# ---- fetch_prefetch_queue ----
### The metal 3 layer, fetch_prefetch_queue

Scale: 1.5 px per micron.
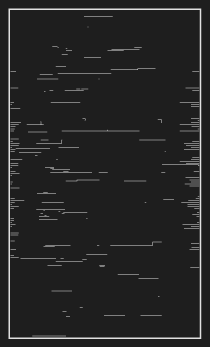
[src/rtl/fetch_prefetch_queue.sv]
// Instruction-fetch front end: one-outstanding req/ack fetcher feeding a DEPTH-entry
// prefetch FIFO, with load-use stall and taken-branch redirect (flush + drain).
module fetch_prefetch_queue #(
    parameter int unsigned DEPTH    = 4,
    parameter logic [31:0] RESET_PC = 32'h0000_0000
) (
    input  logic                       clk_i,
    input  logic                       rst_ni,
    output logic                       imem_req_o,
    output logic [31:0]                imem_addr_o,
    input  logic                       imem_ack_i,
    input  logic [31:0]                imem_rdata_i,
    input  logic                       stall_i,
    input  logic                       redirect_i,
    input  logic [31:0]                redirect_pc_i,
    output logic                       inst_valid_o,
    output logic [31:0]                inst_out_o,
    output logic [31:0]                pc_out_o,
    output logic [$clog2(DEPTH+1)-1:0] occupancy_o
);

    localparam int unsigned CntW = $clog2(DEPTH + 1);
    localparam int unsigned PtrW = $clog2(DEPTH);

    typedef enum logic [0:0] {StFetch, StDrain} state_e;

    state_e            state_q, state_d;
    logic [CntW-1:0]   count_q, count_d;
    logic [PtrW-1:0]   rd_ptr_q, rd_ptr_d, wr_ptr_q, wr_ptr_d;
    logic [31:0]       fetch_pc_q, fetch_pc_d;
    logic [31:0]       drain_addr_q, drain_addr_d;
    logic [31:0]       inst_mem_q [DEPTH];
    logic [31:0]       pc_mem_q   [DEPTH];
    logic              req, push, pop;

    // Request is forced low while reset is asserted so the bus sees no fetch.
    always_comb begin
        req          = rst_ni & ((state_q == StDrain) | (count_q < CntW'(DEPTH)));
        imem_req_o   = req;
        imem_addr_o  = (state_q == StDrain) ? drain_addr_q : fetch_pc_q;
        inst_valid_o = (count_q != '0);
        inst_out_o   = inst_valid_o ? inst_mem_q[rd_ptr_q] : 32'h0;
        pc_out_o     = inst_valid_o ? pc_mem_q[rd_ptr_q] : 32'h0;
        occupancy_o  = count_q;
        push         = (state_q == StFetch) & req & imem_ack_i & ~redirect_i;
        pop          = inst_valid_o & ~stall_i & ~redirect_i;
    end

    always_comb begin
        state_d      = state_q;
        count_d      = count_q;
        rd_ptr_d     = rd_ptr_q;
        wr_ptr_d     = wr_ptr_q;
        fetch_pc_d   = fetch_pc_q;
        drain_addr_d = drain_addr_q;
        if (redirect_i) begin
            count_d    = '0;
            rd_ptr_d   = '0;
            wr_ptr_d   = '0;
            fetch_pc_d = {redirect_pc_i[31:2], 2'b00};
            // An un-acked request must still complete on the bus; its word is thrown away.
            if (state_q == StFetch && req && !imem_ack_i) begin
                drain_addr_d = fetch_pc_q;
                state_d      = StDrain;
            end
        end else begin
            if (state_q == StDrain && imem_ack_i) begin
                state_d = StFetch;
            end
            if (push) begin
                wr_ptr_d   = wr_ptr_q + PtrW'(1);
                fetch_pc_d = fetch_pc_q + 32'd4;
            end
            if (pop) begin
                rd_ptr_d = rd_ptr_q + PtrW'(1);
            end
            count_d = count_q + CntW'(push) - CntW'(pop);
        end
    end

    always_ff @(posedge clk_i or negedge rst_ni) begin
        if (!rst_ni) begin
            state_q      <= StFetch;
            count_q      <= '0;
            rd_ptr_q     <= '0;
            wr_ptr_q     <= '0;
            fetch_pc_q   <= RESET_PC;
            drain_addr_q <= RESET_PC;
        end else begin
            state_q      <= state_d;
            count_q      <= count_d;
            rd_ptr_q     <= rd_ptr_d;
            wr_ptr_q     <= wr_ptr_d;
            fetch_pc_q   <= fetch_pc_d;
            drain_addr_q <= drain_addr_d;
        end
    end

    // Entry storage needs no reset: count gates every read.
    always_ff @(posedge clk_i) begin
        if (push) begin
            inst_mem_q[wr_ptr_q] <= imem_rdata_i;
            pc_mem_q[wr_ptr_q]   <= fetch_pc_q;
        end
    end

endmodule
[config.mk]
export PLATFORM = sky130hd
export DESIGN_NAME = fetch_prefetch_queue
export DESIGN_NICKNAME = d
export VERILOG_FILES = /design/src/rtl/fetch_prefetch_queue.sv
export SDC_FILE = /design/constraint.sdc
export NUM_CORES = 1
export LEC_CHECK = 0
export ABC_CLOCK_PERIOD_IN_PS = 3100
export CAP_MARGIN = 20
export CORE_ASPECT_RATIO = 1.75
export CORE_MARGIN = 2
export CORE_UTILIZATION = 50
export CTS_CLUSTER_SIZE = 24
export DETAILED_ROUTE_END_ITERATION = 8
export MAX_ROUTING_LAYER = met4
export PLACE_DENSITY = 0.76
export SYNTH_ARGS = -nofsm -noshare
export SYNTH_HDL_FRONTEND = slang
export SYNTH_SLANG_ARGS = --single-unit
[constraint.sdc]
create_clock -name clk_i -period 3.1 [get_ports clk_i]
set_clock_uncertainty 0.2 [all_clocks]
set_input_delay 0.775 -clock clk_i [delete_from_list [all_inputs] [get_ports clk_i]]
set_output_delay 0.775 -clock clk_i [all_outputs]
set_load 0.02 [all_outputs]
==> flow_summary.toml <==
# synthesis and place-and-route metrics
[die]
pin_count = 170
initial_utilization_pct = 50.7

[finish]
num-nonclk-buffers = 229
seq_share_pct = 54.5
comb-cell-share_pct = 23.2
largest_reg_flops = 128

[cts]
tritoncts = "yes"
path_clk_slew_ns = 0.07
ctsHoldBuffers = 0
post-cts-setup-buffers = 7
numCtsBuffers = 28
ctsLongestPathBuffers = 3

[yosys]
topCombFamilyByArea = "multiplexers"
edf_count = 248
syn_area_sq_um = 13100
topCellsByArea = "edfxtp_1, dfrtp_1, mux4_2"

[power]
p_comb_mw = 3.99

[final_timing]
finalWorstSetupSlack_ns = -0.0536
min_period_over_period_pct = 102
setup_viol = 33

[worst_setup_path]
r2r_setup_slack_ns = 0.35
crit_family = "flip-flops"

[placed_design]
dp.cells = 1249
dp_slack_ns = 0.0641

[routing]
first_pass_iters = 5

[outcome]
violations = "setup timing"
outcome = "finished, violations left"
About 'The metal 3 layer' of fetch_prefetch_queue:
140 nets have wire on it. The wires run mostly horizontal. The longest straight run is 51.5 microns.


# ---- adpll_tx_ser ----
### Selected gate families, adpll_tx_ser

Scale: 4 px per micron.
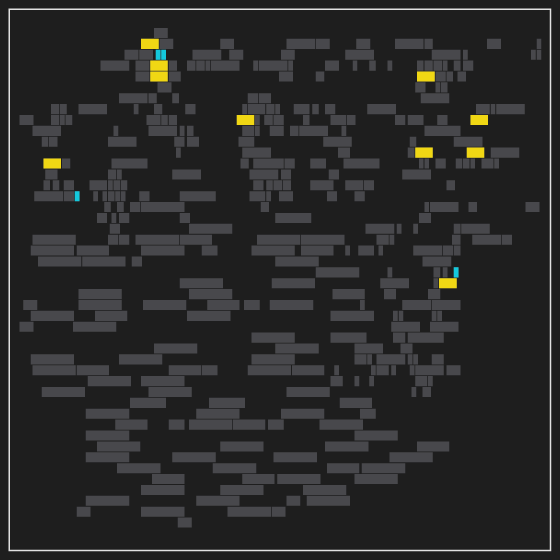
### M2 wires, adpll_tx_ser

Scale: 2 px per micron.
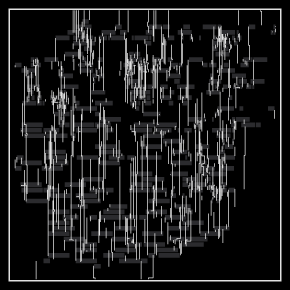
==> config.mk <==
export PLATFORM = sky130hd
export DESIGN_NAME = adpll_tx_ser
export DESIGN_NICKNAME = d
export VERILOG_FILES = /design/src/rtl/adpll_tx_ser.sv
export SDC_FILE = /design/constraint.sdc
export NUM_CORES = 1
export LEC_CHECK = 0
export CAP_MARGIN = 20
export CORE_MARGIN = 2
export CORE_UTILIZATION = 25
export CTS_CLUSTER_DIAMETER = 80
export DETAILED_ROUTE_END_ITERATION = 10
export PLACE_DENSITY_LB_ADDON = 0.05
export REMOVE_ABC_BUFFERS = 1
export SLEW_MARGIN = 20
export SYNTH_ARGS = -nofsm -noshare
export SYNTH_HDL_FRONTEND = slang
export SYNTH_SLANG_ARGS = --single-unit
export TNS_END_PERCENT = 1
==> constraint.sdc <==
create_clock -name clk -period 3.1 [get_ports clk]
set_clock_uncertainty 0.15 [all_clocks]
set_input_delay 0.62 -clock clk [delete_from_list [all_inputs] [get_ports clk]]
set_output_delay 0.62 -clock clk [all_outputs]
set_load 0.01 [all_outputs]
==> src/rtl/adpll_tx_ser.sv <==
// rtl/adpll_tx_ser.sv - bus-loaded byte FIFO serialized LSB-first onto data_mod for adpll_ctr.
// Optional output whitening (7-bit LFSR x^7+x^4+1) is compiled in with `define ADPLL_TX_WHITEN_EN.
module adpll_tx_ser #(
  parameter int SYM_CYCLES = 32,
  parameter int FIFO_AW    = 3
) (
  input  logic       clk,
  input  logic       rst,
  input  logic       valid,
  input  logic [1:0] address,
  input  logic [7:0] wdata,
  input  logic       wstrb,
  output logic [7:0] rdata,
  output logic       ready,
  input  logic       channel_lock,
  output logic       data_mod,
  output logic       tx_busy
);

  localparam int DEPTH = 1 << FIFO_AW;
  localparam int SW    = $clog2(SYM_CYCLES);
  localparam logic [SW-1:0] SYM_LAST = SW'(SYM_CYCLES - 1);

  typedef enum logic {IDLE, SHIFT} state_t;

  state_t             state, state_nx;
  logic [7:0]         mem [DEPTH];
  logic [FIFO_AW-1:0] wr_ptr, rd_ptr;
  logic [FIFO_AW:0]   count;
  logic               empty, full;
  logic               push, pop, push_req, ovf_set;
  logic               bus_req, wr_acc, ctrl_wr, flag_clr;
  logic               enable, overflow, abort, abort_set;
  logic               load, sym_wrap, bit_last;
  logic [7:0]         shreg;
  logic [2:0]         bit_cnt;
  logic [SW-1:0]      sym_cnt;
  logic [7:0]         rd_mux;
  logic               whiten_bit;

  // A request is serviced once: the ready cycle itself must not re-trigger it.
  assign bus_req  = valid & ~ready;
  assign wr_acc   = bus_req & wstrb;
  assign ctrl_wr  = wr_acc & (address == 2'd1);
  assign flag_clr = ctrl_wr & wdata[1];
  assign push_req = wr_acc & (address == 2'd0);
  assign push     = push_req & (~full | pop);
  assign ovf_set  = push_req & full & ~pop;

  assign empty    = (count == '0);
  assign full     = (count == {1'b1, {FIFO_AW{1'b0}}});
  assign sym_wrap = (sym_cnt == SYM_LAST);
  assign bit_last = (bit_cnt == 3'd7);
  assign tx_busy  = (state == SHIFT);
  assign data_mod = (state == SHIFT) & (shreg[0] ^ whiten_bit);

  always_comb begin
    state_nx  = state;
    pop       = 1'b0;
    load      = 1'b0;
    abort_set = 1'b0;
    case (state)
      IDLE: begin
        if (enable && channel_lock && !empty) begin
          pop      = 1'b1;
          load     = 1'b1;
          state_nx = SHIFT;
        end
      end
      SHIFT: begin
        // Lock loss wins over everything, including a byte boundary.
        if (!channel_lock) begin
          abort_set = 1'b1;
          state_nx  = IDLE;
        end else if (sym_wrap && bit_last) begin
          if (enable && !empty) begin
            pop  = 1'b1;
            load = 1'b1;
          end else begin
            state_nx = IDLE;
          end
        end
      end
      default: state_nx = IDLE;
    endcase
  end

  always_ff @(posedge clk) begin
    if (rst) begin
      state   <= IDLE;
      shreg   <= '0;
      bit_cnt <= '0;
      sym_cnt <= '0;
    end else begin
      state <= state_nx;
      if (load) begin
        shreg   <= mem[rd_ptr];
        bit_cnt <= '0;
        sym_cnt <= '0;
      end else if (state == SHIFT) begin
        if (sym_wrap) begin
          sym_cnt <= '0;
          bit_cnt <= bit_cnt + 3'd1;
          shreg   <= {1'b0, shreg[7:1]};
        end else begin
          sym_cnt <= sym_cnt + 1'b1;
        end
      end
    end
  end

  always_ff @(posedge clk) begin
    if (push) mem[wr_ptr] <= wdata;
  end

  always_ff @(posedge clk) begin
    if (rst) begin
      wr_ptr <= '0;
      rd_ptr <= '0;
      count  <= '0;
    end else begin
      if (push) wr_ptr <= wr_ptr + 1'b1;
      if (pop)  rd_ptr <= rd_ptr + 1'b1;
      case ({push, pop})
        2'b10:   count <= count + 1'b1;
        2'b01:   count <= count - 1'b1;
        default: count <= count;
      endcase
    end
  end

`ifdef ADPLL_TX_WHITEN_EN
  logic [6:0] seed, lfsr;

  assign whiten_bit = lfsr[6];

  // Seed only on a fresh start; back-to-back bytes keep the running sequence.
  always_ff @(posedge clk) begin
    if (rst) begin
      seed <= 7'h7F;
      lfsr <= '0;
    end else begin
      if (wr_acc && address == 2'd3) seed <= wdata[6:0];
      if (state == IDLE) begin
        if (load) lfsr <= seed;
      end else if (sym_wrap) begin
        lfsr <= {lfsr[5:4], lfsr[3] ^ lfsr[6], lfsr[2:0], lfsr[6]};
      end
    end
  end
`else
  assign whiten_bit = 1'b0;
`endif

  always_comb begin
    rd_mux = '0;
    case (address)
      2'd1: rd_mux = {7'b0, enable};
      2'd2: rd_mux = {3'b0, abort, overflow, full, empty, tx_busy};
`ifdef ADPLL_TX_WHITEN_EN
      2'd3: rd_mux = {1'b0, seed};
`endif
      default: rd_mux = '0;
    endcase
  end

  always_ff @(posedge clk) begin
    if (rst) begin
      ready    <= 1'b0;
      rdata    <= '0;
      enable   <= 1'b0;
      overflow <= 1'b0;
      abort    <= 1'b0;
    end else begin
      ready <= bus_req;
      rdata <= (bus_req && !wstrb) ? rd_mux : 8'h00;
      if (ctrl_wr) enable <= wdata[0];
      // A new event in the clearing cycle is kept rather than lost.
      if (ovf_set)       overflow <= 1'b1;
      else if (flag_clr) overflow <= 1'b0;
      if (abort_set)     abort <= 1'b1;
      else if (flag_clr) abort <= 1'b0;
    end
  end

endmodule

==> flow_summary.toml <==
# synthesis and place-and-route metrics
[finish]
lay_top_count = "edfxtp_1"
clock_tree_area_fraction_pct = 5.27

[cts]
ctsHoldBuffers = 0
cts_sinks = 103

[die]
core_area_sq_um = 16700
initial_utilization_pct = 25.7
tap_cells = 220
dieWidth_microns = 135

[worst_setup_path]
crit_top_cell = "ha_1"
crit_type = "input port to flop"
r2r_setup_slack_ns = 0.46
crit_arrival_ns = 2.84

[final_timing]
min_period_ns = 2.75
tightestPinTransition_ns = 0.607

[yosys]
netlist_top_cells_count = "edfxtp_1, dfxtp_1, nor2_1, nand2_1, mux4_2"
syn_area_sq_um = 4290
edf_count = 64

[placed_design]
dp.cells = 557

[outcome]
outcome = "completed"
About 'Selected gate families' of adpll_tx_ser:
Key: inv cells = cyan [cells 4]; fa/ha/maj cells = yellow [cells 10]

About 'M2 wires' of adpll_tx_ser:
The wires run mostly vertical. 305 nets have wire on it.


# ---- clk_div_gen ----
### The metal 3 layer, clk_div_gen

Scale: 1 px per micron.
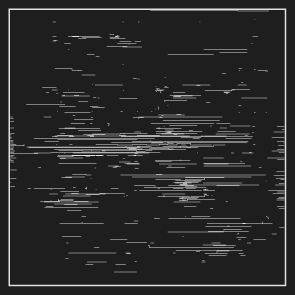
### Selected gate families, clk_div_gen

Scale: 1.5 px per micron.
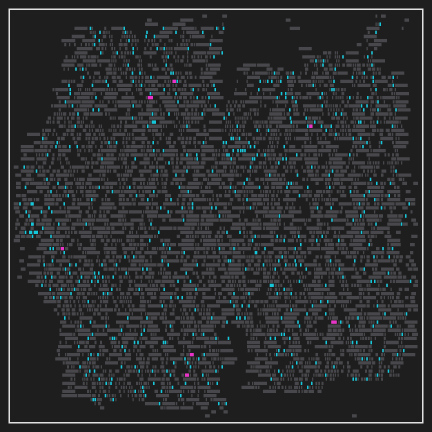
<file path="config.mk">
export PLATFORM = sky130hd
export DESIGN_NAME = clk_div_gen
export DESIGN_NICKNAME = d
export VERILOG_FILES = /design/src/rtl/clk_div_gen.sv
export SDC_FILE = /design/constraint.sdc
export NUM_CORES = 1
export LEC_CHECK = 0
export ABC_AREA = 1
export CAP_MARGIN = 20
export CORE_MARGIN = 2
export CORE_UTILIZATION = 40
export DETAILED_ROUTE_END_ITERATION = 8
export GPL_ROUTABILITY_DRIVEN = 0
export PLACE_DENSITY = 0.59
export RECOVER_POWER = 50
export SYNTH_ARGS = -nofsm -noshare
export SYNTH_HDL_FRONTEND = slang
export SYNTH_SLANG_ARGS = --single-unit
</file>
<file path="constraint.sdc">
create_clock -name clk_in -period 3.05 [get_ports clk_in]
set_input_delay 0.4575 -clock clk_in [delete_from_list [all_inputs] [get_ports clk_in]]
set_output_delay 0.4575 -clock clk_in [all_outputs]
set_load 0.02 [all_outputs]
</file>
<file path="src/rtl/clk_div_gen.sv">
// clk_div_gen: multi-channel programmable clock divider gated by a debounced
// PLL/DCM lock. Each channel has a period N, a high time H and a start count P.
// New config is staged in pending registers and moves to the active set only
// at a safe point: the end of a period, while the channel is stopped, or on sync.
module clk_div_gen #(
    parameter int NCH       = 4,
    parameter int CH_W      = 2,
    parameter int DIV_W     = 16,
    parameter int LOCK_WAIT = 16,
    parameter int DEF_DIV   = 2,
    parameter int DEF_HIGH  = 1
) (
    input  logic             clk_in,
    input  logic             rst_n,
    input  logic             lock_in,
    input  logic [NCH-1:0]   ch_en,
    input  logic             sync,
    input  logic             cfg_we,
    input  logic [CH_W-1:0]  cfg_ch,
    input  logic [DIV_W-1:0] cfg_div,
    input  logic [DIV_W-1:0] cfg_high,
    input  logic [DIV_W-1:0] cfg_phase,
    output logic             ready,
    output logic [NCH-1:0]   clk_out,
    output logic [NCH-1:0]   tick,
    output logic [NCH-1:0]   cfg_pend
);

    localparam int              LW_W   = $clog2(LOCK_WAIT + 1);
    localparam logic [LW_W-1:0] LW_MAX = LW_W'(LOCK_WAIT);
    localparam logic [DIV_W-1:0] ONE   = DIV_W'(1);
    localparam logic [DIV_W-1:0] TWO   = DIV_W'(2);
    localparam logic [DIV_W-1:0] DEF_N = DIV_W'(DEF_DIV);
    localparam logic [DIV_W-1:0] DEF_H = DIV_W'(DEF_HIGH);

    // lock path
    logic            lock_s1_q, lock_s_q;
    logic [LW_W-1:0] lock_cnt_q, lock_cnt_d;

    // per-channel state
    logic [DIV_W-1:0] cnt_q   [NCH];
    logic [DIV_W-1:0] cnt_d   [NCH];
    logic [DIV_W-1:0] div_q   [NCH];
    logic [DIV_W-1:0] div_d   [NCH];
    logic [DIV_W-1:0] high_q  [NCH];
    logic [DIV_W-1:0] high_d  [NCH];
    logic [DIV_W-1:0] phase_q [NCH];
    logic [DIV_W-1:0] phase_d [NCH];
    logic [DIV_W-1:0] pdiv_q  [NCH];
    logic [DIV_W-1:0] pdiv_d  [NCH];
    logic [DIV_W-1:0] phigh_q [NCH];
    logic [DIV_W-1:0] phigh_d [NCH];
    logic [DIV_W-1:0] pphase_q[NCH];
    logic [DIV_W-1:0] pphase_d[NCH];
    logic [NCH-1:0]   pend_q, pend_d;
    logic [NCH-1:0]   clk_q, clk_d;
    logic [NCH-1:0]   tick_q, tick_d;
    logic [NCH-1:0]   run_prev_q, run_prev_d;

    // combinational helpers
    logic [DIV_W-1:0] src_div  [NCH];
    logic [DIV_W-1:0] src_high [NCH];
    logic [DIV_W-1:0] src_phase[NCH];
    logic [DIV_W-1:0] n_c      [NCH];
    logic [DIV_W-1:0] h_c      [NCH];
    logic [DIV_W-1:0] p_c      [NCH];
    logic [DIV_W-1:0] eff_p    [NCH];
    logic [NCH-1:0]   run, wrap, we_hit, apply_evt, do_apply;

    // ready is qualified by the synchronised lock so it drops the same cycle lock_s does
    assign ready    = lock_s_q & (lock_cnt_q == LW_MAX);
    assign clk_out  = clk_q & {NCH{ready}};
    assign tick     = tick_q & {NCH{ready}};
    assign cfg_pend = pend_q;

    // settle counter: saturating count of consecutive lock_s cycles
    always_comb begin
        lock_cnt_d = '0;
        if (lock_s_q) begin
            lock_cnt_d = (lock_cnt_q == LW_MAX) ? lock_cnt_q : lock_cnt_q + LW_W'(1);
        end
    end

    // per-channel config staging, clamping, counting and output generation
    always_comb begin
        for (int i = 0; i < NCH; i++) begin
            run[i]       = ready & ch_en[i];
            wrap[i]      = (cnt_q[i] == div_q[i] - ONE);
            we_hit[i]    = cfg_we && (cfg_ch == CH_W'(i));
            apply_evt[i] = sync | ~run[i] | wrap[i];
            do_apply[i]  = apply_evt[i] & (pend_q[i] | we_hit[i]);

            // a write landing on an apply cycle goes straight through
            src_div[i]   = we_hit[i] ? cfg_div   : pdiv_q[i];
            src_high[i]  = we_hit[i] ? cfg_high  : phigh_q[i];
            src_phase[i] = we_hit[i] ? cfg_phase : pphase_q[i];

            n_c[i] = (src_div[i] < TWO) ? TWO : src_div[i];
            if (src_high[i] == '0)
                h_c[i] = ONE;
            else if (src_high[i] >= n_c[i])
                h_c[i] = n_c[i] - ONE;
            else
                h_c[i] = src_high[i];
            p_c[i] = (src_phase[i] >= n_c[i]) ? '0 : src_phase[i];

            pdiv_d[i]   = we_hit[i] ? cfg_div   : pdiv_q[i];
            phigh_d[i]  = we_hit[i] ? cfg_high  : phigh_q[i];
            pphase_d[i] = we_hit[i] ? cfg_phase : pphase_q[i];
            pend_d[i]   = (pend_q[i] | we_hit[i]) & ~apply_evt[i];

            div_d[i]   = do_apply[i] ? n_c[i] : div_q[i];
            high_d[i]  = do_apply[i] ? h_c[i] : high_q[i];
            phase_d[i] = do_apply[i] ? p_c[i] : phase_q[i];
            eff_p[i]   = do_apply[i] ? p_c[i] : phase_q[i];

            if (!run[i])
                cnt_d[i] = '0;
            else if (sync || !run_prev_q[i])
                cnt_d[i] = eff_p[i];
            else if (wrap[i])
                cnt_d[i] = '0;
            else
                cnt_d[i] = cnt_q[i] + ONE;

            // the start cycle holds a forced-zero count, so it never drives the output
            clk_d[i]      = run[i] & run_prev_q[i] & (cnt_q[i] < high_q[i]);
            tick_d[i]     = clk_d[i] & ~clk_q[i];
            run_prev_d[i] = run[i];
        end
    end

    // lock synchroniser and settle counter registers
    always_ff @(posedge clk_in or negedge rst_n) begin
        if (!rst_n) begin
            lock_s1_q  <= 1'b0;
            lock_s_q   <= 1'b0;
            lock_cnt_q <= '0;
        end else begin
            lock_s1_q  <= lock_in;
            lock_s_q   <= lock_s1_q;
            lock_cnt_q <= lock_cnt_d;
        end
    end

    // channel state registers
    always_ff @(posedge clk_in or negedge rst_n) begin
        if (!rst_n) begin
            for (int i = 0; i < NCH; i++) begin
                cnt_q[i]    <= '0;
                div_q[i]    <= DEF_N;
                high_q[i]   <= DEF_H;
                phase_q[i]  <= '0;
                pdiv_q[i]   <= DEF_N;
                phigh_q[i]  <= DEF_H;
                pphase_q[i] <= '0;
            end
            pend_q     <= '0;
            clk_q      <= '0;
            tick_q     <= '0;
            run_prev_q <= '0;
        end else begin
            for (int i = 0; i < NCH; i++) begin
                cnt_q[i]    <= cnt_d[i];
                div_q[i]    <= div_d[i];
                high_q[i]   <= high_d[i];
                phase_q[i]  <= phase_d[i];
                pdiv_q[i]   <= pdiv_d[i];
                phigh_q[i]  <= phigh_d[i];
                pphase_q[i] <= pphase_d[i];
            end
            pend_q     <= pend_d;
            clk_q      <= clk_d;
            tick_q     <= tick_d;
            run_prev_q <= run_prev_d;
        end
    end

endmodule

</file>
==> flow_summary.toml <==
# synthesis and place-and-route metrics
[yosys]
edf_count = 0
ys_sh_adder_pct = 8.62
ys_area_sq_um = 29300

[grt]
grtUsageMet1_pct = 35.5
grt_pass1_wl_microns = 149000
grt_usage_pct = 25.7
use_met3_pct = 4.94

[outcome]
outcome = "finished, violations left"
violations = "capacitance limit, slew limit"

[final_timing]
drv_slew = 57
maxSlewHeadroom_pct = -14.4

[routing]
top_layer = "met5"
final_antenna_net_count = 0
drcViolationCount = 0

[cts]
numCtsBuffers = 56
ctsHtreeMaxLevel = 2
cts_root_buf = "clkbuf_16"

[power]
seq_power_mw = 7.97
p_clk_mw = 7.47
clock_power_share_pct = 31.4

[die]
dieWidth_microns = 275
pin_count = 72

[finish]
fin_area_sq_um = 37700
nClkBuffers = 77
sequential_cell_total = 471
fill_cells = 6984
buf_share_pct = 14.2

[worst_setup_path]
worst_setup_path_start_kind = "input port"

[placed_design]
io_buffers = 71

[flow_run]
cap_violations = 1
## Picture notes: 'The metal 3 layer' of clk_div_gen
The layer holds 7.1% of the routed length. The layer carries 6910 microns of wire. The wires run mostly horizontal. The longest straight run is 145 microns.

## Picture notes: 'Selected gate families' of clk_div_gen
Key: non-inverting ao/oa cells = magenta [cells 7]; inv cells = cyan [cells 518, where spread over the die]


# ---- nand_tree_pipe_flat ----
<file path="config.mk">
export PLATFORM = sky130hd
export DESIGN_NAME = nand_tree_pipe_flat
export DESIGN_NICKNAME = d
export VERILOG_FILES = /design/src/rtl/nand_tree_pkg.sv /design/src/rtl/nand_tree_pipe_if.sv /design/src/rtl/nand_tree_level.sv /design/src/rtl/nand_tree_pipe.sv /design/src/flat_wrapper.sv
export SDC_FILE = /design/constraint.sdc
export NUM_CORES = 1
export LEC_CHECK = 0
export ABC_AREA = 1
export CAP_MARGIN = 20
export CORE_MARGIN = 5
export CORE_UTILIZATION = 35
export DETAILED_ROUTE_END_ITERATION = 7
export SYNTH_ARGS = -nofsm -noshare
export SYNTH_HDL_FRONTEND = slang
export SYNTH_SLANG_ARGS = --single-unit
export TNS_END_PERCENT = 100
</file>
<file path="constraint.sdc">
create_clock -name clk -period 0.85 [get_ports clk]
set_input_delay 0.085 -clock clk [delete_from_list [all_inputs] [get_ports clk]]
set_output_delay 0.085 -clock clk [all_outputs]
set_load 0.02 [all_outputs]
</file>
<file path="src/rtl/nand_tree_pkg.sv">
// Shared constants and elaboration helpers for the pipelined AND/NAND tree.
// Used by nand_tree_level and nand_tree_pipe.
package nand_tree_pkg;

    localparam int MIN_WIDTH = 2;
    localparam int MAX_WIDTH = 64;

    function automatic int clog2_f(input int v);
        int r;
        r = 0;
        for (int i = 0; i < 31; i++) begin
            if ((1 << i) < v) r = i + 1;
        end
        return r;
    endfunction

    function automatic int level_nodes(input int width, input int level);
        int n;
        n = width;
        for (int i = 0; i < 8; i++) begin
            if (i < level) n = (n + 1) / 2;
        end
        return n;
    endfunction

endpackage

</file>
<file path="src/rtl/nand_tree_pipe_if.sv">
// Operand/result valid-ready bundle for nand_tree_pipe.
// slave = the tree, master = the operand source / result sink.
interface nand_tree_pipe_if #(
    parameter int WIDTH = 8
);
    logic [WIDTH-1:0] in_data;
    logic             in_inv;
    logic             in_valid;
    logic             in_ready;
    logic             out_data;
    logic             out_valid;
    logic             out_ready;

    modport master (
        output in_data, in_inv, in_valid, out_ready,
        input  in_ready, out_data, out_valid
    );

    modport slave (
        input  in_data, in_inv, in_valid, out_ready,
        output in_ready, out_data, out_valid
    );
endinterface

</file>
<file path="src/rtl/nand_tree_level.sv">
// One tree level: pairwise AND, odd trailing node passes through,
// then an enable-gated register rank carrying valid and inv alongside.
module nand_tree_level
    import nand_tree_pkg::*;
#(
    parameter int IN_N  = 2,
    parameter int OUT_N = (IN_N + 1) / 2
) (
    input  logic             clk,
    input  logic             rst_n,
    input  logic             en,
    input  logic [IN_N-1:0]  in_nodes,
    input  logic             in_v,
    input  logic             in_inv,
    output logic [OUT_N-1:0] out_nodes,
    output logic             out_v,
    output logic             out_inv
);

    logic [OUT_N-1:0] and_n;

    for (genvar i = 0; i < OUT_N; i++) begin : g_node
        if (2 * i + 1 < IN_N) begin : g_and
            assign and_n[i] = in_nodes[2*i] & in_nodes[2*i+1];
        end else begin : g_pass
            assign and_n[i] = in_nodes[2*i];
        end
    end

    // rank register: data loads regardless of valid so nothing goes X
    always_ff @(posedge clk or negedge rst_n) begin
        if (!rst_n) begin
            out_nodes <= '0;
            out_v     <= 1'b0;
            out_inv   <= 1'b0;
        end else if (en) begin
            out_nodes <= and_n;
            out_v     <= in_v;
            out_inv   <= in_inv;
        end
    end

endmodule

</file>
<file path="src/rtl/nand_tree_pipe.sv">
// Pipelined WIDTH-input AND/NAND reduction, one register rank per level,
// global stall. Optional NAND_TREE_SELFCHECK_EN adds a sticky mismatch flag.
module nand_tree_pipe
    import nand_tree_pkg::*;
#(
    parameter int  WIDTH = 8,
    localparam int LAT   = clog2_f(WIDTH)
) (
    input logic             clk,
    input logic             rst_n,
    nand_tree_pipe_if.slave io
`ifdef NAND_TREE_SELFCHECK_EN
    ,
    output logic            mismatch
`endif
);

    logic stall;
    logic en;
    logic acc;
    logic fin_d;
    logic fin_v;
    logic fin_inv;

    assign stall        = io.out_valid & ~io.out_ready;
    assign en           = ~stall;
    assign io.in_ready  = ~stall;
    assign acc          = io.in_valid & io.in_ready;
    assign io.out_valid = fin_v;
    assign io.out_data  = fin_d ^ fin_inv;

    for (genvar k = 0; k < LAT; k++) begin : g_lvl
        localparam int NI = level_nodes(WIDTH, k);
        localparam int NO = level_nodes(WIDTH, k + 1);

        logic [NI-1:0] d;
        logic          v;
        logic          inv;
        logic [NO-1:0] q;
        logic          qv;
        logic          qinv;

        if (k == 0) begin : g_src
            assign d   = io.in_data;
            assign v   = acc;
            assign inv = io.in_inv;
        end else begin : g_src
            assign d   = g_lvl[k-1].q;
            assign v   = g_lvl[k-1].qv;
            assign inv = g_lvl[k-1].qinv;
        end

        nand_tree_level #(
            .IN_N (NI),
            .OUT_N(NO)
        ) u_lvl (
            .clk      (clk),
            .rst_n    (rst_n),
            .en       (en),
            .in_nodes (d),
            .in_v     (v),
            .in_inv   (inv),
            .out_nodes(q),
            .out_v    (qv),
            .out_inv  (qinv)
        );

        if (k == LAT - 1) begin : g_tail
            assign fin_d   = q[0];
            assign fin_v   = qv;
            assign fin_inv = qinv;
        end
    end

`ifdef NAND_TREE_SELFCHECK_EN
    logic           ref_in;
    logic [LAT-1:0] ref_sr;

    assign ref_in = io.in_inv ? ~&io.in_data : &io.in_data;

    // flat reference delayed under the same stall as the tree
    always_ff @(posedge clk or negedge rst_n) begin
        if (!rst_n) begin
            ref_sr <= '0;
        end else if (en) begin
            ref_sr[0] <= ref_in;
            for (int i = 1; i < LAT; i++) ref_sr[i] <= ref_sr[i-1];
        end
    end

    // sticky compare of tree result against the reference
    always_ff @(posedge clk or negedge rst_n) begin
        if (!rst_n) mismatch <= 1'b0;
        else        mismatch <= mismatch |
                                (io.out_valid & (io.out_data ^ ref_sr[LAT-1]));
    end
`endif

endmodule
</file>
<file path="src/flat_wrapper.sv">
// flat-port wrapper written by rule: the top's interface ports become plain ports
module nand_tree_pipe_flat import nand_tree_pkg::*;
#(
    parameter int  WIDTH = 8,
    localparam int LAT   = clog2_f(WIDTH)
)
  (clk, rst_n, io_in_data, io_in_inv, io_in_valid, io_out_ready, io_in_ready, io_out_data, io_out_valid);
  nand_tree_pipe_if #(.WIDTH(WIDTH)) io_i ();
  input logic clk;
  input logic rst_n;
  input wire logic [$bits(io_i.in_data)-1:0] io_in_data;
  input wire logic [$bits(io_i.in_inv)-1:0] io_in_inv;
  input wire logic [$bits(io_i.in_valid)-1:0] io_in_valid;
  input wire logic [$bits(io_i.out_ready)-1:0] io_out_ready;
  output wire logic [$bits(io_i.in_ready)-1:0] io_in_ready;
  output wire logic [$bits(io_i.out_data)-1:0] io_out_data;
  output wire logic [$bits(io_i.out_valid)-1:0] io_out_valid;
  assign io_i.in_data = io_in_data;
  assign io_i.in_inv = io_in_inv;
  assign io_i.in_valid = io_in_valid;
  assign io_i.out_ready = io_out_ready;
  assign io_in_ready = io_i.in_ready;
  assign io_out_data = io_i.out_data;
  assign io_out_valid = io_i.out_valid;
  nand_tree_pipe #(.WIDTH(WIDTH)) u_core (.clk(clk), .rst_n(rst_n), .io(io_i));
endmodule
</file>
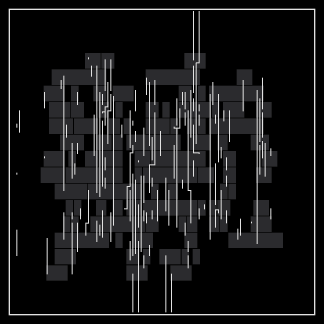
*M2 wires, nand_tree_pipe_flat*
Scale: 6 px per micron.
The longest straight run is 25.5 microns. 87 nets have wire on it. The wires run mostly vertical. The layer carries 649 microns of wire.

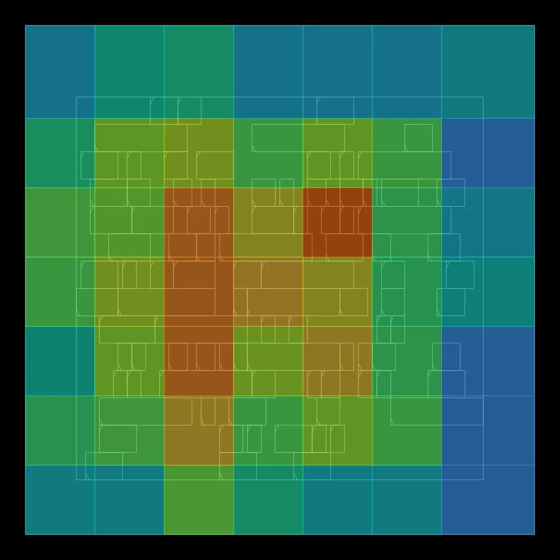
*Routing congestion map, nand_tree_pipe_flat*
most used routing layer in global routing: met2
met1 Track Usage GR: 13.1%

==> flow_summary.toml <==
# synthesis and place-and-route metrics
[outcome]
outcome = "finished, violations left"
violations = "setup timing"

[grt]
grt_max_degree = 14
met2_usage_pct = 18.0
overflow = 0

[worst_setup_path]
crit_path_end_kind = "output port"
endpoint = "io_out_data"
crit_path_start = "u_core.g_lvl[2].u_lvl.out_inv"

[worst_hold_path]
worst_hold_path_type = "input port to asynchronous set/reset pin"

[finish]
fill_cells = 157
num-nonclk-buffers = 24
fin_cells = 112
regArea_sq_um = 327
fin_area_sq_um = 888

[cts]
cts_root_buf = "clkbuf_4"
cts_sinks = 13

[final_timing]
setup_viol = 16
maxSlewHeadroom_pct = 88.6
finalWorstSetupSlack_ns = -0.217
rsz0062_at_grt = "true"

[yosys]
fp_nets = 84
ys_sh_adder_pct = 0

[flow_run]
cap_violations = 0

# ---- tdc_multichannel ----
`config.mk`:
```
export PLATFORM = sky130hd
export DESIGN_NAME = tdc_multichannel
export DESIGN_NICKNAME = d
export VERILOG_FILES = /design/src/rtl/tdc_pkg.sv /design/src/rtl/tdc_fine_encoder.sv /design/src/rtl/tdc_multichannel.sv
export SDC_FILE = /design/constraint.sdc
export NUM_CORES = 1
export LEC_CHECK = 0
export ABC_AREA = 1
export CAP_MARGIN = 30
export CORE_MARGIN = 2
export CORE_UTILIZATION = 35
export CTS_CLUSTER_DIAMETER = 100
export DETAILED_ROUTE_END_ITERATION = 12
export GPL_TIMING_DRIVEN = 0
export PLACE_DENSITY = 0.52
export SLEW_MARGIN = 20
export SYNTH_ARGS = -nofsm -noshare
export SYNTH_HDL_FRONTEND = slang
export SYNTH_SLANG_ARGS = --single-unit
```
`constraint.sdc`:
```
create_clock -name iClk -period 5.4 [get_ports iClk]
set_clock_uncertainty 0.1 [all_clocks]
set_input_delay 0.54 -clock iClk [delete_from_list [all_inputs] [get_ports iClk]]
set_output_delay 0.54 -clock iClk [all_outputs]
set_load 0.01 [all_outputs]
```
`src/rtl/tdc_pkg.sv`:
```
// Shared TDC definitions: default geometry, clog2 helper, edge encoding and
// the record field positions that readout software/RTL decodes.
//
// Record layout (LSB first): fine | coarse | [edge] | ch
//   edge bit exists only when TDC_FALLING_EDGE_EN is defined.
//
// Build macro: TDC_FALLING_EDGE_EN -- also timestamp falling tap0 edges.
package tdc_pkg;

  localparam int unsigned TDC_NUM_TAPS = 120;
  localparam int unsigned TDC_FINE_W   = 7;
  localparam int unsigned TDC_COARSE_W = 10;

`ifdef TDC_FALLING_EDGE_EN
  localparam int unsigned EDGE_W = 1;
`else
  localparam int unsigned EDGE_W = 0;
`endif

  typedef enum logic {
    EdgeRise = 1'b0,
    EdgeFall = 1'b1
  } tdc_edge_e;

  // Field positions for the default geometry.
  localparam int unsigned FINE_LSB   = 0;
  localparam int unsigned COARSE_LSB = FINE_LSB + TDC_FINE_W;
  localparam int unsigned EDGE_BIT   = COARSE_LSB + TDC_COARSE_W;  // valid only with edge bit
  localparam int unsigned CH_LSB     = EDGE_BIT + EDGE_W;

  function automatic int unsigned tdc_clog2(input int unsigned n);
    int unsigned r;
    r = 0;
    for (int unsigned i = 0; i < 32; i++) begin
      if ((64'd1 << i) < 64'(n)) r = i + 1;
    end
    return r;
  endfunction

endpackage

```
`src/rtl/tdc_fine_encoder.sv`:
```
// Two-stage pipelined popcount of one channel's thermometer snapshot.
// Stage A (registered): partial counts over 32-tap groups.
// Stage B (combinational from stage A): group sum, saturated to FINE_W bits;
// the consumer registers it.
//
// Ports:
//   clk_i, rst_i      clock, synchronous active-high reset
//   valid_i, taps_i   snapshot to count (already registered upstream)
//   meta_i            side data travelling alongside the count
//   valid_o, fine_o   count one cycle after valid_i
//   meta_o            side data aligned with fine_o
module tdc_fine_encoder
  import tdc_pkg::*;
#(
  parameter int unsigned NUM_TAPS = TDC_NUM_TAPS,
  parameter int unsigned FINE_W   = TDC_FINE_W,
  parameter int unsigned META_W   = TDC_COARSE_W
) (
  input  logic                clk_i,
  input  logic                rst_i,
  input  logic                valid_i,
  input  logic [NUM_TAPS-1:0] taps_i,
  input  logic [META_W-1:0]   meta_i,
  output logic                valid_o,
  output logic [FINE_W-1:0]   fine_o,
  output logic [META_W-1:0]   meta_o
);

  localparam int unsigned GrpW    = 32;
  localparam int unsigned NumGrp  = (NUM_TAPS + GrpW - 1) / GrpW;
  localparam int unsigned PadW    = NumGrp * GrpW;
  localparam int unsigned PartW   = 6;
  localparam int unsigned SumW    = tdc_clog2(NUM_TAPS + 1);
  localparam int unsigned FineMax = (1 << FINE_W) - 1;

  logic [PadW-1:0]              taps_pad;
  logic [NumGrp-1:0][PartW-1:0] part_d, part_q;
  logic [META_W-1:0]            meta_q;
  logic                         vld_q;
  logic [SumW-1:0]              sum;

  assign taps_pad = PadW'(taps_i);

  always_comb begin
    part_d = '0;
    for (int unsigned g = 0; g < NumGrp; g++) begin
      for (int unsigned b = 0; b < GrpW; b++) begin
        part_d[g] = part_d[g] + PartW'(taps_pad[g*GrpW + b]);
      end
    end
  end

  always_ff @(posedge clk_i) begin
    if (rst_i) vld_q <= 1'b0;
    else       vld_q <= valid_i;
  end

  always_ff @(posedge clk_i) begin
    part_q <= part_d;
    meta_q <= meta_i;
  end

  always_comb begin
    sum = '0;
    for (int unsigned g = 0; g < NumGrp; g++) sum = sum + SumW'(part_q[g]);
    if (32'(sum) > FineMax) fine_o = '1;
    else                    fine_o = FINE_W'(sum);
  end

  assign valid_o = vld_q;
  assign meta_o  = meta_q;

endmodule

```
`src/rtl/tdc_multichannel.sv`:
```
// Multi-channel TDC back end. Per channel: tap0 edge detect, snapshot
// register (S1), pipelined popcount (S2), 1-entry holding register (S3).
// A round-robin arbiter moves one held record per cycle into a
// first-word-fall-through output FIFO.
//
// Ports:
//   iClk, iRst  clock, synchronous active-high reset
//   iTaps       per-channel thermometer snapshots, channel c at [c*NUM_TAPS +: NUM_TAPS]
//   oTDC        record {ch, [edge], coarse, fine} at FIFO head, 0 when empty
//   oValid      oTDC valid; popped on oValid & iReady
//   iReady      consumer ready
//   oLost       sticky per-channel record-dropped flags
//   oCoarse     live coarse counter
//
// Build macro: TDC_FALLING_EDGE_EN -- falling edges also timestamped
// (fine = count of zeros), edge bit inserted between ch and coarse.
module tdc_multichannel
  import tdc_pkg::*;
#(
  parameter int unsigned NUM_CH     = 4,
  parameter int unsigned NUM_TAPS   = TDC_NUM_TAPS,
  parameter int unsigned FINE_W     = TDC_FINE_W,
  parameter int unsigned COARSE_W   = TDC_COARSE_W,
  parameter int unsigned FIFO_DEPTH = 16,
  // Single-channel builds still carry a 1-bit ch field.
  localparam int unsigned CH_W      = (NUM_CH > 1) ? tdc_clog2(NUM_CH) : 1,
  localparam int unsigned DIG_OUT   = CH_W + EDGE_W + COARSE_W + FINE_W
) (
  input  logic                         iClk,
  input  logic                         iRst,
  input  logic [NUM_CH*NUM_TAPS-1:0]   iTaps,
  output logic [DIG_OUT-1:0]           oTDC,
  output logic                         oValid,
  input  logic                         iReady,
  output logic [NUM_CH-1:0]            oLost,
  output logic [COARSE_W-1:0]          oCoarse
);

  localparam int unsigned META_W = EDGE_W + COARSE_W;
  localparam int unsigned AW     = tdc_clog2(FIFO_DEPTH);

  // Coarse counter
  logic [COARSE_W-1:0] coarse_d, coarse_q;
  assign coarse_d = coarse_q + COARSE_W'(1);

  // Edge detect and S1
  logic [NUM_CH-1:0]                tap0_q;
  logic [NUM_CH-1:0]                ev;
  logic [NUM_CH-1:0]                s1_vld_q;
  logic [NUM_CH-1:0][NUM_TAPS-1:0]  s1_taps_d, s1_taps_q;
  logic [NUM_CH-1:0][META_W-1:0]    s1_meta_d, s1_meta_q;

  always_comb begin
    ev        = '0;
    s1_taps_d = '0;
    s1_meta_d = '0;
    for (int unsigned c = 0; c < NUM_CH; c++) begin
      s1_taps_d[c] = iTaps[c*NUM_TAPS +: NUM_TAPS];
`ifdef TDC_FALLING_EDGE_EN
      // Opposite-polarity transitions only, so each edge re-arms the other.
      ev[c] = iTaps[c*NUM_TAPS] ^ tap0_q[c];
      if (!iTaps[c*NUM_TAPS]) begin
        s1_taps_d[c] = ~iTaps[c*NUM_TAPS +: NUM_TAPS];  // count zeros
        s1_meta_d[c] = {EdgeFall, coarse_q};
      end else begin
        s1_meta_d[c] = {EdgeRise, coarse_q};
      end
`else
      ev[c]        = iTaps[c*NUM_TAPS] & ~tap0_q[c];
      s1_meta_d[c] = coarse_q;
`endif
    end
  end

  // S2: per-channel popcount
  logic [NUM_CH-1:0]              enc_vld;
  logic [NUM_CH-1:0][FINE_W-1:0]  enc_fine;
  logic [NUM_CH-1:0][META_W-1:0]  enc_meta;

  for (genvar c = 0; c < NUM_CH; c++) begin : g_ch
    tdc_fine_encoder #(
      .NUM_TAPS (NUM_TAPS),
      .FINE_W   (FINE_W),
      .META_W   (META_W)
    ) u_enc (
      .clk_i   (iClk),
      .rst_i   (iRst),
      .valid_i (s1_vld_q[c]),
      .taps_i  (s1_taps_q[c]),
      .meta_i  (s1_meta_q[c]),
      .valid_o (enc_vld[c]),
      .fine_o  (enc_fine[c]),
      .meta_o  (enc_meta[c])
    );
  end

  // FIFO status
  logic [AW:0]        wr_ptr_d, wr_ptr_q, rd_ptr_d, rd_ptr_q;
  logic [DIG_OUT-1:0] mem_q [FIFO_DEPTH];
  logic               fifo_empty, fifo_full, fifo_pop, fifo_wr, can_wr;

  assign fifo_empty = (wr_ptr_q == rd_ptr_q);
  assign fifo_full  = (wr_ptr_q[AW] != rd_ptr_q[AW]) &&
                      (wr_ptr_q[AW-1:0] == rd_ptr_q[AW-1:0]);
  assign fifo_pop   = !fifo_empty && iReady;
  // A pop this cycle frees the slot the grant writes into.
  assign can_wr     = !fifo_full || fifo_pop;

  // Round-robin arbiter
  logic [NUM_CH-1:0]   hold_vld_d, hold_vld_q;
  logic [DIG_OUT-1:0]  hold_rec_d [NUM_CH];
  logic [DIG_OUT-1:0]  hold_rec_q [NUM_CH];
  logic [NUM_CH-1:0]   gnt;
  logic [CH_W-1:0]     ptr_d, ptr_q;
  logic [DIG_OUT-1:0]  gnt_rec;

  always_comb begin
    int unsigned idx;
    gnt     = '0;
    gnt_rec = '0;
    ptr_d   = ptr_q;
    fifo_wr = 1'b0;
    for (int unsigned i = 0; i < NUM_CH; i++) begin
      idx = 32'(ptr_q) + i;
      if (idx >= NUM_CH) idx = idx - NUM_CH;
      if (!fifo_wr && can_wr && hold_vld_q[idx]) begin
        fifo_wr  = 1'b1;
        gnt[idx] = 1'b1;
        gnt_rec  = hold_rec_q[idx];
        ptr_d    = (idx + 1 >= NUM_CH) ? '0 : CH_W'(idx + 1);
      end
    end
  end

  // S3 holding registers; a slot granted this cycle may reload immediately.
  logic [NUM_CH-1:0] lost_d, lost_q;

  always_comb begin
    hold_vld_d = hold_vld_q;
    lost_d     = lost_q;
    for (int unsigned c = 0; c < NUM_CH; c++) begin
      hold_rec_d[c] = hold_rec_q[c];
      if (gnt[c]) hold_vld_d[c] = 1'b0;
      if (enc_vld[c]) begin
        if (hold_vld_d[c]) begin
          lost_d[c] = 1'b1;
        end else begin
          hold_vld_d[c] = 1'b1;
          hold_rec_d[c] = {CH_W'(c), enc_meta[c], enc_fine[c]};
        end
      end
    end
  end

  always_comb begin
    wr_ptr_d = wr_ptr_q;
    rd_ptr_d = rd_ptr_q;
    if (fifo_wr)  wr_ptr_d = wr_ptr_q + (AW+1)'(1);
    if (fifo_pop) rd_ptr_d = rd_ptr_q + (AW+1)'(1);
  end

  always_ff @(posedge iClk) begin
    if (iRst) begin
      coarse_q   <= '0;
      tap0_q     <= '1;
      s1_vld_q   <= '0;
      hold_vld_q <= '0;
      lost_q     <= '0;
      ptr_q      <= '0;
      wr_ptr_q   <= '0;
      rd_ptr_q   <= '0;
    end else begin
      coarse_q   <= coarse_d;
      for (int unsigned c = 0; c < NUM_CH; c++) tap0_q[c] <= iTaps[c*NUM_TAPS];
      s1_vld_q   <= ev;
      hold_vld_q <= hold_vld_d;
      lost_q     <= lost_d;
      ptr_q      <= ptr_d;
      wr_ptr_q   <= wr_ptr_d;
      rd_ptr_q   <= rd_ptr_d;
    end
  end

  // Data paths qualified by the valid flags above need no reset.
  always_ff @(posedge iClk) begin
    s1_taps_q  <= s1_taps_d;
    s1_meta_q  <= s1_meta_d;
    hold_rec_q <= hold_rec_d;
    if (fifo_wr) mem_q[wr_ptr_q[AW-1:0]] <= gnt_rec;
  end

  assign oValid  = !fifo_empty;
  assign oTDC    = fifo_empty ? '0 : mem_q[rd_ptr_q[AW-1:0]];
  assign oLost   = lost_q;
  assign oCoarse = coarse_q;

endmodule
```
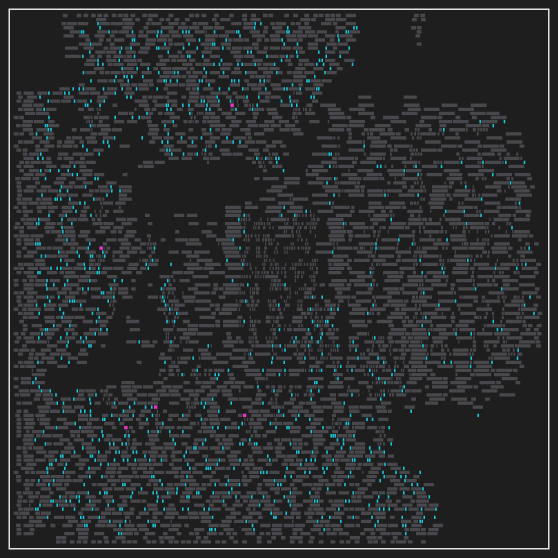
*Selected gate families, tdc_multichannel*
Scale: 1.5 px per micron.
Key: inv cells = cyan [cells 873, where spread over the die]; non-inverting ao/oa cells = magenta [cells 5]

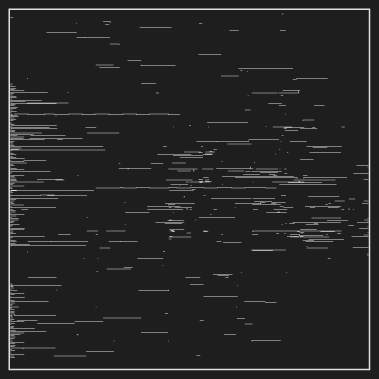
*The metal 3 layer, tdc_multichannel*
Scale: 1 px per micron.
The longest straight run is 93.8 microns. The wires run mostly horizontal. The layer carries 6250 microns of wire. 336 nets have wire on it. The layer holds 5.9% of the routed length.

==> flow_summary.toml <==
# synthesis and place-and-route metrics
[power]
switching_share_pct = 39.2
fin_total_pwr_mw = 36.3
powerDensity_nw_per_um2 = 653

[cts]
ctsLongestPathBuffers = 3

[final_timing]
drv_slew = 0
setup_viol = 0

[worst_setup_path]
worst_setup_path_start_kind = "flop"
rr_endpoint = "g_ch[1].u_enc.part_q[10]"
crit_arrival_ns = 5.77
crit_top_cell = "fa_1"

[outcome]
outcome = "completed"

[finish]
fill_cells = 11700
area_growth_pct = 26.2

[routing]
avgViaCountPerCell = 4.37
top_layer = "met5"

[worst_hold_path]
holdPathStages = 1

[grt]
antenna_found_initial = 9

[flow_run]
cap_violations = 0

[die]
dieWidth_microns = 359

[yosys]
synthSimpleGateAreaFrac_pct = 4.76
ys.flops = 1010

# ---- ex_mem_reg ----
File: src/rtl/ex_mem_reg.sv
// rtl/ex_mem_reg.sv - EX/MEM pipeline register with store-data forwarding and retired-instruction counter
//
// Purpose:
//    Registers the EX-stage results and control fields into the MEM stage.
//    Per clock edge the priority is rst > flush_exmem > stall_exmem > load.
//    Store data (rD2) is forwarded from the register-file write-back port,
//    both when it is captured and while it is held under a stall. This lets a
//    stalled store pick up a value that WB writes while the store is stalled.
//
// Ports:
//    clk_cpu        in   1   pipeline clock, rising edge
//    rst            in   1   synchronous active-high reset
//    stall_exmem    in   1   hold current contents
//    flush_exmem    in   1   load a bubble
//    valid_ex       in   1   EX holds a real instruction
//    alu_c_ex       in  32   ALU result
//    rD2_ex         in  32   rs2 data (store data)
//    imm_ex         in  32   extended immediate
//    pc4_ex         in  32   PC+4
//    rs2_ex         in   5   rs2 index
//    wR_ex          in   5   destination register index
//    rf_we_ex       in   1   register-file write enable
//    dram_we_ex     in   1   data-memory write enable
//    wd_sel_ex      in   2   write-back source select
//    rf_we_wb       in   1   WB register-file write enable
//    wR_wb          in   5   WB destination index
//    wD_wb          in  32   WB write data
//    addr_mem, rD2_mem, imm_mem, pc4_mem       out 32   registered data fields
//    wR_mem (5), rf_we_mem, dram_we_mem, valid_mem (1), wd_sel_mem (2)  out
//    inst_cnt_mem   out  32   valid instructions accepted into MEM

module ex_mem_reg (
   input  logic        clk_cpu,
   input  logic        rst,
   input  logic        stall_exmem,
   input  logic        flush_exmem,
   input  logic        valid_ex,
   input  logic [31:0] alu_c_ex,
   input  logic [31:0] rD2_ex,
   input  logic [31:0] imm_ex,
   input  logic [31:0] pc4_ex,
   input  logic [4:0]  rs2_ex,
   input  logic [4:0]  wR_ex,
   input  logic        rf_we_ex,
   input  logic        dram_we_ex,
   input  logic [1:0]  wd_sel_ex,
   input  logic        rf_we_wb,
   input  logic [4:0]  wR_wb,
   input  logic [31:0] wD_wb,
   output logic [31:0] addr_mem,
   output logic [31:0] rD2_mem,
   output logic [31:0] imm_mem,
   output logic [31:0] pc4_mem,
   output logic [4:0]  wR_mem,
   output logic        rf_we_mem,
   output logic        dram_we_mem,
   output logic        valid_mem,
   output logic [1:0]  wd_sel_mem,
   output logic [31:0] inst_cnt_mem
);

   // Write-back source select codes
   localparam logic [1:0] WD_SEL_ALU  = 2'b00;
   localparam logic [1:0] WD_SEL_DRAM = 2'b01;
   localparam logic [1:0] WD_SEL_IMM  = 2'b10;
   localparam logic [1:0] WD_SEL_PC4  = 2'b11;

   // rs2 index of the held instruction, kept so held store data can be refreshed
   logic [4:0] rs2_mem;

   // x0 is never a forwarding source
   logic fwd_capture;
   logic fwd_held;

   assign fwd_capture = rf_we_wb && (wR_wb != 5'd0) && (wR_wb == rs2_ex);
   assign fwd_held    = rf_we_wb && (wR_wb != 5'd0) && (wR_wb == rs2_mem);

   always_ff @(posedge clk_cpu) begin
      if (rst) begin
         addr_mem     <= 32'd0;
         rD2_mem      <= 32'd0;
         imm_mem      <= 32'd0;
         pc4_mem      <= 32'd0;
         wR_mem       <= 5'd0;
         rs2_mem      <= 5'd0;
         rf_we_mem    <= 1'b0;
         dram_we_mem  <= 1'b0;
         valid_mem    <= 1'b0;
         wd_sel_mem   <= WD_SEL_ALU;
         inst_cnt_mem <= 32'd0;
      end else if (flush_exmem || (!stall_exmem && !valid_ex)) begin
         // Bubble: flush (stall ignored) or a load of a non-instruction
         addr_mem     <= 32'd0;
         rD2_mem      <= 32'd0;
         imm_mem      <= 32'd0;
         pc4_mem      <= 32'd0;
         wR_mem       <= 5'd0;
         rs2_mem      <= 5'd0;
         rf_we_mem    <= 1'b0;
         dram_we_mem  <= 1'b0;
         valid_mem    <= 1'b0;
         wd_sel_mem   <= WD_SEL_ALU;
      end else if (stall_exmem) begin
         // Hold everything; only the store data may be refreshed from WB
         if (valid_mem && fwd_held) begin
            rD2_mem <= wD_wb;
         end
      end else begin
         addr_mem     <= alu_c_ex;
         rD2_mem      <= fwd_capture ? wD_wb : rD2_ex;
         imm_mem      <= imm_ex;
         pc4_mem      <= pc4_ex;
         wR_mem       <= wR_ex;
         rs2_mem      <= rs2_ex;
         rf_we_mem    <= rf_we_ex;
         dram_we_mem  <= dram_we_ex;
         valid_mem    <= 1'b1;
         wd_sel_mem   <= wd_sel_ex;
         inst_cnt_mem <= inst_cnt_mem + 32'd1;   // wraps naturally at 2^32
      end
   end

endmodule

File: config.mk
export PLATFORM = sky130hd
export DESIGN_NAME = ex_mem_reg
export DESIGN_NICKNAME = d
export VERILOG_FILES = /design/src/rtl/ex_mem_reg.sv
export SDC_FILE = /design/constraint.sdc
export NUM_CORES = 1
export LEC_CHECK = 0
export ABC_AREA = 1
export ABC_CLOCK_PERIOD_IN_PS = 3000
export CAP_MARGIN = 40
export CORE_MARGIN = 5
export CORE_UTILIZATION = 44
export CTS_CLUSTER_SIZE = 12
export DETAILED_ROUTE_END_ITERATION = 10
export PLACE_DENSITY = 0.86
export SYNTH_ARGS = -nofsm -noshare
export SYNTH_HDL_FRONTEND = slang
export SYNTH_SLANG_ARGS = --single-unit
File: constraint.sdc
create_clock -name clk_cpu -period 3 [get_ports clk_cpu]
set_input_delay 0.3 -clock clk_cpu [delete_from_list [all_inputs] [get_ports clk_cpu]]
set_output_delay 0.3 -clock clk_cpu [all_outputs]
set_load 0.03 [all_outputs]
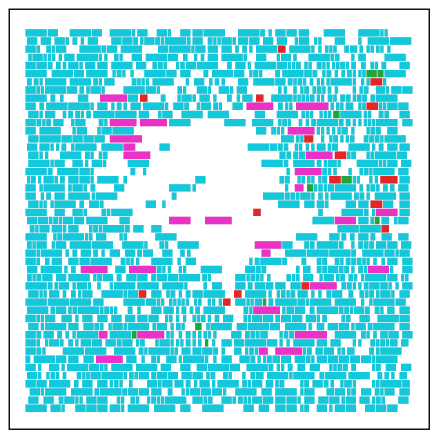
*Cells by drive strength, ex_mem_reg*
Scale: 3 px per micron.
Key: x2 = green [cells 10]; x1 and smaller = cyan [cells 1333]; x6 and larger = magenta [cells 29]; x3 and x4 = red [cells 16]

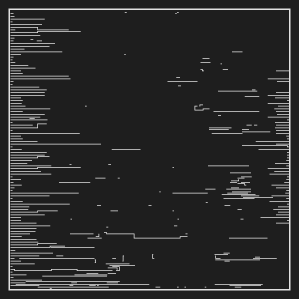
*The metal 3 layer, ex_mem_reg*
Scale: 2 px per micron.
The longest straight run is 66.5 microns. The layer holds 9.2% of the routed length. The layer carries 2440 microns of wire. 222 nets have wire on it. The wires run mostly horizontal.

==> flow_summary.toml <==
# synthesis and place-and-route metrics
[outcome]
outcome = "completed"

[finish]
buf_share_pct = 31.3
num-nonclk-buffers = 362
lay_top_count = "nand2_1"
sequential_cell_total = 175
antenna_cells = 0

[die]
pin_count = 355
tap_cells = 220

[final_timing]
min_period_ns = 1.92
fmax_ghz = 0.521
min_period_over_period_pct = 64.0
rsz0062_at_grt = "false"
setup-tns-final_ns = 0
tightestPinTransition_ns = 0.729

[power]
p_leak_nw = 4.47
power.net_switching_mw = 1.41
switching_share_pct = 25.6

[grt]
grtUsageMet1_pct = 29.5

[yosys]
syn_inst = 1054

[worst_setup_path]
rr_startpoint = "inst_cnt_mem[0]"
crit_type = "flop to output port"
crit_family = "buffers and inverters"
crit_path_end_kind = "output port"

[routing]
wl_met3_microns = 2440

[cts]
ctsHtreeMaxLevel = 4

[placed_design]
dp_slack_ns = 0.681

# ---- is_uart_tx_fsm ----
File: config.mk
export PLATFORM = sky130hd
export DESIGN_NAME = is_uart_tx_fsm
export DESIGN_NICKNAME = d
export VERILOG_FILES = /design/src/rtl/is_pkg_uart_controller.sv /design/src/rtl/is_uart_tx_fsm.sv
export SDC_FILE = /design/constraint.sdc
export NUM_CORES = 1
export LEC_CHECK = 0
export ABC_CLOCK_PERIOD_IN_PS = 2200
export CORE_UTILIZATION = 40
export DETAILED_ROUTE_END_ITERATION = 10
export HOLD_SLACK_MARGIN = 0.06
export PLACE_DENSITY = 0.74
export SYNTH_ARGS = -nofsm -noshare
export SYNTH_HDL_FRONTEND = slang
export SYNTH_SLANG_ARGS = --single-unit
File: constraint.sdc
create_clock -name clk_i -period 2.2 [get_ports clk_i]
set_input_delay 0.33 -clock clk_i [delete_from_list [all_inputs] [get_ports clk_i]]
set_output_delay 0.33 -clock clk_i [all_outputs]
set_load 0.01 [all_outputs]
File: src/rtl/is_pkg_uart_controller.sv
// ---------------------------------------------------------------------------
// is_pkg_uart_controller
// Shared definitions for the UART controller transmit and receive FSMs.
//   state_t         : frame-sequencing states of the transmitter
//   parity_t        : parity bit source selection
//   UART_DATA_W     : payload width of one character
//   UART_IDLE_LVL   : line level while no frame is being sent
//   uart_parity()   : parity bit for a character, used by TX and RX
// ---------------------------------------------------------------------------
package is_pkg_uart_controller;

    localparam int unsigned UART_DATA_W   = 8;
    localparam logic        UART_IDLE_LVL = 1'b1;

    typedef enum logic [2:0] {
        IDLE  = 3'd0,
        TSTRB = 3'd1,
        TDT   = 3'd2,
        TPARB = 3'd3,
        TSTB1 = 3'd4,
        TSTB2 = 3'd5,
        TEND  = 3'd6
    } state_t;

    typedef enum logic [2:0] {
        PAR_NONE  = 3'd0,
        PAR_ODD   = 3'd1,
        PAR_EVEN  = 3'd2,
        PAR_MARK  = 3'd3,
        PAR_SPACE = 3'd4
    } parity_t;

    // Parity bit for one character; PAR_NONE yields 0 (bit is not sent).
    function automatic logic uart_parity(input parity_t                mode,
                                         input logic [UART_DATA_W-1:0] data);
        logic w_par;
        w_par = 1'b0;
        case (mode)
            PAR_ODD:  w_par = ~^data;
            PAR_EVEN: w_par = ^data;
            PAR_MARK: w_par = 1'b1;
            default:  w_par = 1'b0;
        endcase
        return w_par;
    endfunction

endpackage

File: src/rtl/is_uart_tx_fsm.sv
// ---------------------------------------------------------------------------
// is_uart_tx_fsm
// UART transmitter: start bit, 8 data bits LSB first, optional parity bit,
// STOP_BITS stop bits. One bit is emitted per tx_ce_i strobe.
//
// Parameters
//   PARITY_MODE  : parity bit source (PAR_NONE/ODD/EVEN/MARK/SPACE)
//   STOP_BITS    : number of stop bits, 1 or 2
// Ports
//   clk_i         in   system clock
//   rst_i         in   synchronous active-high reset
//   tx_ce_i       in   bit-rate enable strobe, one per bit period
//   tx_data_en_i  in   host request, tx_data_i valid
//   tx_data_i     in   byte to send
//   txd_o         out  serial line, registered, idle high
//   txct_r_o      out  ready, 1 = idle and able to accept a byte
//   tx_done_o     out  one-cycle pulse at the end of the last stop bit
// ---------------------------------------------------------------------------
module is_uart_tx_fsm
    import is_pkg_uart_controller::*;
#(
    parameter parity_t     PARITY_MODE = PAR_SPACE,
    parameter int unsigned STOP_BITS   = 2
) (
    input  logic                   clk_i,
    input  logic                   rst_i,
    input  logic                   tx_ce_i,
    input  logic                   tx_data_en_i,
    input  logic [UART_DATA_W-1:0] tx_data_i,
    output logic                   txd_o,
    output logic                   txct_r_o,
    output logic                   tx_done_o
);

    localparam int unsigned CNT_W = 3;

    state_t                 r_state;
    logic [CNT_W-1:0]       r_cnt;
    logic [UART_DATA_W-1:0] r_shreg;
    logic                   r_par;
    logic                   r_txd;
    logic                   r_rdy;
    logic                   r_done;

    // The tx_done_o cycle is never an acceptance cycle, so a host holding
    // tx_data_en_i high gets its next byte taken in the cycle after the pulse.
    logic w_accept;
    assign w_accept = tx_data_en_i & r_rdy & ~r_done;

    // Frame sequencer; every state after IDLE advances only on a strobe.
    always_ff @(posedge clk_i) begin
        if (rst_i) begin
            r_state <= IDLE;
            r_cnt   <= '0;
            r_shreg <= '0;
            r_par   <= 1'b0;
            r_txd   <= UART_IDLE_LVL;
            r_rdy   <= 1'b1;
            r_done  <= 1'b0;
        end else begin
            r_done <= 1'b0;
            case (r_state)
                IDLE: begin
                    // A strobe coinciding with acceptance is not used for
                    // the start bit; the start bit waits for the next strobe.
                    if (w_accept) begin
                        r_shreg <= tx_data_i;
                        r_par   <= uart_parity(PARITY_MODE, tx_data_i);
                        r_rdy   <= 1'b0;
                        r_state <= TSTRB;
                    end
                end
                TSTRB: begin
                    if (tx_ce_i) begin
                        r_txd   <= 1'b0;
                        r_cnt   <= '0;
                        r_state <= TDT;
                    end
                end
                TDT: begin
                    if (tx_ce_i) begin
                        r_txd   <= r_shreg[0];
                        r_shreg <= {1'b0, r_shreg[UART_DATA_W-1:1]};
                        r_cnt   <= r_cnt + CNT_W'(1);
                        // Counter at 7 means the 8th data bit is going out now.
                        if (r_cnt == CNT_W'(7)) begin
                            r_state <= (PARITY_MODE != PAR_NONE) ? TPARB : TSTB1;
                        end
                    end
                end
                TPARB: begin
                    if (tx_ce_i) begin
                        r_txd   <= r_par;
                        r_state <= TSTB1;
                    end
                end
                TSTB1: begin
                    if (tx_ce_i) begin
                        r_txd   <= 1'b1;
                        r_state <= (STOP_BITS == 2) ? TSTB2 : TEND;
                    end
                end
                TSTB2: begin
                    if (tx_ce_i) begin
                        r_txd   <= 1'b1;
                        r_state <= TEND;
                    end
                end
                TEND: begin
                    // Strobe here closes the last stop bit period.
                    if (tx_ce_i) begin
                        r_done  <= 1'b1;
                        r_rdy   <= 1'b1;
                        r_state <= IDLE;
                    end
                end
                default: begin
                    r_txd   <= UART_IDLE_LVL;
                    r_rdy   <= 1'b1;
                    r_state <= IDLE;
                end
            endcase
        end
    end

    assign txd_o     = r_txd;
    assign txct_r_o  = r_rdy;
    assign tx_done_o = r_done;

endmodule

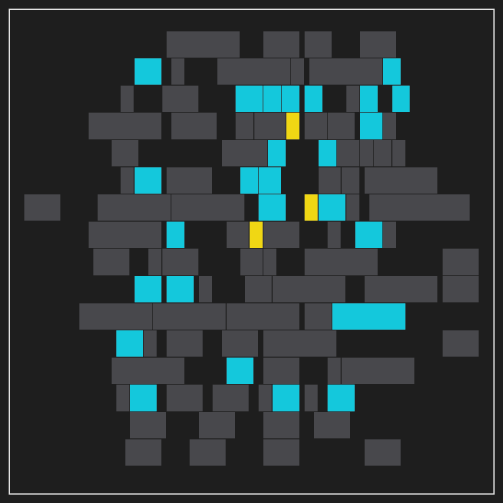
*Selected gate families, is_uart_tx_fsm*
Scale: 10 px per micron.
Key: aoi and oai cells = cyan [cells 26]; inv cells = yellow [cells 3]

==> flow_summary.toml <==
# synthesis and place-and-route metrics
[grt]
top_usage_layer = "met2"

[power]
maxPowerGroup = "sequential cells"
switching_share_pct = 35.0
internal_power_uw = 616

[routing]
wl_met2_microns = 720
top_layer = "met4"

[cts]
ctsHoldBuffers = 0
cts_root_buf = "clkbuf_4"
ctsLongestPathBuffers = 2
ctsResizeCount = 0

[worst_setup_path]
path_depth = 4
path_cells = "inv_1 -> and3_1 -> mux2i_1 -> a211oi_1"
slowest_delay_ns = 0.66

[final_timing]
setup-tns-final_ns = 0
min_period_over_period_pct = 73.5
setup_viol = 0

[yosys]
ys_seq_share_pct = 39.7
synth_warnings = 0
synth-xor-area-share_pct = 1.02
topCombFamilyByArea = "AND-OR/OR-AND gates"
fp_nets = 108

[finish]
nNonClkInverters = 3
area_growth_pct = 19.4
regArea_sq_um = 340

[outcome]
outcome = "completed"

# ---- fifo_fwft_adapter ----
### config.mk
export PLATFORM = sky130hd
export DESIGN_NAME = fifo_fwft_adapter
export DESIGN_NICKNAME = d
export VERILOG_FILES = /design/src/rtl/fifo_fwft_adapter_pkg.sv /design/src/rtl/fifo_fwft_adapter_buf3.sv /design/src/rtl/fifo_fwft_adapter.sv
export SDC_FILE = /design/constraint.sdc
export NUM_CORES = 1
export LEC_CHECK = 0
export ABC_CLOCK_PERIOD_IN_PS = 1800
export CORE_MARGIN = 4
export CORE_UTILIZATION = 25
export DETAILED_ROUTE_END_ITERATION = 6
export PLACE_DENSITY = 0.46
export SLEW_MARGIN = 25
export SYNTH_ARGS = -nofsm -noshare
export SYNTH_HDL_FRONTEND = slang
export SYNTH_SLANG_ARGS = --single-unit
### constraint.sdc
create_clock -name rclk -period 1.8 [get_ports rclk]
set_input_delay 0.36 -clock rclk [delete_from_list [all_inputs] [get_ports rclk]]
set_output_delay 0.36 -clock rclk [all_outputs]
set_load 0.01 [all_outputs]
### src/rtl/fifo_fwft_adapter_pkg.sv
// rtl/fifo_fwft_adapter_pkg.sv - shared constants and index helpers for the FIFO read-side FWFT stage
package fifo_fwft_adapter_pkg;

  localparam int FWFT_DEPTH = 3;
  localparam int FWFT_CNT_W = 2;

  typedef logic [1:0] fwft_idx_t;

  // Indices wrap 2 -> 0; value 3 is never produced.
  function automatic fwft_idx_t fwft_idx_inc(input fwft_idx_t idx);
    return (idx == 2'd2) ? 2'd0 : idx + 2'd1;
  endfunction

endpackage

### src/rtl/fifo_fwft_adapter_buf3.sv
// rtl/fifo_fwft_adapter_buf3.sv - 3-entry circular register buffer (fwft_buf3)
module fwft_buf3
  import fifo_fwft_adapter_pkg::*;
#(
  parameter int DATA_WIDTH = 8
) (
  input  logic                  clk,
  input  logic                  rst,
  input  logic                  push,
  input  logic [DATA_WIDTH-1:0] push_data,
  input  logic                  pop,
  output logic [DATA_WIDTH-1:0] head_data,
  output logic [FWFT_CNT_W-1:0] count
);

  logic [DATA_WIDTH-1:0] mem_q [FWFT_DEPTH];
  logic [DATA_WIDTH-1:0] mem_d [FWFT_DEPTH];
  fwft_idx_t             head_q, head_d;
  fwft_idx_t             tail_q, tail_d;
  logic [FWFT_CNT_W-1:0] count_q, count_d;

  // With count=1 a simultaneous push/pop reads the old head; the write goes to tail.
  always_comb begin
    mem_d   = mem_q;
    head_d  = head_q;
    tail_d  = tail_q;
    count_d = count_q;
    if (push) begin
      mem_d[tail_q] = push_data;
      tail_d        = fwft_idx_inc(tail_q);
    end
    if (pop) begin
      head_d = fwft_idx_inc(head_q);
    end
    case ({push, pop})
      2'b10:   count_d = count_q + 2'd1;
      2'b01:   count_d = count_q - 2'd1;
      default: count_d = count_q;
    endcase
  end

  always_ff @(posedge clk or posedge rst) begin
    if (rst) begin
      mem_q   <= '{default: '0};
      head_q  <= '0;
      tail_q  <= '0;
      count_q <= '0;
    end else begin
      mem_q   <= mem_d;
      head_q  <= head_d;
      tail_q  <= tail_d;
      count_q <= count_d;
    end
  end

  assign head_data = mem_q[head_q];
  assign count     = count_q;

endmodule

### src/rtl/fifo_fwft_adapter.sv
// rtl/fifo_fwft_adapter.sv - converts the FIFO's one-cycle-latency read port into a FWFT valid/ready stream
module fifo_fwft_adapter
  import fifo_fwft_adapter_pkg::*;
#(
  parameter int DATA_WIDTH = 8
) (
  input  logic                  rclk,
  input  logic                  rst,
  input  logic                  fifo_empty,
  output logic                  fifo_r_en,
  input  logic [DATA_WIDTH-1:0] fifo_rdata,
  output logic [DATA_WIDTH-1:0] m_data,
  output logic                  m_valid,
  input  logic                  m_ready,
  output logic [1:0]            m_count
);

  logic                  inflight_q, inflight_d;
  logic [FWFT_CNT_W-1:0] held;
  logic [2:0]            occupancy;
  logic                  pop;

  fwft_buf3 #(
    .DATA_WIDTH (DATA_WIDTH)
  ) u_buf (
    .clk       (rclk),
    .rst       (rst),
    .push      (inflight_q),
    .push_data (fifo_rdata),
    .pop       (pop),
    .head_data (m_data),
    .count     (held)
  );

  // Credit check counts the word still in flight, so a stall never overflows the buffer.
  always_comb begin
    occupancy  = {1'b0, held} + {2'b00, inflight_q};
    fifo_r_en  = !rst && !fifo_empty && (occupancy < 3'(FWFT_DEPTH));
    inflight_d = fifo_r_en;
    m_valid    = (held != '0);
    pop        = m_valid && m_ready;
    m_count    = held;
  end

  always_ff @(posedge rclk or posedge rst) begin
    if (rst) begin
      inflight_q <= 1'b0;
    end else begin
      inflight_q <= inflight_d;
    end
  end

  always_ff @(posedge rclk) begin
    if (!rst) begin
      assert (occupancy <= 3'(FWFT_DEPTH));
    end
  end

endmodule

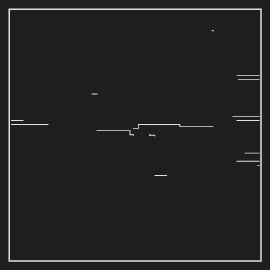
*The metal 3 layer, fifo_fwft_adapter*
Scale: 3 px per micron.
The wires run mostly horizontal. The longest straight run is 13.8 microns. The layer holds 3.6% of the routed length.

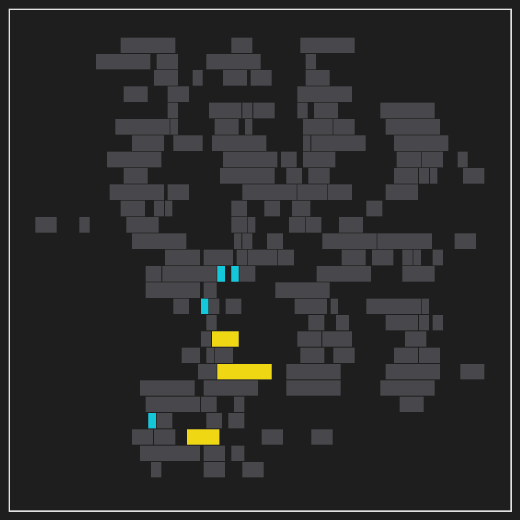
*Selected gate families, fifo_fwft_adapter*
Scale: 6 px per micron.
Key: inv cells = cyan [cells 4, where center]; fa/ha/maj cells = yellow [cells 3]

==> flow_summary.toml <==
# synthesis and place-and-route metrics
[outcome]
outcome = "finished, violations left"
violations = "setup timing"

[die]
initial_utilization_pct = 25.8

[worst_setup_path]
endpoint = "fifo_r_en"
worst_setup_path_start_kind = "flop"
crit_path_start = "inflight_q"

[final_timing]
setup_viol = 1
finalHoldViolations = 0
finalWorstSetupSlack_ns = -0.113
min_period_over_period_pct = 106

[grt]
grt_max_degree = 32

[placed_design]
dp_slack_ns = -0.388
hpwl_microns = 2180

[finish]
layout-drive-gt1-share_pct = 42.8
largest_reg_flops = 24
fin_cells = 224

[power]
irDropWorstVdd_mv = 0.420
pwr-share-comb_pct = 47.9

[worst_hold_path]
worst_hold_path_type = "flop to flop"
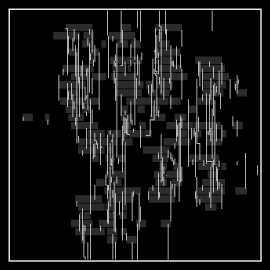
*M2 wires, fifo_fwft_adapter*
Scale: 3 px per micron.
The wires run mostly vertical. The layer carries 1560 microns of wire. The longest straight run is 38.1 microns. The layer holds 51% of the routed length. 155 nets have wire on it.


# ---- vga_timing_gen ----
### Routing congestion map, vga_timing_gen

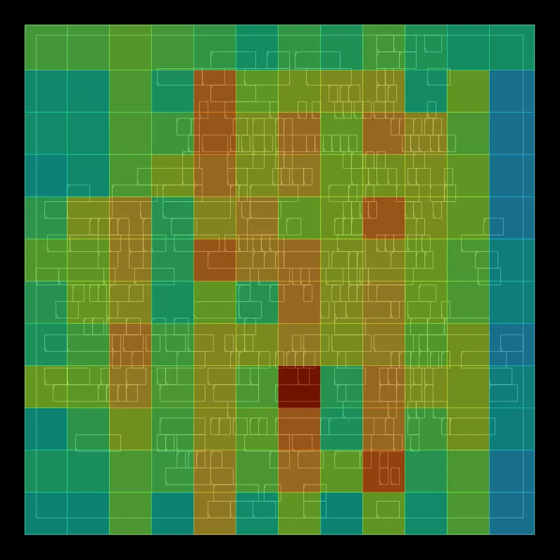
### M2 wires, vga_timing_gen

Scale: 3 px per micron.
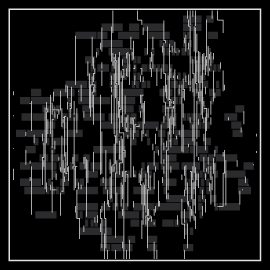
==> config.mk <==
export PLATFORM = sky130hd
export DESIGN_NAME = vga_timing_gen
export DESIGN_NICKNAME = d
export VERILOG_FILES = /design/src/rtl/vga_timing_gen.sv
export SDC_FILE = /design/constraint.sdc
export NUM_CORES = 1
export LEC_CHECK = 0
export ABC_AREA = 1
export CORE_MARGIN = 1.5
export CORE_UTILIZATION = 30
export DETAILED_ROUTE_END_ITERATION = 12
export PLACE_DENSITY = 0.5
export SYNTH_ARGS = -nofsm -noshare
export SYNTH_HDL_FRONTEND = slang
export SYNTH_SLANG_ARGS = --single-unit
export TNS_END_PERCENT = 30
==> constraint.sdc <==
create_clock -name vga_clk -period 2.3 [get_ports vga_clk]
set_input_delay 0.69 -clock vga_clk [delete_from_list [all_inputs] [get_ports vga_clk]]
set_output_delay 0.69 -clock vga_clk [all_outputs]
set_load 0.05 [all_outputs]
==> src/rtl/vga_timing_gen.sv <==
// ============================================================================
//  Module      : vga_timing_gen
//  Description : VGA raster timing generator. Pixel/line counters with
//                registered sync, blank and frame-tick outputs.
//  Revision    : 1.0 - initial release
// ============================================================================
`default_nettype none

module vga_timing_gen #(
  parameter int H_VISIBLE = 640,
  parameter int H_FRONT   = 16,
  parameter int H_SYNC    = 96,
  parameter int H_BACK    = 48,
  parameter int V_VISIBLE = 480,
  parameter int V_FRONT   = 10,
  parameter int V_SYNC    = 2,
  parameter int V_BACK    = 33
) (
  input  logic       vga_clk,
  input  logic       reset,
  output logic [9:0] DrawX,
  output logic [9:0] DrawY,
  output logic       hs,
  output logic       vs,
  output logic       blank,
  output logic       frame_tick,
  output logic [7:0] frame_count
);

  localparam int         c_H_TOTAL  = H_VISIBLE + H_FRONT + H_SYNC + H_BACK;
  localparam int         c_V_TOTAL  = V_VISIBLE + V_FRONT + V_SYNC + V_BACK;
  localparam logic [9:0] c_H_LAST   = 10'(c_H_TOTAL - 1);
  localparam logic [9:0] c_V_LAST   = 10'(c_V_TOTAL - 1);
  localparam logic [9:0] c_H_VIS    = 10'(H_VISIBLE);
  localparam logic [9:0] c_V_VIS    = 10'(V_VISIBLE);
  localparam logic [9:0] c_HS_START = 10'(H_VISIBLE + H_FRONT);
  localparam logic [9:0] c_HS_END   = 10'(H_VISIBLE + H_FRONT + H_SYNC);
  localparam logic [9:0] c_VS_START = 10'(V_VISIBLE + V_FRONT);
  localparam logic [9:0] c_VS_END   = 10'(V_VISIBLE + V_FRONT + V_SYNC);

  logic [9:0] r_draw_x;
  logic [9:0] r_draw_y;
  logic       r_hs;
  logic       r_vs;
  logic       r_blank;
  logic       r_frame_tick;
  logic [7:0] r_frame_count;

  logic [9:0] w_next_x;
  logic [9:0] w_next_y;
  logic       w_x_wrap;
  logic       w_next_tick;

  // Outputs are decoded from the next counter values so they land on the
  // same edge as the coordinates they describe.
  always_comb begin
    w_x_wrap    = (r_draw_x == c_H_LAST);
    w_next_x    = w_x_wrap ? 10'd0 : r_draw_x + 10'd1;
    w_next_y    = r_draw_y;
    if (w_x_wrap) begin
      w_next_y  = (r_draw_y == c_V_LAST) ? 10'd0 : r_draw_y + 10'd1;
    end
    w_next_tick = (w_next_x == 10'd0) && (w_next_y == c_V_VIS);
  end

  always_ff @(posedge vga_clk) begin
    if (reset) begin
      r_draw_x      <= 10'd0;
      r_draw_y      <= 10'd0;
      r_hs          <= 1'b1;
      r_vs          <= 1'b1;
      r_blank       <= 1'b0;
      r_frame_tick  <= 1'b0;
      r_frame_count <= 8'd0;
    end else begin
      r_draw_x      <= w_next_x;
      r_draw_y      <= w_next_y;
      r_blank       <= (w_next_x < c_H_VIS) && (w_next_y < c_V_VIS);
      r_hs          <= !((w_next_x >= c_HS_START) && (w_next_x < c_HS_END));
      r_vs          <= !((w_next_y >= c_VS_START) && (w_next_y < c_VS_END));
      r_frame_tick  <= w_next_tick;
      if (w_next_tick) begin
        r_frame_count <= r_frame_count + 8'd1;
      end
    end
  end

  assign DrawX       = r_draw_x;
  assign DrawY       = r_draw_y;
  assign hs          = r_hs;
  assign vs          = r_vs;
  assign blank       = r_blank;
  assign frame_tick  = r_frame_tick;
  assign frame_count = r_frame_count;

endmodule

`default_nettype wire

==> flow_summary.toml <==
# synthesis and place-and-route metrics
[grt]
met2_usage_pct = 22.8

[yosys]
ys_seq_share_pct = 33.1
async_flop_share_pct = 0
topCellsByArea = "dfxtp_1, nand2_1, inv_1"
syn_inst = 280

[routing]
final_antenna_net_count = 0
wl_microns = 4820

[power]
power.net_switching_uw = 248

[cts]
post-cts-setup-buffers = 0
cts_root_buf = "clkbuf_8"
clock_latency_ns = 0.28

[finish]
nNonClkInverters = 37
seq_share_pct = 25.5
fin_cells = 400

[worst_setup_path]
rr_endpoint = "frame_count[2]"
crit_path_start = "frame_count[5]"
cp_max_fo = 5

[outcome]
outcome = "completed"

[placed_design]
dp.cells = 392
Notes on 'Routing congestion map' of vga_timing_gen above:
Core Util, Final: 40.0%
aggregate global-route resource usage: 14.3%
most used routing layer in global routing: met2
met1 Track Usage GR: 18.9%
Avg WL per Cell: 12.0 microns

Notes on 'M2 wires' of vga_timing_gen above:
The longest straight run is 35.5 microns. The layer carries 2160 microns of wire. 246 nets have wire on it. The layer holds 45% of the routed length. The wires run mostly vertical.


# ---- hilo_muldiv ----
File: config.mk
export PLATFORM = sky130hd
export DESIGN_NAME = hilo_muldiv
export DESIGN_NICKNAME = d
export VERILOG_FILES = /design/src/rtl/muldiv_pkg.sv /design/src/rtl/muldiv_iter_core.sv /design/src/rtl/hilo_muldiv.sv
export SDC_FILE = /design/constraint.sdc
export NUM_CORES = 1
export LEC_CHECK = 0
export CAP_MARGIN = 20
export CORE_UTILIZATION = 54
export DETAILED_ROUTE_END_ITERATION = 10
export PLACE_DENSITY_LB_ADDON = 0.3
export SETUP_SLACK_MARGIN = 0.05
export SYNTH_ARGS = -nofsm -noshare
export SYNTH_HDL_FRONTEND = slang
export SYNTH_SLANG_ARGS = --single-unit
File: constraint.sdc
create_clock -name clk_i -period 5.4 [get_ports clk_i]
set_clock_uncertainty 0.1 [all_clocks]
set_input_delay 0.54 -clock clk_i [delete_from_list [all_inputs] [get_ports clk_i]]
set_output_delay 0.54 -clock clk_i [all_outputs]
set_load 0.02 [all_outputs]
File: src/rtl/muldiv_pkg.sv
// rtl/muldiv_pkg.sv - shared encodings and constants for the HI/LO multiply/divide unit
package muldiv_pkg;

    localparam int MD_DATA_W = 32;
    localparam int MD_ITER   = MD_DATA_W;

    localparam logic [1:0] OP_MULT  = 2'b00;
    localparam logic [1:0] OP_MULTU = 2'b01;
    localparam logic [1:0] OP_DIV   = 2'b10;
    localparam logic [1:0] OP_DIVU  = 2'b11;

    typedef enum logic [1:0] {
        ST_IDLE = 2'd0,
        ST_RUN  = 2'd1,
        ST_DONE = 2'd2
    } state_t;

endpackage

File: src/rtl/muldiv_iter_core.sv
// rtl/muldiv_iter_core.sv - one-bit-per-step shift-add multiply / restoring divide datapath
module muldiv_iter_core #(
    parameter int W = 32
) (
    input  logic           clk,
    input  logic           rst,
    input  logic           load,
    input  logic           step,
    input  logic           div_mode,
    input  logic [W-1:0]   opa,
    input  logic [W-1:0]   opb,
    output logic [2*W-1:0] acc_next
);

    // acc = {upper partial product | remainder, multiplier | dividend-to-quotient}
    logic [2*W-1:0] acc;
    logic [W-1:0]   opnd;
    logic [W:0]     sum;
    logic [W:0]     shifted;
    logic [W:0]     trial;

    always_comb begin
        sum      = {1'b0, acc[2*W-1:W]} + (acc[0] ? {1'b0, opnd} : {(W+1){1'b0}});
        shifted  = {acc[2*W-1:W], acc[W-1]};
        trial    = shifted - {1'b0, opnd};
        acc_next = {sum, acc[W-1:1]};
        if (div_mode) begin
            // The remainder stays below the divisor, so trial[W] is a clean borrow flag.
            if (!trial[W]) begin
                acc_next = {trial[W-1:0], acc[W-2:0], 1'b1};
            end else begin
                acc_next = {shifted[W-1:0], acc[W-2:0], 1'b0};
            end
        end
    end

    always_ff @(posedge clk) begin
        if (rst) begin
            acc  <= '0;
            opnd <= '0;
        end else if (load) begin
            acc  <= {{W{1'b0}}, opb};
            opnd <= opa;
        end else if (step) begin
            acc  <= acc_next;
        end
    end

endmodule

File: src/rtl/hilo_muldiv.sv
// rtl/hilo_muldiv.sv - iterative MULT/MULTU/DIV/DIVU unit owning the HI/LO registers
module hilo_muldiv
    import muldiv_pkg::*;
#(
    parameter int DATA_W = MD_ITER
) (
    input  logic              clk_i,
    input  logic              rst_i,
    input  logic              start_i,
    input  logic [1:0]        op_i,
    input  logic [DATA_W-1:0] rs_data_i,
    input  logic [DATA_W-1:0] rt_data_i,
    input  logic              mthi_i,
    input  logic              mtlo_i,
    input  logic [DATA_W-1:0] wdata_i,
    output logic              busy_o,
    output logic              done_o,
    output logic              div_zero_o,
    output logic [DATA_W-1:0] hi_o,
    output logic [DATA_W-1:0] lo_o
);

    localparam int              CNT_W    = $clog2(DATA_W + 1);
    localparam logic [CNT_W-1:0] LAST_CNT = CNT_W'(DATA_W - 1);

    state_t            state, state_nxt;
    logic [CNT_W-1:0]  cnt;
    logic              busy, accept, last_step;
    logic              signed_op, op_div, rs_neg, rt_neg;
    logic              is_div, neg_q, neg_r, div_zero;
    logic [DATA_W-1:0] rs_abs, rt_abs, rs_orig;
    logic [DATA_W-1:0] hi, lo, res_hi, res_lo, quo, rem;
    logic [2*DATA_W-1:0] acc_next, prod;

    assign busy      = (state == ST_RUN);
    assign accept    = start_i && !busy;
    assign last_step = busy && (cnt == LAST_CNT);

    assign signed_op = (op_i == OP_MULT) || (op_i == OP_DIV);
    assign op_div    = (op_i == OP_DIV) || (op_i == OP_DIVU);
    assign rs_neg    = signed_op && rs_data_i[DATA_W-1];
    assign rt_neg    = signed_op && rt_data_i[DATA_W-1];
    assign rs_abs    = rs_neg ? -rs_data_i : rs_data_i;
    assign rt_abs    = rt_neg ? -rt_data_i : rt_data_i;

    muldiv_iter_core #(.W(DATA_W)) u_core (
        .clk      (clk_i),
        .rst      (rst_i),
        .load     (accept),
        .step     (busy),
        .div_mode (is_div),
        .opa      (rt_abs),
        .opb      (rs_abs),
        .acc_next (acc_next)
    );

    // Commit uses the core's final step combinationally so HI/LO update at the 32nd edge.
    assign prod = neg_q ? -acc_next : acc_next;
    assign quo  = acc_next[DATA_W-1:0];
    assign rem  = acc_next[2*DATA_W-1:DATA_W];

    always_comb begin
        res_hi = prod[2*DATA_W-1:DATA_W];
        res_lo = prod[DATA_W-1:0];
        if (is_div) begin
            if (div_zero) begin
                res_hi = rs_orig;
                res_lo = '1;
            end else begin
                res_hi = neg_r ? -rem : rem;
                res_lo = neg_q ? -quo : quo;
            end
        end
    end

    always_comb begin
        state_nxt = state;
        case (state)
            ST_IDLE, ST_DONE: state_nxt = accept ? ST_RUN : ST_IDLE;
            ST_RUN:           if (cnt == LAST_CNT) state_nxt = ST_DONE;
            default:          state_nxt = ST_IDLE;
        endcase
    end

    always_ff @(posedge clk_i) begin
        if (rst_i) begin
            state    <= ST_IDLE;
            cnt      <= '0;
            is_div   <= 1'b0;
            neg_q    <= 1'b0;
            neg_r    <= 1'b0;
            div_zero <= 1'b0;
            rs_orig  <= '0;
            hi       <= '0;
            lo       <= '0;
        end else begin
            state <= state_nxt;
            if (accept) begin
                cnt      <= '0;
                is_div   <= op_div;
                neg_q    <= rs_neg ^ rt_neg;
                neg_r    <= rs_neg;
                div_zero <= op_div && (rt_data_i == '0);
                rs_orig  <= rs_data_i;
            end else if (busy) begin
                cnt <= cnt + CNT_W'(1);
            end
            if (last_step) begin
                hi <= res_hi;
                lo <= res_lo;
            end else if (!busy && !accept) begin
                if (mthi_i) hi <= wdata_i;
                if (mtlo_i) lo <= wdata_i;
            end
        end
    end

    assign busy_o     = busy;
    assign done_o     = (state == ST_DONE);
    assign div_zero_o = (state == ST_DONE) && div_zero;
    assign hi_o       = hi;
    assign lo_o       = lo;

endmodule
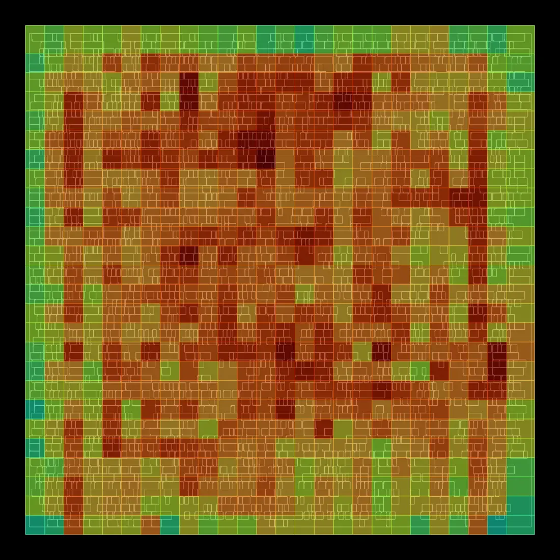
*Routing congestion map, hilo_muldiv*
aggregate global-route resource usage: 42.8%
GR Layer Usage met2: 63.3%
most used routing layer in global routing: met2
Core Util, Final: 66.8%
routing usage on met3: 9.40%

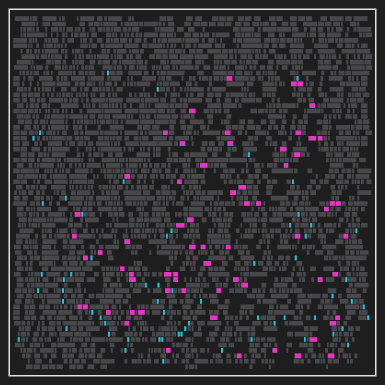
*Selected gate families, hilo_muldiv*
Scale: 2 px per micron.
Key: non-inverting ao/oa cells = magenta [cells 66]; inv cells = cyan [cells 63]

==> flow_summary.toml <==
# synthesis and place-and-route metrics
[outcome]
outcome = "completed"

[yosys]
avgSynthCellArea_sq_um = 7.13
ys_area_sq_um = 17600
syn_area_sq_um = 17600
synth.distinct_cells = 99
netlist_top_cells_count = "nand2_1, a21oi_1, nor2_1, dfxtp_1, o21ai_0"

[power]
fin_total_pwr_mw = 5.74
p_comb_mw = 1.99

[placed_design]
dp_slack_ns = -0.115

[worst_setup_path]
cp_max_fo = 9
required_ns = 5.73
crit_top_cell = "nand2b_4"

[cts]
ctsHoldBuffers = 0

[die]
chipArea_sq_um = 33300

[worst_hold_path]
min_to = "lo_o[23]"

[routing]
wl_met3_microns = 9410
wl_microns = 73000
first_pass_iters = 6

[final_timing]
drv_slew = 0

[finish]
logic_gates = 2032

# ---- muldiv_sequencer ----
### Selected gate families, muldiv_sequencer

Scale: 1.5 px per micron.
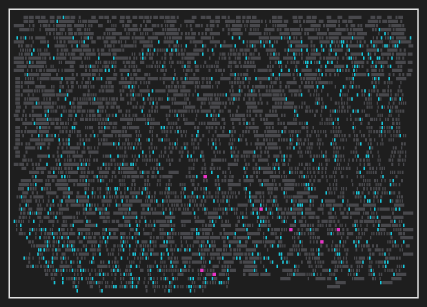
[config.mk]
export PLATFORM = sky130hd
export DESIGN_NAME = muldiv_sequencer
export DESIGN_NICKNAME = d
export VERILOG_FILES = /design/src/rtl/muldiv_pkg.sv /design/src/rtl/muldiv_iter_core.sv /design/src/rtl/muldiv_sequencer.sv
export SDC_FILE = /design/constraint.sdc
export NUM_CORES = 1
export LEC_CHECK = 0
export ABC_AREA = 1
export CAP_MARGIN = 40
export CORE_ASPECT_RATIO = 0.7
export CORE_MARGIN = 2
export CORE_UTILIZATION = 50
export CTS_CLUSTER_DIAMETER = 50
export DETAILED_ROUTE_END_ITERATION = 16
export PLACE_DENSITY = 0.68
export SETUP_SLACK_MARGIN = 0.05
export SYNTH_ARGS = -nofsm -noshare
export SYNTH_HDL_FRONTEND = slang
export SYNTH_HIERARCHICAL = 1
export SYNTH_SLANG_ARGS = --single-unit
[constraint.sdc]
create_clock -name iClk -period 4 [get_ports iClk]
set_input_delay 0.8 -clock iClk [delete_from_list [all_inputs] [get_ports iClk]]
set_output_delay 0.8 -clock iClk [all_outputs]
set_load 0.05 [all_outputs]
[src/rtl/muldiv_pkg.sv]
// muldiv_pkg: shared types and helpers for the RV32M iterative multiply/divide
// sequencer.
//   state_t       FSM states of muldiv_sequencer
//   OP_*          funct3 encodings of the M-extension operations
//   is_div()      operation belongs to the divide/remainder group
//   a_signed()    operand A is interpreted as two's complement
//   b_signed()    operand B is interpreted as two's complement
package muldiv_pkg;

    typedef enum logic [2:0] {
        ST_IDLE,
        ST_PREP,
        ST_CALC,
        ST_FIX,
        ST_DONE
    } state_t;

    localparam logic [2:0] OP_MUL    = 3'b000;
    localparam logic [2:0] OP_MULH   = 3'b001;
    localparam logic [2:0] OP_MULHSU = 3'b010;
    localparam logic [2:0] OP_MULHU  = 3'b011;
    localparam logic [2:0] OP_DIV    = 3'b100;
    localparam logic [2:0] OP_DIVU   = 3'b101;
    localparam logic [2:0] OP_REM    = 3'b110;
    localparam logic [2:0] OP_REMU   = 3'b111;

    function automatic logic is_div(input logic [2:0] op);
        return op[2];
    endfunction

    function automatic logic a_signed(input logic [2:0] op);
        return (op == OP_MULH) || (op == OP_MULHSU) || (op == OP_DIV) || (op == OP_REM);
    endfunction

    function automatic logic b_signed(input logic [2:0] op);
        return (op == OP_MULH) || (op == OP_DIV) || (op == OP_REM);
    endfunction

endpackage

[src/rtl/muldiv_iter_core.sv]
// muldiv_iter_core: datapath registers for a 1-bit-per-cycle unsigned
// shift-add multiply and restoring shift-subtract divide.
//   clk        clock
//   rst_n      synchronous active-low reset, clears all registers
//   load       load operand magnitudes (multiplier/dividend and
//              multiplicand/divisor) and clear the partial results
//   step       perform one iteration in the selected mode
//   mode_div   0: multiply, 1: divide
//   a_mag      magnitude of operand A
//   b_mag      magnitude of operand B
//   product    2*XLEN-bit unsigned product (valid after XLEN steps)
//   quotient   unsigned quotient (valid after XLEN steps)
//   remainder  unsigned remainder (valid after XLEN steps)
module muldiv_iter_core #(
    parameter int XLEN = 32
) (
    input  logic                clk,
    input  logic                rst_n,
    input  logic                load,
    input  logic                step,
    input  logic                mode_div,
    input  logic [XLEN-1:0]     a_mag,
    input  logic [XLEN-1:0]     b_mag,
    output logic [2*XLEN-1:0]   product,
    output logic [XLEN-1:0]     quotient,
    output logic [XLEN-1:0]     remainder
);

    // Multiply: low half of prod_reg starts as the multiplier and is shifted
    // out LSB-first while the upper half accumulates. opnd_reg holds the
    // multiplicand for multiply and the divisor for divide.
    logic [2*XLEN-1:0] prod_reg;
    logic [XLEN-1:0]   quo_reg;
    logic [XLEN:0]     rem_reg;
    logic [XLEN-1:0]   opnd_reg;

    logic [XLEN:0]     mul_sum;
    logic [XLEN+1:0]   div_shifted;
    logic [XLEN+1:0]   div_trial;

    always_comb begin
        mul_sum     = {1'b0, prod_reg[2*XLEN-1:XLEN]}
                    + (prod_reg[0] ? {1'b0, opnd_reg} : {(XLEN+1){1'b0}});
        // Bring the next dividend bit into the partial remainder; the extra
        // top bit makes the trial subtract's sign bit a clean borrow flag.
        div_shifted = {rem_reg, quo_reg[XLEN-1]};
        div_trial   = div_shifted - {2'b00, opnd_reg};
    end

    always_ff @(posedge clk) begin
        if (!rst_n) begin
            prod_reg <= '0;
            quo_reg  <= '0;
            rem_reg  <= '0;
            opnd_reg <= '0;
        end else if (load) begin
            prod_reg <= {{XLEN{1'b0}}, mode_div ? a_mag : b_mag};
            quo_reg  <= a_mag;
            rem_reg  <= '0;
            opnd_reg <= mode_div ? b_mag : a_mag;
        end else if (step) begin
            if (mode_div) begin
                if (!div_trial[XLEN+1]) begin
                    rem_reg <= div_trial[XLEN:0];
                    quo_reg <= {quo_reg[XLEN-2:0], 1'b1};
                end else begin
                    rem_reg <= div_shifted[XLEN:0];
                    quo_reg <= {quo_reg[XLEN-2:0], 1'b0};
                end
            end else begin
                prod_reg <= {mul_sum, prod_reg[XLEN-1:1]};
            end
        end
    end

    assign product   = prod_reg;
    assign quotient  = quo_reg;
    assign remainder = rem_reg[XLEN-1:0];

endmodule

[src/rtl/muldiv_sequencer.sv]
// muldiv_sequencer: iterative RV32M multiply/divide controller.
// Accepts one operation in IDLE, runs XLEN iterations on operand magnitudes,
// sign-corrects, and presents the result with its destination tag.
//   iClk     clock
//   iRstN    synchronous active-low reset
//   iStart   request a new operation (sampled only in IDLE)
//   iFunct3  M-extension operation select
//   iRs1     operand A (multiplicand / dividend)
//   iRs2     operand B (multiplier / divisor)
//   iRd      destination register tag
//   iFlush   abort the operation in flight
//   oBusy    high whenever not IDLE (decode stall)
//   oValid   one-cycle pulse, oResult/oRd valid
//   oResult  final result, held until the next completion
//   oRd      destination tag of the completed operation
module muldiv_sequencer
    import muldiv_pkg::*;
#(
    parameter int XLEN = 32
) (
    input  logic            iClk,
    input  logic            iRstN,
    input  logic            iStart,
    input  logic [2:0]      iFunct3,
    input  logic [XLEN-1:0] iRs1,
    input  logic [XLEN-1:0] iRs2,
    input  logic [4:0]      iRd,
    input  logic            iFlush,
    output logic            oBusy,
    output logic            oValid,
    output logic [XLEN-1:0] oResult,
    output logic [4:0]      oRd
);

    localparam int              CW       = $clog2(XLEN);
    localparam logic [CW-1:0]   CNT_LAST = CW'(XLEN - 1);
    localparam logic [XLEN-1:0] INT_MIN  = {1'b1, {(XLEN-1){1'b0}}};

    state_t            state_reg, state_next;
    logic [2:0]        op_reg;
    logic [XLEN-1:0]   rs1_reg, rs2_reg;
    logic [4:0]        rd_reg;
    logic              a_neg_reg, b_neg_reg;
    logic [CW-1:0]     cnt_reg;
    logic [XLEN-1:0]   res_reg;
    logic              valid_reg;
    logic [XLEN-1:0]   result_out_reg;
    logic [4:0]        rd_out_reg;

    logic              a_neg, b_neg;
    logic [XLEN-1:0]   a_mag, b_mag;
    logic              div_by_zero, div_ovf, special;
    logic [XLEN-1:0]   special_res;
    logic [2*XLEN-1:0] product, prod_fix;
    logic [XLEN-1:0]   quotient, remainder, quo_fix, rem_fix, fix_res;

    // Operand sign/magnitude and divide special cases, evaluated in PREP.
    // The magnitude of INT_MIN wraps to itself, which is correct when the
    // result is treated as unsigned.
    always_comb begin
        a_neg       = a_signed(op_reg) && rs1_reg[XLEN-1];
        b_neg       = b_signed(op_reg) && rs2_reg[XLEN-1];
        a_mag       = a_neg ? -rs1_reg : rs1_reg;
        b_mag       = b_neg ? -rs2_reg : rs2_reg;
        div_by_zero = is_div(op_reg) && (rs2_reg == '0);
        div_ovf     = ((op_reg == OP_DIV) || (op_reg == OP_REM))
                    && (rs1_reg == INT_MIN) && (rs2_reg == '1);
        special     = div_by_zero || div_ovf;
        // op_reg[1] distinguishes REM/REMU from DIV/DIVU.
        if (div_by_zero) begin
            special_res = op_reg[1] ? rs1_reg : '1;
        end else begin
            special_res = op_reg[1] ? '0 : INT_MIN;
        end
    end

    // Sign correction applied in FIX.
    always_comb begin
        prod_fix = (a_neg_reg ^ b_neg_reg) ? -product : product;
        quo_fix  = (a_neg_reg ^ b_neg_reg) ? -quotient : quotient;
        rem_fix  = a_neg_reg ? -remainder : remainder;
        fix_res  = '0;
        if (is_div(op_reg)) begin
            fix_res = op_reg[1] ? rem_fix : quo_fix;
        end else if (op_reg == OP_MUL) begin
            fix_res = prod_fix[XLEN-1:0];
        end else begin
            fix_res = prod_fix[2*XLEN-1:XLEN];
        end
    end

    muldiv_iter_core #(.XLEN(XLEN)) u_core (
        .clk       (iClk),
        .rst_n     (iRstN),
        .load      (state_reg == ST_PREP),
        .step      (state_reg == ST_CALC),
        .mode_div  (is_div(op_reg)),
        .a_mag     (a_mag),
        .b_mag     (b_mag),
        .product   (product),
        .quotient  (quotient),
        .remainder (remainder)
    );

    always_ff @(posedge iClk) begin
        if (!iRstN) begin
            state_reg <= ST_IDLE;
        end else begin
            state_reg <= state_next;
        end
    end

    // Flush overrides every transition out of a busy state.
    always_comb begin
        state_next = state_reg;
        if (iFlush && (state_reg != ST_IDLE)) begin
            state_next = ST_IDLE;
        end else begin
            case (state_reg)
                ST_IDLE: if (iStart && !iFlush) state_next = ST_PREP;
                ST_PREP: state_next = special ? ST_DONE : ST_CALC;
                ST_CALC: if (cnt_reg == CNT_LAST) state_next = ST_FIX;
                ST_FIX:  state_next = ST_DONE;
                ST_DONE: state_next = ST_IDLE;
                default: state_next = ST_IDLE;
            endcase
        end
    end

    // The output registers are only written when DONE completes unflushed,
    // so oValid appears the cycle after DONE and a flush leaves oResult alone.
    always_ff @(posedge iClk) begin
        if (!iRstN) begin
            op_reg         <= '0;
            rs1_reg        <= '0;
            rs2_reg        <= '0;
            rd_reg         <= '0;
            a_neg_reg      <= 1'b0;
            b_neg_reg      <= 1'b0;
            cnt_reg        <= '0;
            res_reg        <= '0;
            valid_reg      <= 1'b0;
            result_out_reg <= '0;
            rd_out_reg     <= '0;
        end else begin
            valid_reg <= 1'b0;
            case (state_reg)
                ST_IDLE: begin
                    if (iStart && !iFlush) begin
                        op_reg  <= iFunct3;
                        rs1_reg <= iRs1;
                        rs2_reg <= iRs2;
                        rd_reg  <= iRd;
                    end
                end
                ST_PREP: begin
                    a_neg_reg <= a_neg;
                    b_neg_reg <= b_neg;
                    cnt_reg   <= '0;
                    if (special) res_reg <= special_res;
                end
                ST_CALC: cnt_reg <= cnt_reg + 1'b1;
                ST_FIX:  res_reg <= fix_res;
                ST_DONE: begin
                    if (!iFlush) begin
                        valid_reg      <= 1'b1;
                        result_out_reg <= res_reg;
                        rd_out_reg     <= rd_reg;
                    end
                end
                default: ;
            endcase
        end
    end

    assign oBusy   = (state_reg != ST_IDLE);
    assign oValid  = valid_reg;
    assign oResult = result_out_reg;
    assign oRd     = rd_out_reg;

endmodule

==> flow_summary.toml <==
# synthesis and place-and-route metrics
[outcome]
outcome = "completed"

[routing]
first_pass_iters = 6
avgViaCountPerCell = 5.67
wl_per_cell_microns = 19.9

[worst_setup_path]
crit_path_start = "rs1_reg[0]"

[die]
pin_count = 115
dieHeight_microns = 191
chipArea_sq_um = 51900

[cts]
ctsHtreeMaxLevel = 2

[final_timing]
rsz0062_at_grt = "false"

[power]
fin_total_pwr_mw = 18.4

[finish]
clock_tree_area_fraction_pct = 4.58
seq_share_pct = 22.6

[placed_design]
dp_slack_ns = 1.09
hpwl_microns = 77300

[yosys]
yosysMostFrequentCell = "nand2_1"
About 'Selected gate families' of muldiv_sequencer:
Key: inv cells = cyan [cells 648, where spread over the die]; non-inverting ao/oa cells = magenta [cells 7]


# ---- seq_cmd_port ----
==> src/rtl/seq_cmd_port.sv <==
// seq_cmd_port: device-side receiver for the sequencer command bus.
// Captures {cmd, arg} words on this slot's write strobe, queues them in a
// small FIFO for the device core (valid/ready), and exposes a status byte
// {full, empty, overflow, count} that sequencer programs can poll.
// cmd 4'hF is a local FLUSH: it empties the queue and clears overflow.
module seq_cmd_port #(
    parameter int DepthLog2 = 2
) (
    input  logic        clock,
    input  logic        reset,
    input  logic [11:0] inst,
    input  logic        inst_en,
    output logic [3:0]  cmd,
    output logic [7:0]  arg,
    output logic        cmd_valid,
    input  logic        cmd_ready,
    output logic [7:0]  stat
);

    localparam int DEPTH = 1 << DepthLog2;
    localparam int CW    = DepthLog2 + 1;
    localparam logic [CW-1:0] FULL_CNT  = CW'(DEPTH);
    localparam logic [3:0]    CMD_FLUSH = 4'hF;

    typedef enum logic [1:0] {
        ST_RESET = 2'd0,
        ST_READY = 2'd1,
        ST_ERROR = 2'd2
    } state_t;

    state_t state;
    state_t state_next;

    logic [11:0]          mem [DEPTH];
    logic [DepthLog2-1:0] rd_ptr;
    logic [DepthLog2-1:0] wr_ptr;
    logic [CW-1:0]        count;
    logic                 overflow;

    logic is_ready;
    logic is_flush;
    logic wr_req;
    logic pop;
    logic push;
    logic drop;
    logic is_full;
    logic is_empty;

    assign is_full  = (count == FULL_CNT);
    assign is_empty = (count == '0);

    // Strobe decode: FLUSH is handled locally; a full queue still accepts a
    // word when the head is being popped in the same cycle.
    assign is_flush = is_ready && inst_en && (inst[11:8] == CMD_FLUSH);
    assign wr_req   = is_ready && inst_en && (inst[11:8] != CMD_FLUSH);
    assign pop      = cmd_valid && cmd_ready;
    assign push     = wr_req && (!is_full || pop);
    assign drop     = wr_req && is_full && !pop;

    // State register; any edge with reset high returns to ST_RESET.
    always_ff @(posedge clock) begin
        if (reset) begin
            state <= ST_RESET;
        end else begin
            state <= state_next;
        end
    end

    // Next-state and output decode; an unknown encoding parks in ST_ERROR.
    always_comb begin
        state_next = state;
        is_ready   = 1'b0;
        cmd_valid  = 1'b0;
        cmd        = 4'h0;
        arg        = 8'h00;
        stat       = {is_full, is_empty, overflow, 5'(count)};
        case (state)
            ST_RESET: begin
                state_next = ST_READY;
                stat       = 8'h40;
            end
            ST_READY: begin
                is_ready  = 1'b1;
                cmd_valid = !is_empty;
                if (!is_empty) begin
                    cmd = mem[rd_ptr][11:8];
                    arg = mem[rd_ptr][7:0];
                end
            end
            ST_ERROR: begin
                stat = 8'h60;
            end
            default: begin
                state_next = ST_ERROR;
                stat       = 8'h60;
            end
        endcase
    end

    // Queue bookkeeping: pointers, occupancy and the sticky overflow flag.
    always_ff @(posedge clock) begin
        if (reset || is_flush) begin
            rd_ptr   <= '0;
            wr_ptr   <= '0;
            count    <= '0;
            overflow <= 1'b0;
        end else begin
            if (push) begin
                wr_ptr <= wr_ptr + 1'b1;
            end
            if (pop) begin
                rd_ptr <= rd_ptr + 1'b1;
            end
            case ({push, pop})
                2'b10:   count <= count + 1'b1;
                2'b01:   count <= count - 1'b1;
                default: count <= count;
            endcase
            if (drop) begin
                overflow <= 1'b1;
            end
        end
    end

    // Entry storage; contents are only meaningful under count, so no reset.
    always_ff @(posedge clock) begin
        if (push) begin
            mem[wr_ptr] <= inst;
        end
    end

endmodule

==> config.mk <==
export PLATFORM = sky130hd
export DESIGN_NAME = seq_cmd_port
export DESIGN_NICKNAME = d
export VERILOG_FILES = /design/src/rtl/seq_cmd_port.sv
export SDC_FILE = /design/constraint.sdc
export NUM_CORES = 1
export LEC_CHECK = 0
export CAP_MARGIN = 30
export CORE_ASPECT_RATIO = 1.1
export CORE_UTILIZATION = 30
export DETAILED_ROUTE_END_ITERATION = 12
export DONT_BUFFER_PORTS = 1
export GPL_ROUTABILITY_DRIVEN = 1
export GPL_TIMING_DRIVEN = 0
export MAX_ROUTING_LAYER = met4
export PLACE_DENSITY = 0.41
export SLEW_MARGIN = 20
export SYNTH_ARGS = -nofsm -noshare
export SYNTH_HDL_FRONTEND = slang
export SYNTH_SLANG_ARGS = --single-unit
==> constraint.sdc <==
create_clock -name clock -period 2.4 [get_ports clock]
set_clock_uncertainty 0.1 [all_clocks]
set_input_delay 0.48 -clock clock [delete_from_list [all_inputs] [get_ports clock]]
set_output_delay 0.48 -clock clock [all_outputs]
set_load 0.005 [all_outputs]
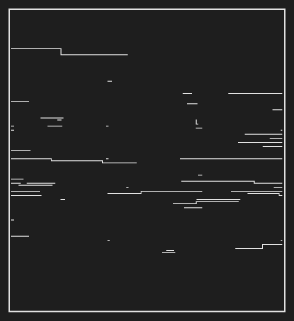
*The metal 3 layer, seq_cmd_port*
Scale: 3 px per micron.
The layer carries 431 microns of wire. The layer holds 8.9% of the routed length. The longest straight run is 33.8 microns. The wires run mostly horizontal. 36 nets have wire on it.

==> flow_summary.toml <==
# synthesis and place-and-route metrics
[power]
clock_power_share_pct = 42.5
powerDensity_nw_per_um2 = 847
fin_total_pwr_mw = 2.56

[finish]
reg_top3 = "mem x48, count x3"
buf_share_pct = 2.15
layout-drive-gt1-share_pct = 26.3

[final_timing]
fmax_ghz = 0.453
min_period_over_period_pct = 92.1
setup_viol = 0

[yosys]
edf_count = 48
top_cell_area_share_pct = 54.8
syn_area_sq_um = 2630

[grt]
grt_max_degree = 13

[worst_setup_path]
r2r_setup_slack_ns = 0.23

[worst_hold_path]
min_to = "state[0]"
hold_start = "reset"

[outcome]
outcome = "completed"

[die]
rows = 35

[routing]
wl_met2_microns = 2290
wl_met1_microns = 1980

# ---- run_monitor ----
### M2 wires, run_monitor

Scale: 2 px per micron.
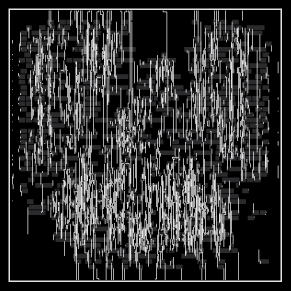
**src/rtl/run_monitor.sv**
```systemverilog
// run_monitor: sequences the RV32I core reset, counts RUN cycles, fingerprints the
// core's memory-write stream and reports done/pass/timeout for self-checking runs.
module run_monitor #(
  parameter int unsigned        DATA_W     = 32,
  parameter int unsigned        CNT_W      = 32,
  parameter int unsigned        RST_HOLD   = 2,
  parameter logic [CNT_W-1:0]   TIMEOUT    = CNT_W'(100000),
  parameter logic [DATA_W-1:0]  SIG_SEED   = '0,
  parameter logic [DATA_W-1:0]  EXPECT_SIG = '0,
  parameter bit                 CHECK_SIG  = 1'b1
) (
  input  logic              clk,
  input  logic              reset,
  input  logic              start,
  input  logic              complete,
  input  logic              wr_valid,
  input  logic [DATA_W-1:0] wr_data,
  output logic              core_reset,
  output logic              busy,
  output logic              done,
  output logic              pass,
  output logic              timed_out,
  output logic [CNT_W-1:0]  cycle_count,
  output logic [CNT_W-1:0]  wr_count,
  output logic [DATA_W-1:0] signature
);

  typedef enum logic [1:0] {IDLE, HOLD, RUN, DONE} state_t;

  state_t            state_q, state_d;
  logic [7:0]        hold_q, hold_d;
  logic              core_reset_q, core_reset_d;
  logic              busy_q, busy_d;
  logic              done_q, done_d;
  logic              pass_q, pass_d;
  logic              timed_out_q, timed_out_d;
  logic [CNT_W-1:0]  cycle_count_q, cycle_count_d;
  logic [CNT_W-1:0]  wr_count_q, wr_count_d;
  logic [DATA_W-1:0] signature_q, signature_d;

  logic [CNT_W-1:0]  cyc_inc;
  logic [CNT_W-1:0]  wr_inc;
  logic [DATA_W-1:0] sig_upd;

  always_comb begin
    state_d       = state_q;
    hold_d        = hold_q;
    core_reset_d  = core_reset_q;
    busy_d        = busy_q;
    done_d        = done_q;
    pass_d        = pass_q;
    timed_out_d   = timed_out_q;
    cycle_count_d = cycle_count_q;
    wr_count_d    = wr_count_q;
    signature_d   = signature_q;

    // Saturating counters; the signature update is shared by the pass check so a
    // write in the completing cycle is part of the judged signature.
    cyc_inc = (cycle_count_q == '1) ? cycle_count_q : cycle_count_q + 1'b1;
    wr_inc  = (wr_count_q == '1) ? wr_count_q : wr_count_q + 1'b1;
    sig_upd = wr_valid ? ({signature_q[DATA_W-2:0], signature_q[DATA_W-1]} ^ wr_data)
                       : signature_q;

    case (state_q)
      IDLE, DONE: begin
        if (start) begin
          state_d       = HOLD;
          hold_d        = 8'(RST_HOLD - 1);
          core_reset_d  = 1'b1;
          busy_d        = 1'b1;
          done_d        = 1'b0;
          pass_d        = 1'b0;
          timed_out_d   = 1'b0;
          cycle_count_d = '0;
          wr_count_d    = '0;
          signature_d   = SIG_SEED;
        end
      end
      HOLD: begin
        if (hold_q == '0) begin
          state_d      = RUN;
          core_reset_d = 1'b0;
        end else begin
          hold_d = hold_q - 1'b1;
        end
      end
      RUN: begin
        cycle_count_d = cyc_inc;
        signature_d   = sig_upd;
        if (wr_valid) begin
          wr_count_d = wr_inc;
        end
        if (complete) begin
          state_d      = DONE;
          core_reset_d = 1'b1;
          busy_d       = 1'b0;
          done_d       = 1'b1;
          pass_d       = !CHECK_SIG || (sig_upd == EXPECT_SIG);
        end else if (cyc_inc == TIMEOUT) begin
          state_d      = DONE;
          core_reset_d = 1'b1;
          busy_d       = 1'b0;
          done_d       = 1'b1;
          timed_out_d  = 1'b1;
          pass_d       = 1'b0;
        end
      end
      default: state_d = IDLE;
    endcase
  end

  always_ff @(posedge clk or negedge reset) begin
    if (!reset) begin
      state_q       <= IDLE;
      hold_q        <= '0;
      core_reset_q  <= 1'b1;
      busy_q        <= 1'b0;
      done_q        <= 1'b0;
      pass_q        <= 1'b0;
      timed_out_q   <= 1'b0;
      cycle_count_q <= '0;
      wr_count_q    <= '0;
      signature_q   <= SIG_SEED;
    end else begin
      state_q       <= state_d;
      hold_q        <= hold_d;
      core_reset_q  <= core_reset_d;
      busy_q        <= busy_d;
      done_q        <= done_d;
      pass_q        <= pass_d;
      timed_out_q   <= timed_out_d;
      cycle_count_q <= cycle_count_d;
      wr_count_q    <= wr_count_d;
      signature_q   <= signature_d;
    end
  end

  assign core_reset  = core_reset_q;
  assign busy        = busy_q;
  assign done        = done_q;
  assign pass        = pass_q;
  assign timed_out   = timed_out_q;
  assign cycle_count = cycle_count_q;
  assign wr_count    = wr_count_q;
  assign signature   = signature_q;

endmodule
```
**config.mk**
```make
export PLATFORM = sky130hd
export DESIGN_NAME = run_monitor
export DESIGN_NICKNAME = d
export VERILOG_FILES = /design/src/rtl/run_monitor.sv
export SDC_FILE = /design/constraint.sdc
export NUM_CORES = 1
export LEC_CHECK = 0
export CORE_MARGIN = 4
export CORE_UTILIZATION = 41
export CTS_BUF_LIST = sky130_fd_sc_hd__clkbuf_2 sky130_fd_sc_hd__clkbuf_4 sky130_fd_sc_hd__clkbuf_8
export CTS_CLUSTER_SIZE = 16
export DETAILED_ROUTE_END_ITERATION = 8
export GPL_TIMING_DRIVEN = 0
export PLACE_DENSITY_LB_ADDON = 0.25
export SLEW_MARGIN = 40
export SYNTH_ARGS = -nofsm -noshare
export SYNTH_HDL_FRONTEND = slang
export SYNTH_SLANG_ARGS = --single-unit
```
**constraint.sdc**
```tcl
create_clock -name clk -period 7.35 [get_ports clk]
set_input_delay 1.47 -clock clk [delete_from_list [all_inputs] [get_ports clk]]
set_output_delay 1.47 -clock clk [all_outputs]
set_load 0.02 [all_outputs]
```
==> flow_summary.toml <==
# synthesis and place-and-route metrics
[outcome]
outcome = "completed"

[yosys]
ys_sh_adder_pct = 1.32
synthMuxAreaShare_pct = 0.471
fp_nets = 818

[die]
rows = 46

[cts]
ctsLongestPathBuffers = 2
numCtsBuffers = 9

[worst_setup_path]
required_ns = 7.61
crit_family = "simple AND/OR/NAND/NOR gates"

[routing]
wl_met3_microns = 1720
first_pass_iters = 5

[worst_hold_path]
min_to = "timed_out"

[final_timing]
fmax_ghz = 0.247

[power]
powerDensity_nw_per_um2 = 288
switching_share_pct = 44.2

[finish]
nNonClkInverters = 10

[grt]
met2_usage_pct = 32.5

[placed_design]
dp_slack_ns = 2.88
hpwl_microns = 14800
Notes on 'M2 wires' of run_monitor above:
The layer holds 43% of the routed length. The layer carries 8680 microns of wire. 816 nets have wire on it.


# ---- prbs_gen_multi ----
### Cells by drive strength, prbs_gen_multi

Scale: 4 px per micron.
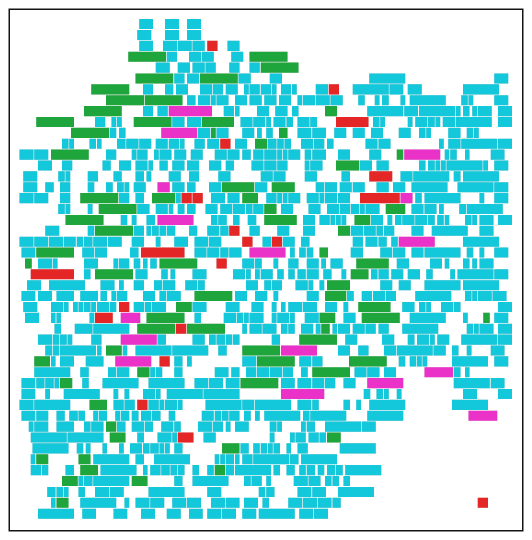
--- src/rtl/prbs_pkg.sv ---
// Shared PRBS constants: polynomial encodings, tap/length masks, FSM states.
// Used by the generator and the matching checker.
package prbs_pkg;

  typedef enum logic [1:0] {
    POLY_PRBS7  = 2'd0,
    POLY_PRBS15 = 2'd1,
    POLY_PRBS23 = 2'd2,
    POLY_PRBS31 = 2'd3
  } poly_e;

  typedef enum logic [1:0] {
    IDLE = 2'd0,
    FILL = 2'd1,
    RUN  = 2'd2,
    HOLD = 2'd3
  } state_e;

  localparam int SW = 31;

  localparam int TAP_N7  = 7;
  localparam int TAP_M7  = 6;
  localparam int TAP_N15 = 15;
  localparam int TAP_M15 = 14;
  localparam int TAP_N23 = 23;
  localparam int TAP_M23 = 18;
  localparam int TAP_N31 = 31;
  localparam int TAP_M31 = 28;

  localparam logic [SW-1:0] LEN7  =
    (31'd1 << TAP_N7) - 31'd1;
  localparam logic [SW-1:0] LEN15 =
    (31'd1 << TAP_N15) - 31'd1;
  localparam logic [SW-1:0] LEN23 =
    (31'd1 << TAP_N23) - 31'd1;
  localparam logic [SW-1:0] LEN31 =
    {SW{1'b1}};

  localparam logic [SW-1:0] TAP7  =
    (31'd1 << (TAP_N7 - 1)) |
    (31'd1 << (TAP_M7 - 1));
  localparam logic [SW-1:0] TAP15 =
    (31'd1 << (TAP_N15 - 1)) |
    (31'd1 << (TAP_M15 - 1));
  localparam logic [SW-1:0] TAP23 =
    (31'd1 << (TAP_N23 - 1)) |
    (31'd1 << (TAP_M23 - 1));
  localparam logic [SW-1:0] TAP31 =
    (31'd1 << (TAP_N31 - 1)) |
    (31'd1 << (TAP_M31 - 1));

  function automatic logic [SW-1:0] len_mask(
    input logic [1:0] p
  );
    logic [SW-1:0] m;
    m = LEN31;
    unique case (p)
      POLY_PRBS7:  m = LEN7;
      POLY_PRBS15: m = LEN15;
      POLY_PRBS23: m = LEN23;
      POLY_PRBS31: m = LEN31;
    endcase
    return m;
  endfunction

  function automatic logic [SW-1:0] tap_mask(
    input logic [1:0] p
  );
    logic [SW-1:0] m;
    m = TAP31;
    unique case (p)
      POLY_PRBS7:  m = TAP7;
      POLY_PRBS15: m = TAP15;
      POLY_PRBS23: m = TAP23;
      POLY_PRBS31: m = TAP31;
    endcase
    return m;
  endfunction

  // An all-zero register would lock the LFSR, so substitute 1.
  function automatic logic [SW-1:0] seed_fix(
    input logic [SW-1:0] v,
    input logic [1:0]    p
  );
    logic [SW-1:0] m;
    m = v & len_mask(p);
    if (m == '0) m = 31'd1;
    return m;
  endfunction

endpackage

--- src/rtl/prbs_gen_multi_wide_step.sv ---
// Combinational WIDTH-step PRBS advance, MSB-first word.
// Shared between the generator and the checker.
module prbs_wide_step
  import prbs_pkg::*;
#(
  parameter int WIDTH = 32
) (
  input  logic [SW-1:0]    state_i,
  input  logic [1:0]       poly_i,
  output logic [SW-1:0]    state_o,
  output logic [WIDTH-1:0] word_o
);

  logic [SW-1:0] msk;
  logic [SW-1:0] tap;
  logic [SW-1:0] st;
  logic          fb;

  always_comb begin
    msk    = len_mask(poly_i);
    tap    = tap_mask(poly_i);
    st     = state_i & msk;
    fb     = 1'b0;
    word_o = '0;
    for (int i = 0; i < WIDTH; i++) begin
      fb = ^(st & tap);
      st = {st[SW-2:0], fb} & msk;
      word_o[WIDTH-1-i] = fb;
    end
    state_o = st;
  end

endmodule

--- src/rtl/prbs_gen_multi.sv ---
// Runtime-selectable PRBS7/15/23/31 word source with valid/ready.
// Optional data[0] error injection with PRBS_ERR_INJ_EN.
module prbs_gen_multi
  import prbs_pkg::*;
#(
  parameter int         WIDTH        = 32,
  parameter logic [1:0] POLY_DEFAULT = 2'd3,
  parameter logic [30:0] SEED_DEFAULT =
    31'h7FFF_FFFF
) (
  input  logic             clk,
  input  logic             reset_n,
  input  logic             en,
  input  logic [1:0]       poly_sel,
  input  logic             seed_load,
  input  logic [30:0]      seed,
  input  logic             invert,
  output logic [WIDTH-1:0] data,
  output logic             valid,
  input  logic             ready,
  output logic [31:0]      word_cnt
`ifdef PRBS_ERR_INJ_EN
  ,
  input  logic             err_inject,
  output logic [15:0]      err_cnt
`endif
);

  localparam logic [SW-1:0] S_RST =
    SEED_DEFAULT & len_mask(POLY_DEFAULT);

  state_e           state_q, state_d;
  logic [SW-1:0]    s_q, s_d;
  logic [1:0]       poly_q, poly_d;
  logic [WIDTH-1:0] data_q, data_d;
  logic [31:0]      cnt_q, cnt_d;

  logic [SW-1:0]    s_step;
  logic [WIDTH-1:0] word_step;
  logic             load;
  logic             flip;

  prbs_wide_step #(
    .WIDTH (WIDTH)
  ) u_step (
    .state_i (s_q),
    .poly_i  (poly_q),
    .state_o (s_step),
    .word_o  (word_step)
  );

  always_comb begin
    state_d = state_q;
    s_d     = s_q;
    poly_d  = poly_q;
    data_d  = data_q;
    cnt_d   = cnt_q;
    load    = 1'b0;
    if (seed_load) begin
      s_d     = seed_fix(seed, poly_sel);
      poly_d  = poly_sel;
      cnt_d   = '0;
      state_d = en ? FILL : IDLE;
    end else begin
      unique case (state_q)
        IDLE: begin
          if (en) begin
            poly_d  = poly_sel;
            s_d     = seed_fix(s_q, poly_sel);
            state_d = FILL;
          end
        end
        FILL: begin
          load    = 1'b1;
          state_d = RUN;
        end
        RUN: begin
          if (ready) begin
            load  = 1'b1;
            cnt_d = (cnt_q == '1) ?
              cnt_q : cnt_q + 32'd1;
          end
          if (!en) state_d = HOLD;
        end
        HOLD: begin
          if (en) state_d = RUN;
        end
      endcase
    end
    if (load) begin
      s_d       = s_step;
      data_d    = word_step ^ {WIDTH{invert}};
      data_d[0] = data_d[0] ^ flip;
    end
  end

  always_ff @(posedge clk or negedge reset_n) begin
    if (!reset_n) begin
      state_q <= IDLE;
      s_q     <= S_RST;
      poly_q  <= POLY_DEFAULT;
      data_q  <= '0;
      cnt_q   <= '0;
    end else begin
      state_q <= state_d;
      s_q     <= s_d;
      poly_q  <= poly_d;
      data_q  <= data_d;
      cnt_q   <= cnt_d;
    end
  end

`ifdef PRBS_ERR_INJ_EN
  logic        err_arm_q, err_arm_d;
  logic [15:0] err_cnt_q, err_cnt_d;

  // A pulse coinciding with a load corrupts that very word.
  always_comb begin
    err_arm_d = err_arm_q | err_inject;
    err_cnt_d = err_cnt_q;
    flip      = 1'b0;
    if (load && err_arm_d) begin
      flip      = 1'b1;
      err_arm_d = 1'b0;
      err_cnt_d = (err_cnt_q == '1) ?
        err_cnt_q : err_cnt_q + 16'd1;
    end
  end

  always_ff @(posedge clk or negedge reset_n) begin
    if (!reset_n) begin
      err_arm_q <= 1'b0;
      err_cnt_q <= '0;
    end else begin
      err_arm_q <= err_arm_d;
      err_cnt_q <= err_cnt_d;
    end
  end

  assign err_cnt = err_cnt_q;
`else
  assign flip = 1'b0;
`endif

  assign data     = data_q;
  assign valid    = (state_q == RUN);
  assign word_cnt = cnt_q;

endmodule

--- config.mk ---
export PLATFORM = sky130hd
export DESIGN_NAME = prbs_gen_multi
export DESIGN_NICKNAME = d
export VERILOG_FILES = /design/src/rtl/prbs_pkg.sv /design/src/rtl/prbs_gen_multi_wide_step.sv /design/src/rtl/prbs_gen_multi.sv
export SDC_FILE = /design/constraint.sdc
export NUM_CORES = 1
export LEC_CHECK = 0
export ABC_CLOCK_PERIOD_IN_PS = 4100
export CORE_AREA = 2 2 126 128
export CTS_CLUSTER_SIZE = 8
export DETAILED_ROUTE_END_ITERATION = 6
export DIE_AREA = 0 0 128 130
export PLACE_DENSITY = 0.75
export SETUP_SLACK_MARGIN = 0.5
export SLEW_MARGIN = 5
export SYNTH_ARGS = -nofsm -noshare
export SYNTH_HDL_FRONTEND = slang
export SYNTH_HIERARCHICAL = 1
export SYNTH_SLANG_ARGS = --single-unit
--- constraint.sdc ---
create_clock -name clk -period 4.1 [get_ports clk]
set_input_delay 1.23 -clock clk [delete_from_list [all_inputs] [get_ports clk]]
set_output_delay 1.23 -clock clk [all_outputs]
set_load 0.01 [all_outputs]
==> flow_summary.toml <==
# synthesis and place-and-route metrics
[power]
seqPwrFrac_pct = 28.9
p_leak_nw = 3.48

[finish]
antenna_cells = 1
nClkBuffers = 11
num-nets-final = 938

[outcome]
outcome = "completed"

[worst_hold_path]
holdPathStages = 2

[routing]
top_layer = "met4"
wl_met1_microns = 8980
wl_per_cell_microns = 18.7
drt_iter0_drc = 721
wl_met3_microns = 1680

[yosys]
ys_area_sq_um = 7520
edf_count = 0
ys_seq_share_pct = 33.5
synth-xor-area-share_pct = 18.1
ys_sh_adder_pct = 0.832

[die]
chipArea_sq_um = 16600
tap_cells = 192

[worst_setup_path]
critPathBufInv = 0
crit_family = "multiplexers"
endpoint = "data[5]"
crit_type = "flop to flop"

[cts]
cts_root_buf = "clkbuf_16"

[grt]
grt_pass1_vias = 5944
antenna_found_initial = 0

[placed_design]
routabilityCongestion = 0.982
## Picture notes: 'Cells by drive strength' of prbs_gen_multi
Key: x3 and x4 = red [cells 21]; x6 and larger = magenta [cells 16]; x1 and smaller = cyan [cells 788]; x2 = green [cells 74]



==> layout pictures side by side <==
Routing congestion map.
shot_01.png
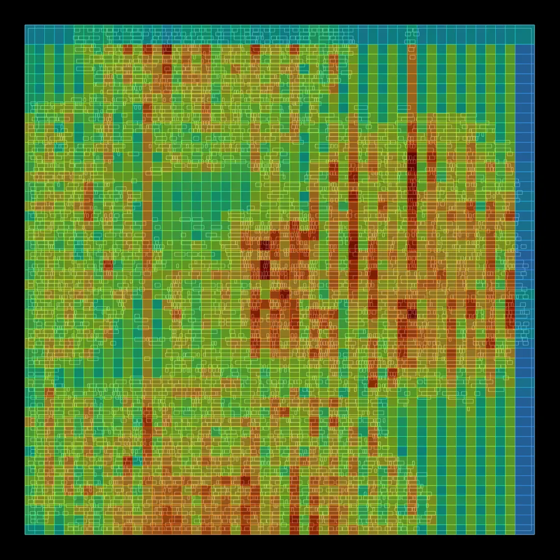
shot_02.png
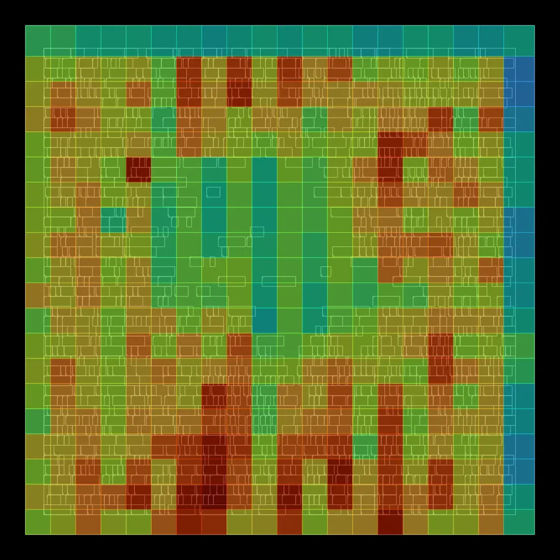
shot_03.png
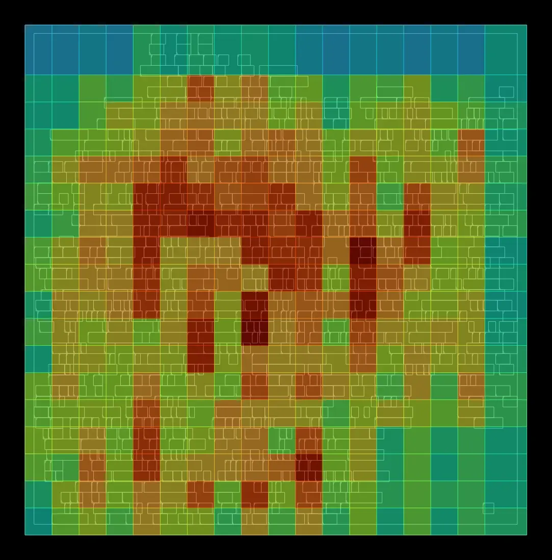
shot_04.png
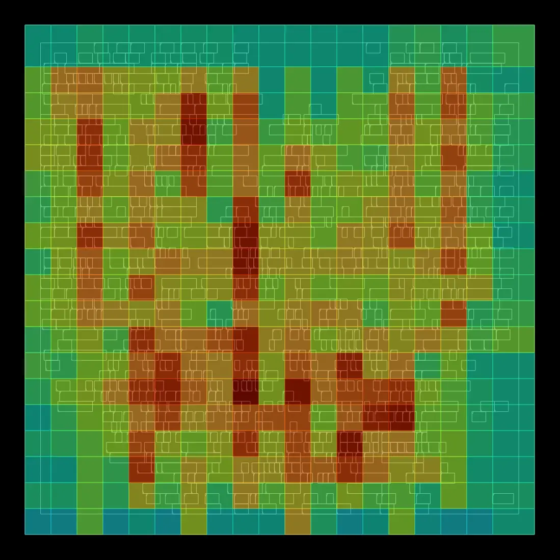
shot_05.png
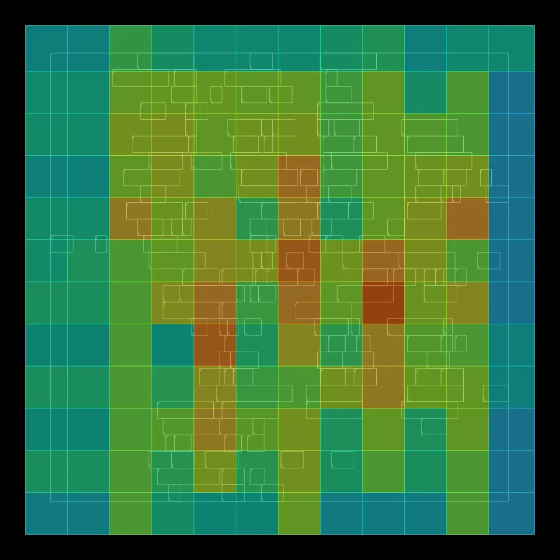
shot_06.png
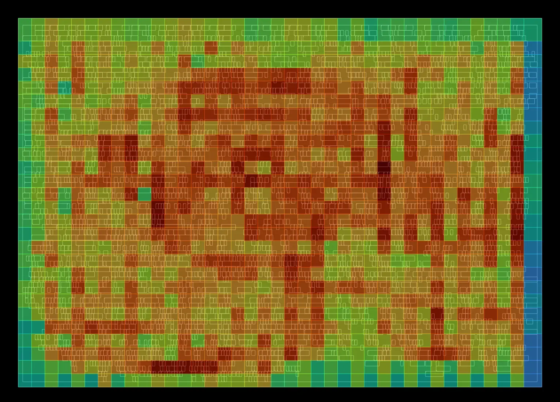
Of these, lowest utilization: shot_05.png
Of these, highest track usage: shot_06.png
| from | picture |
|---|---|
| ex_mem_reg | shot_02.png |
| run_monitor | shot_04.png |
| tdc_multichannel | shot_01.png |
| prbs_gen_multi | shot_03.png |
| muldiv_sequencer | shot_06.png |
| fifo_fwft_adapter | shot_05.png |


==> screenshots <==
Routing congestion map.
picture 1
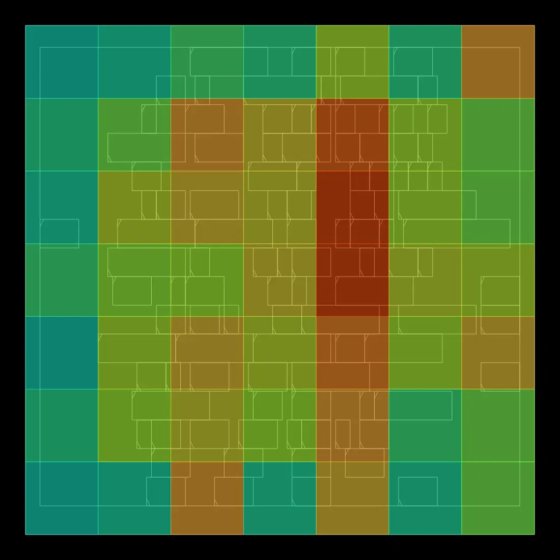
picture 2
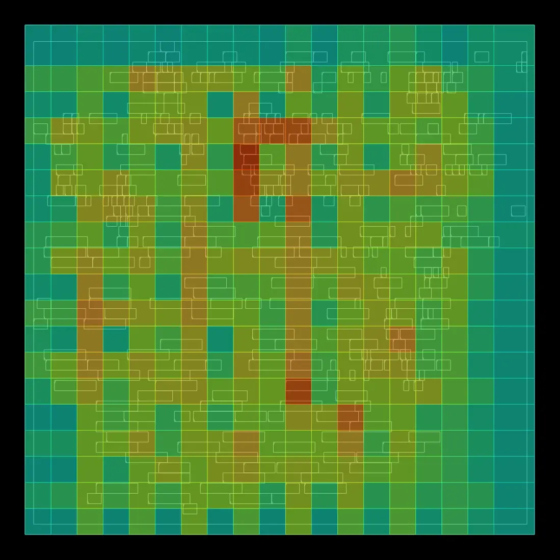
picture 3
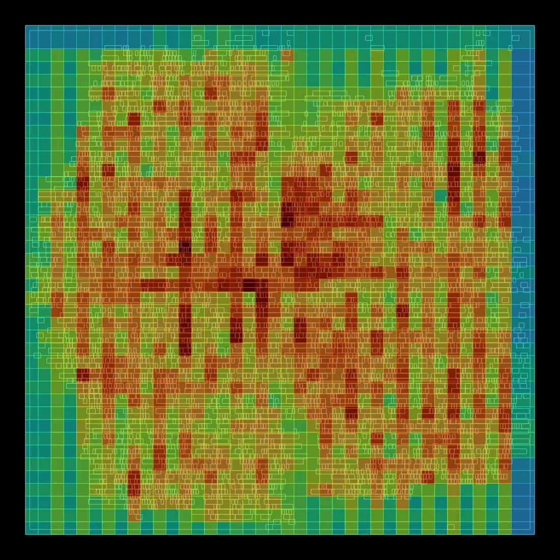
picture 4
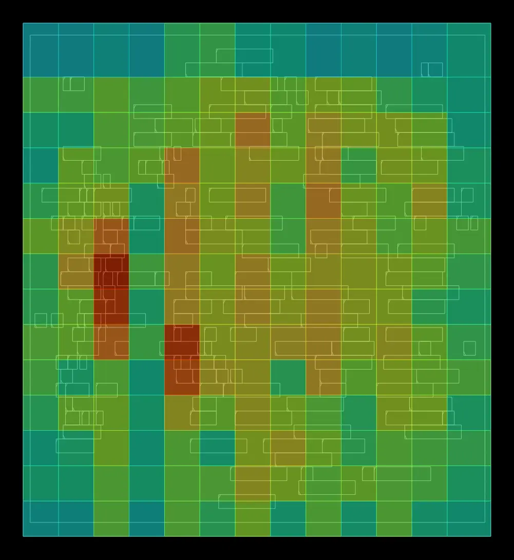
picture 5
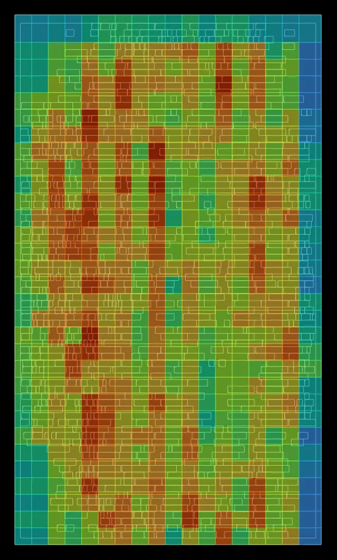
adpll_tx_ser is picture 2.
fetch_prefetch_queue is picture 5.
is_uart_tx_fsm is picture 1.
clk_div_gen is picture 3.
seq_cmd_port is picture 4.
- least wire per cell: picture 1
- most wire per cell: picture 5

No activity file was given, so power comes from the tool's default toggle rates.
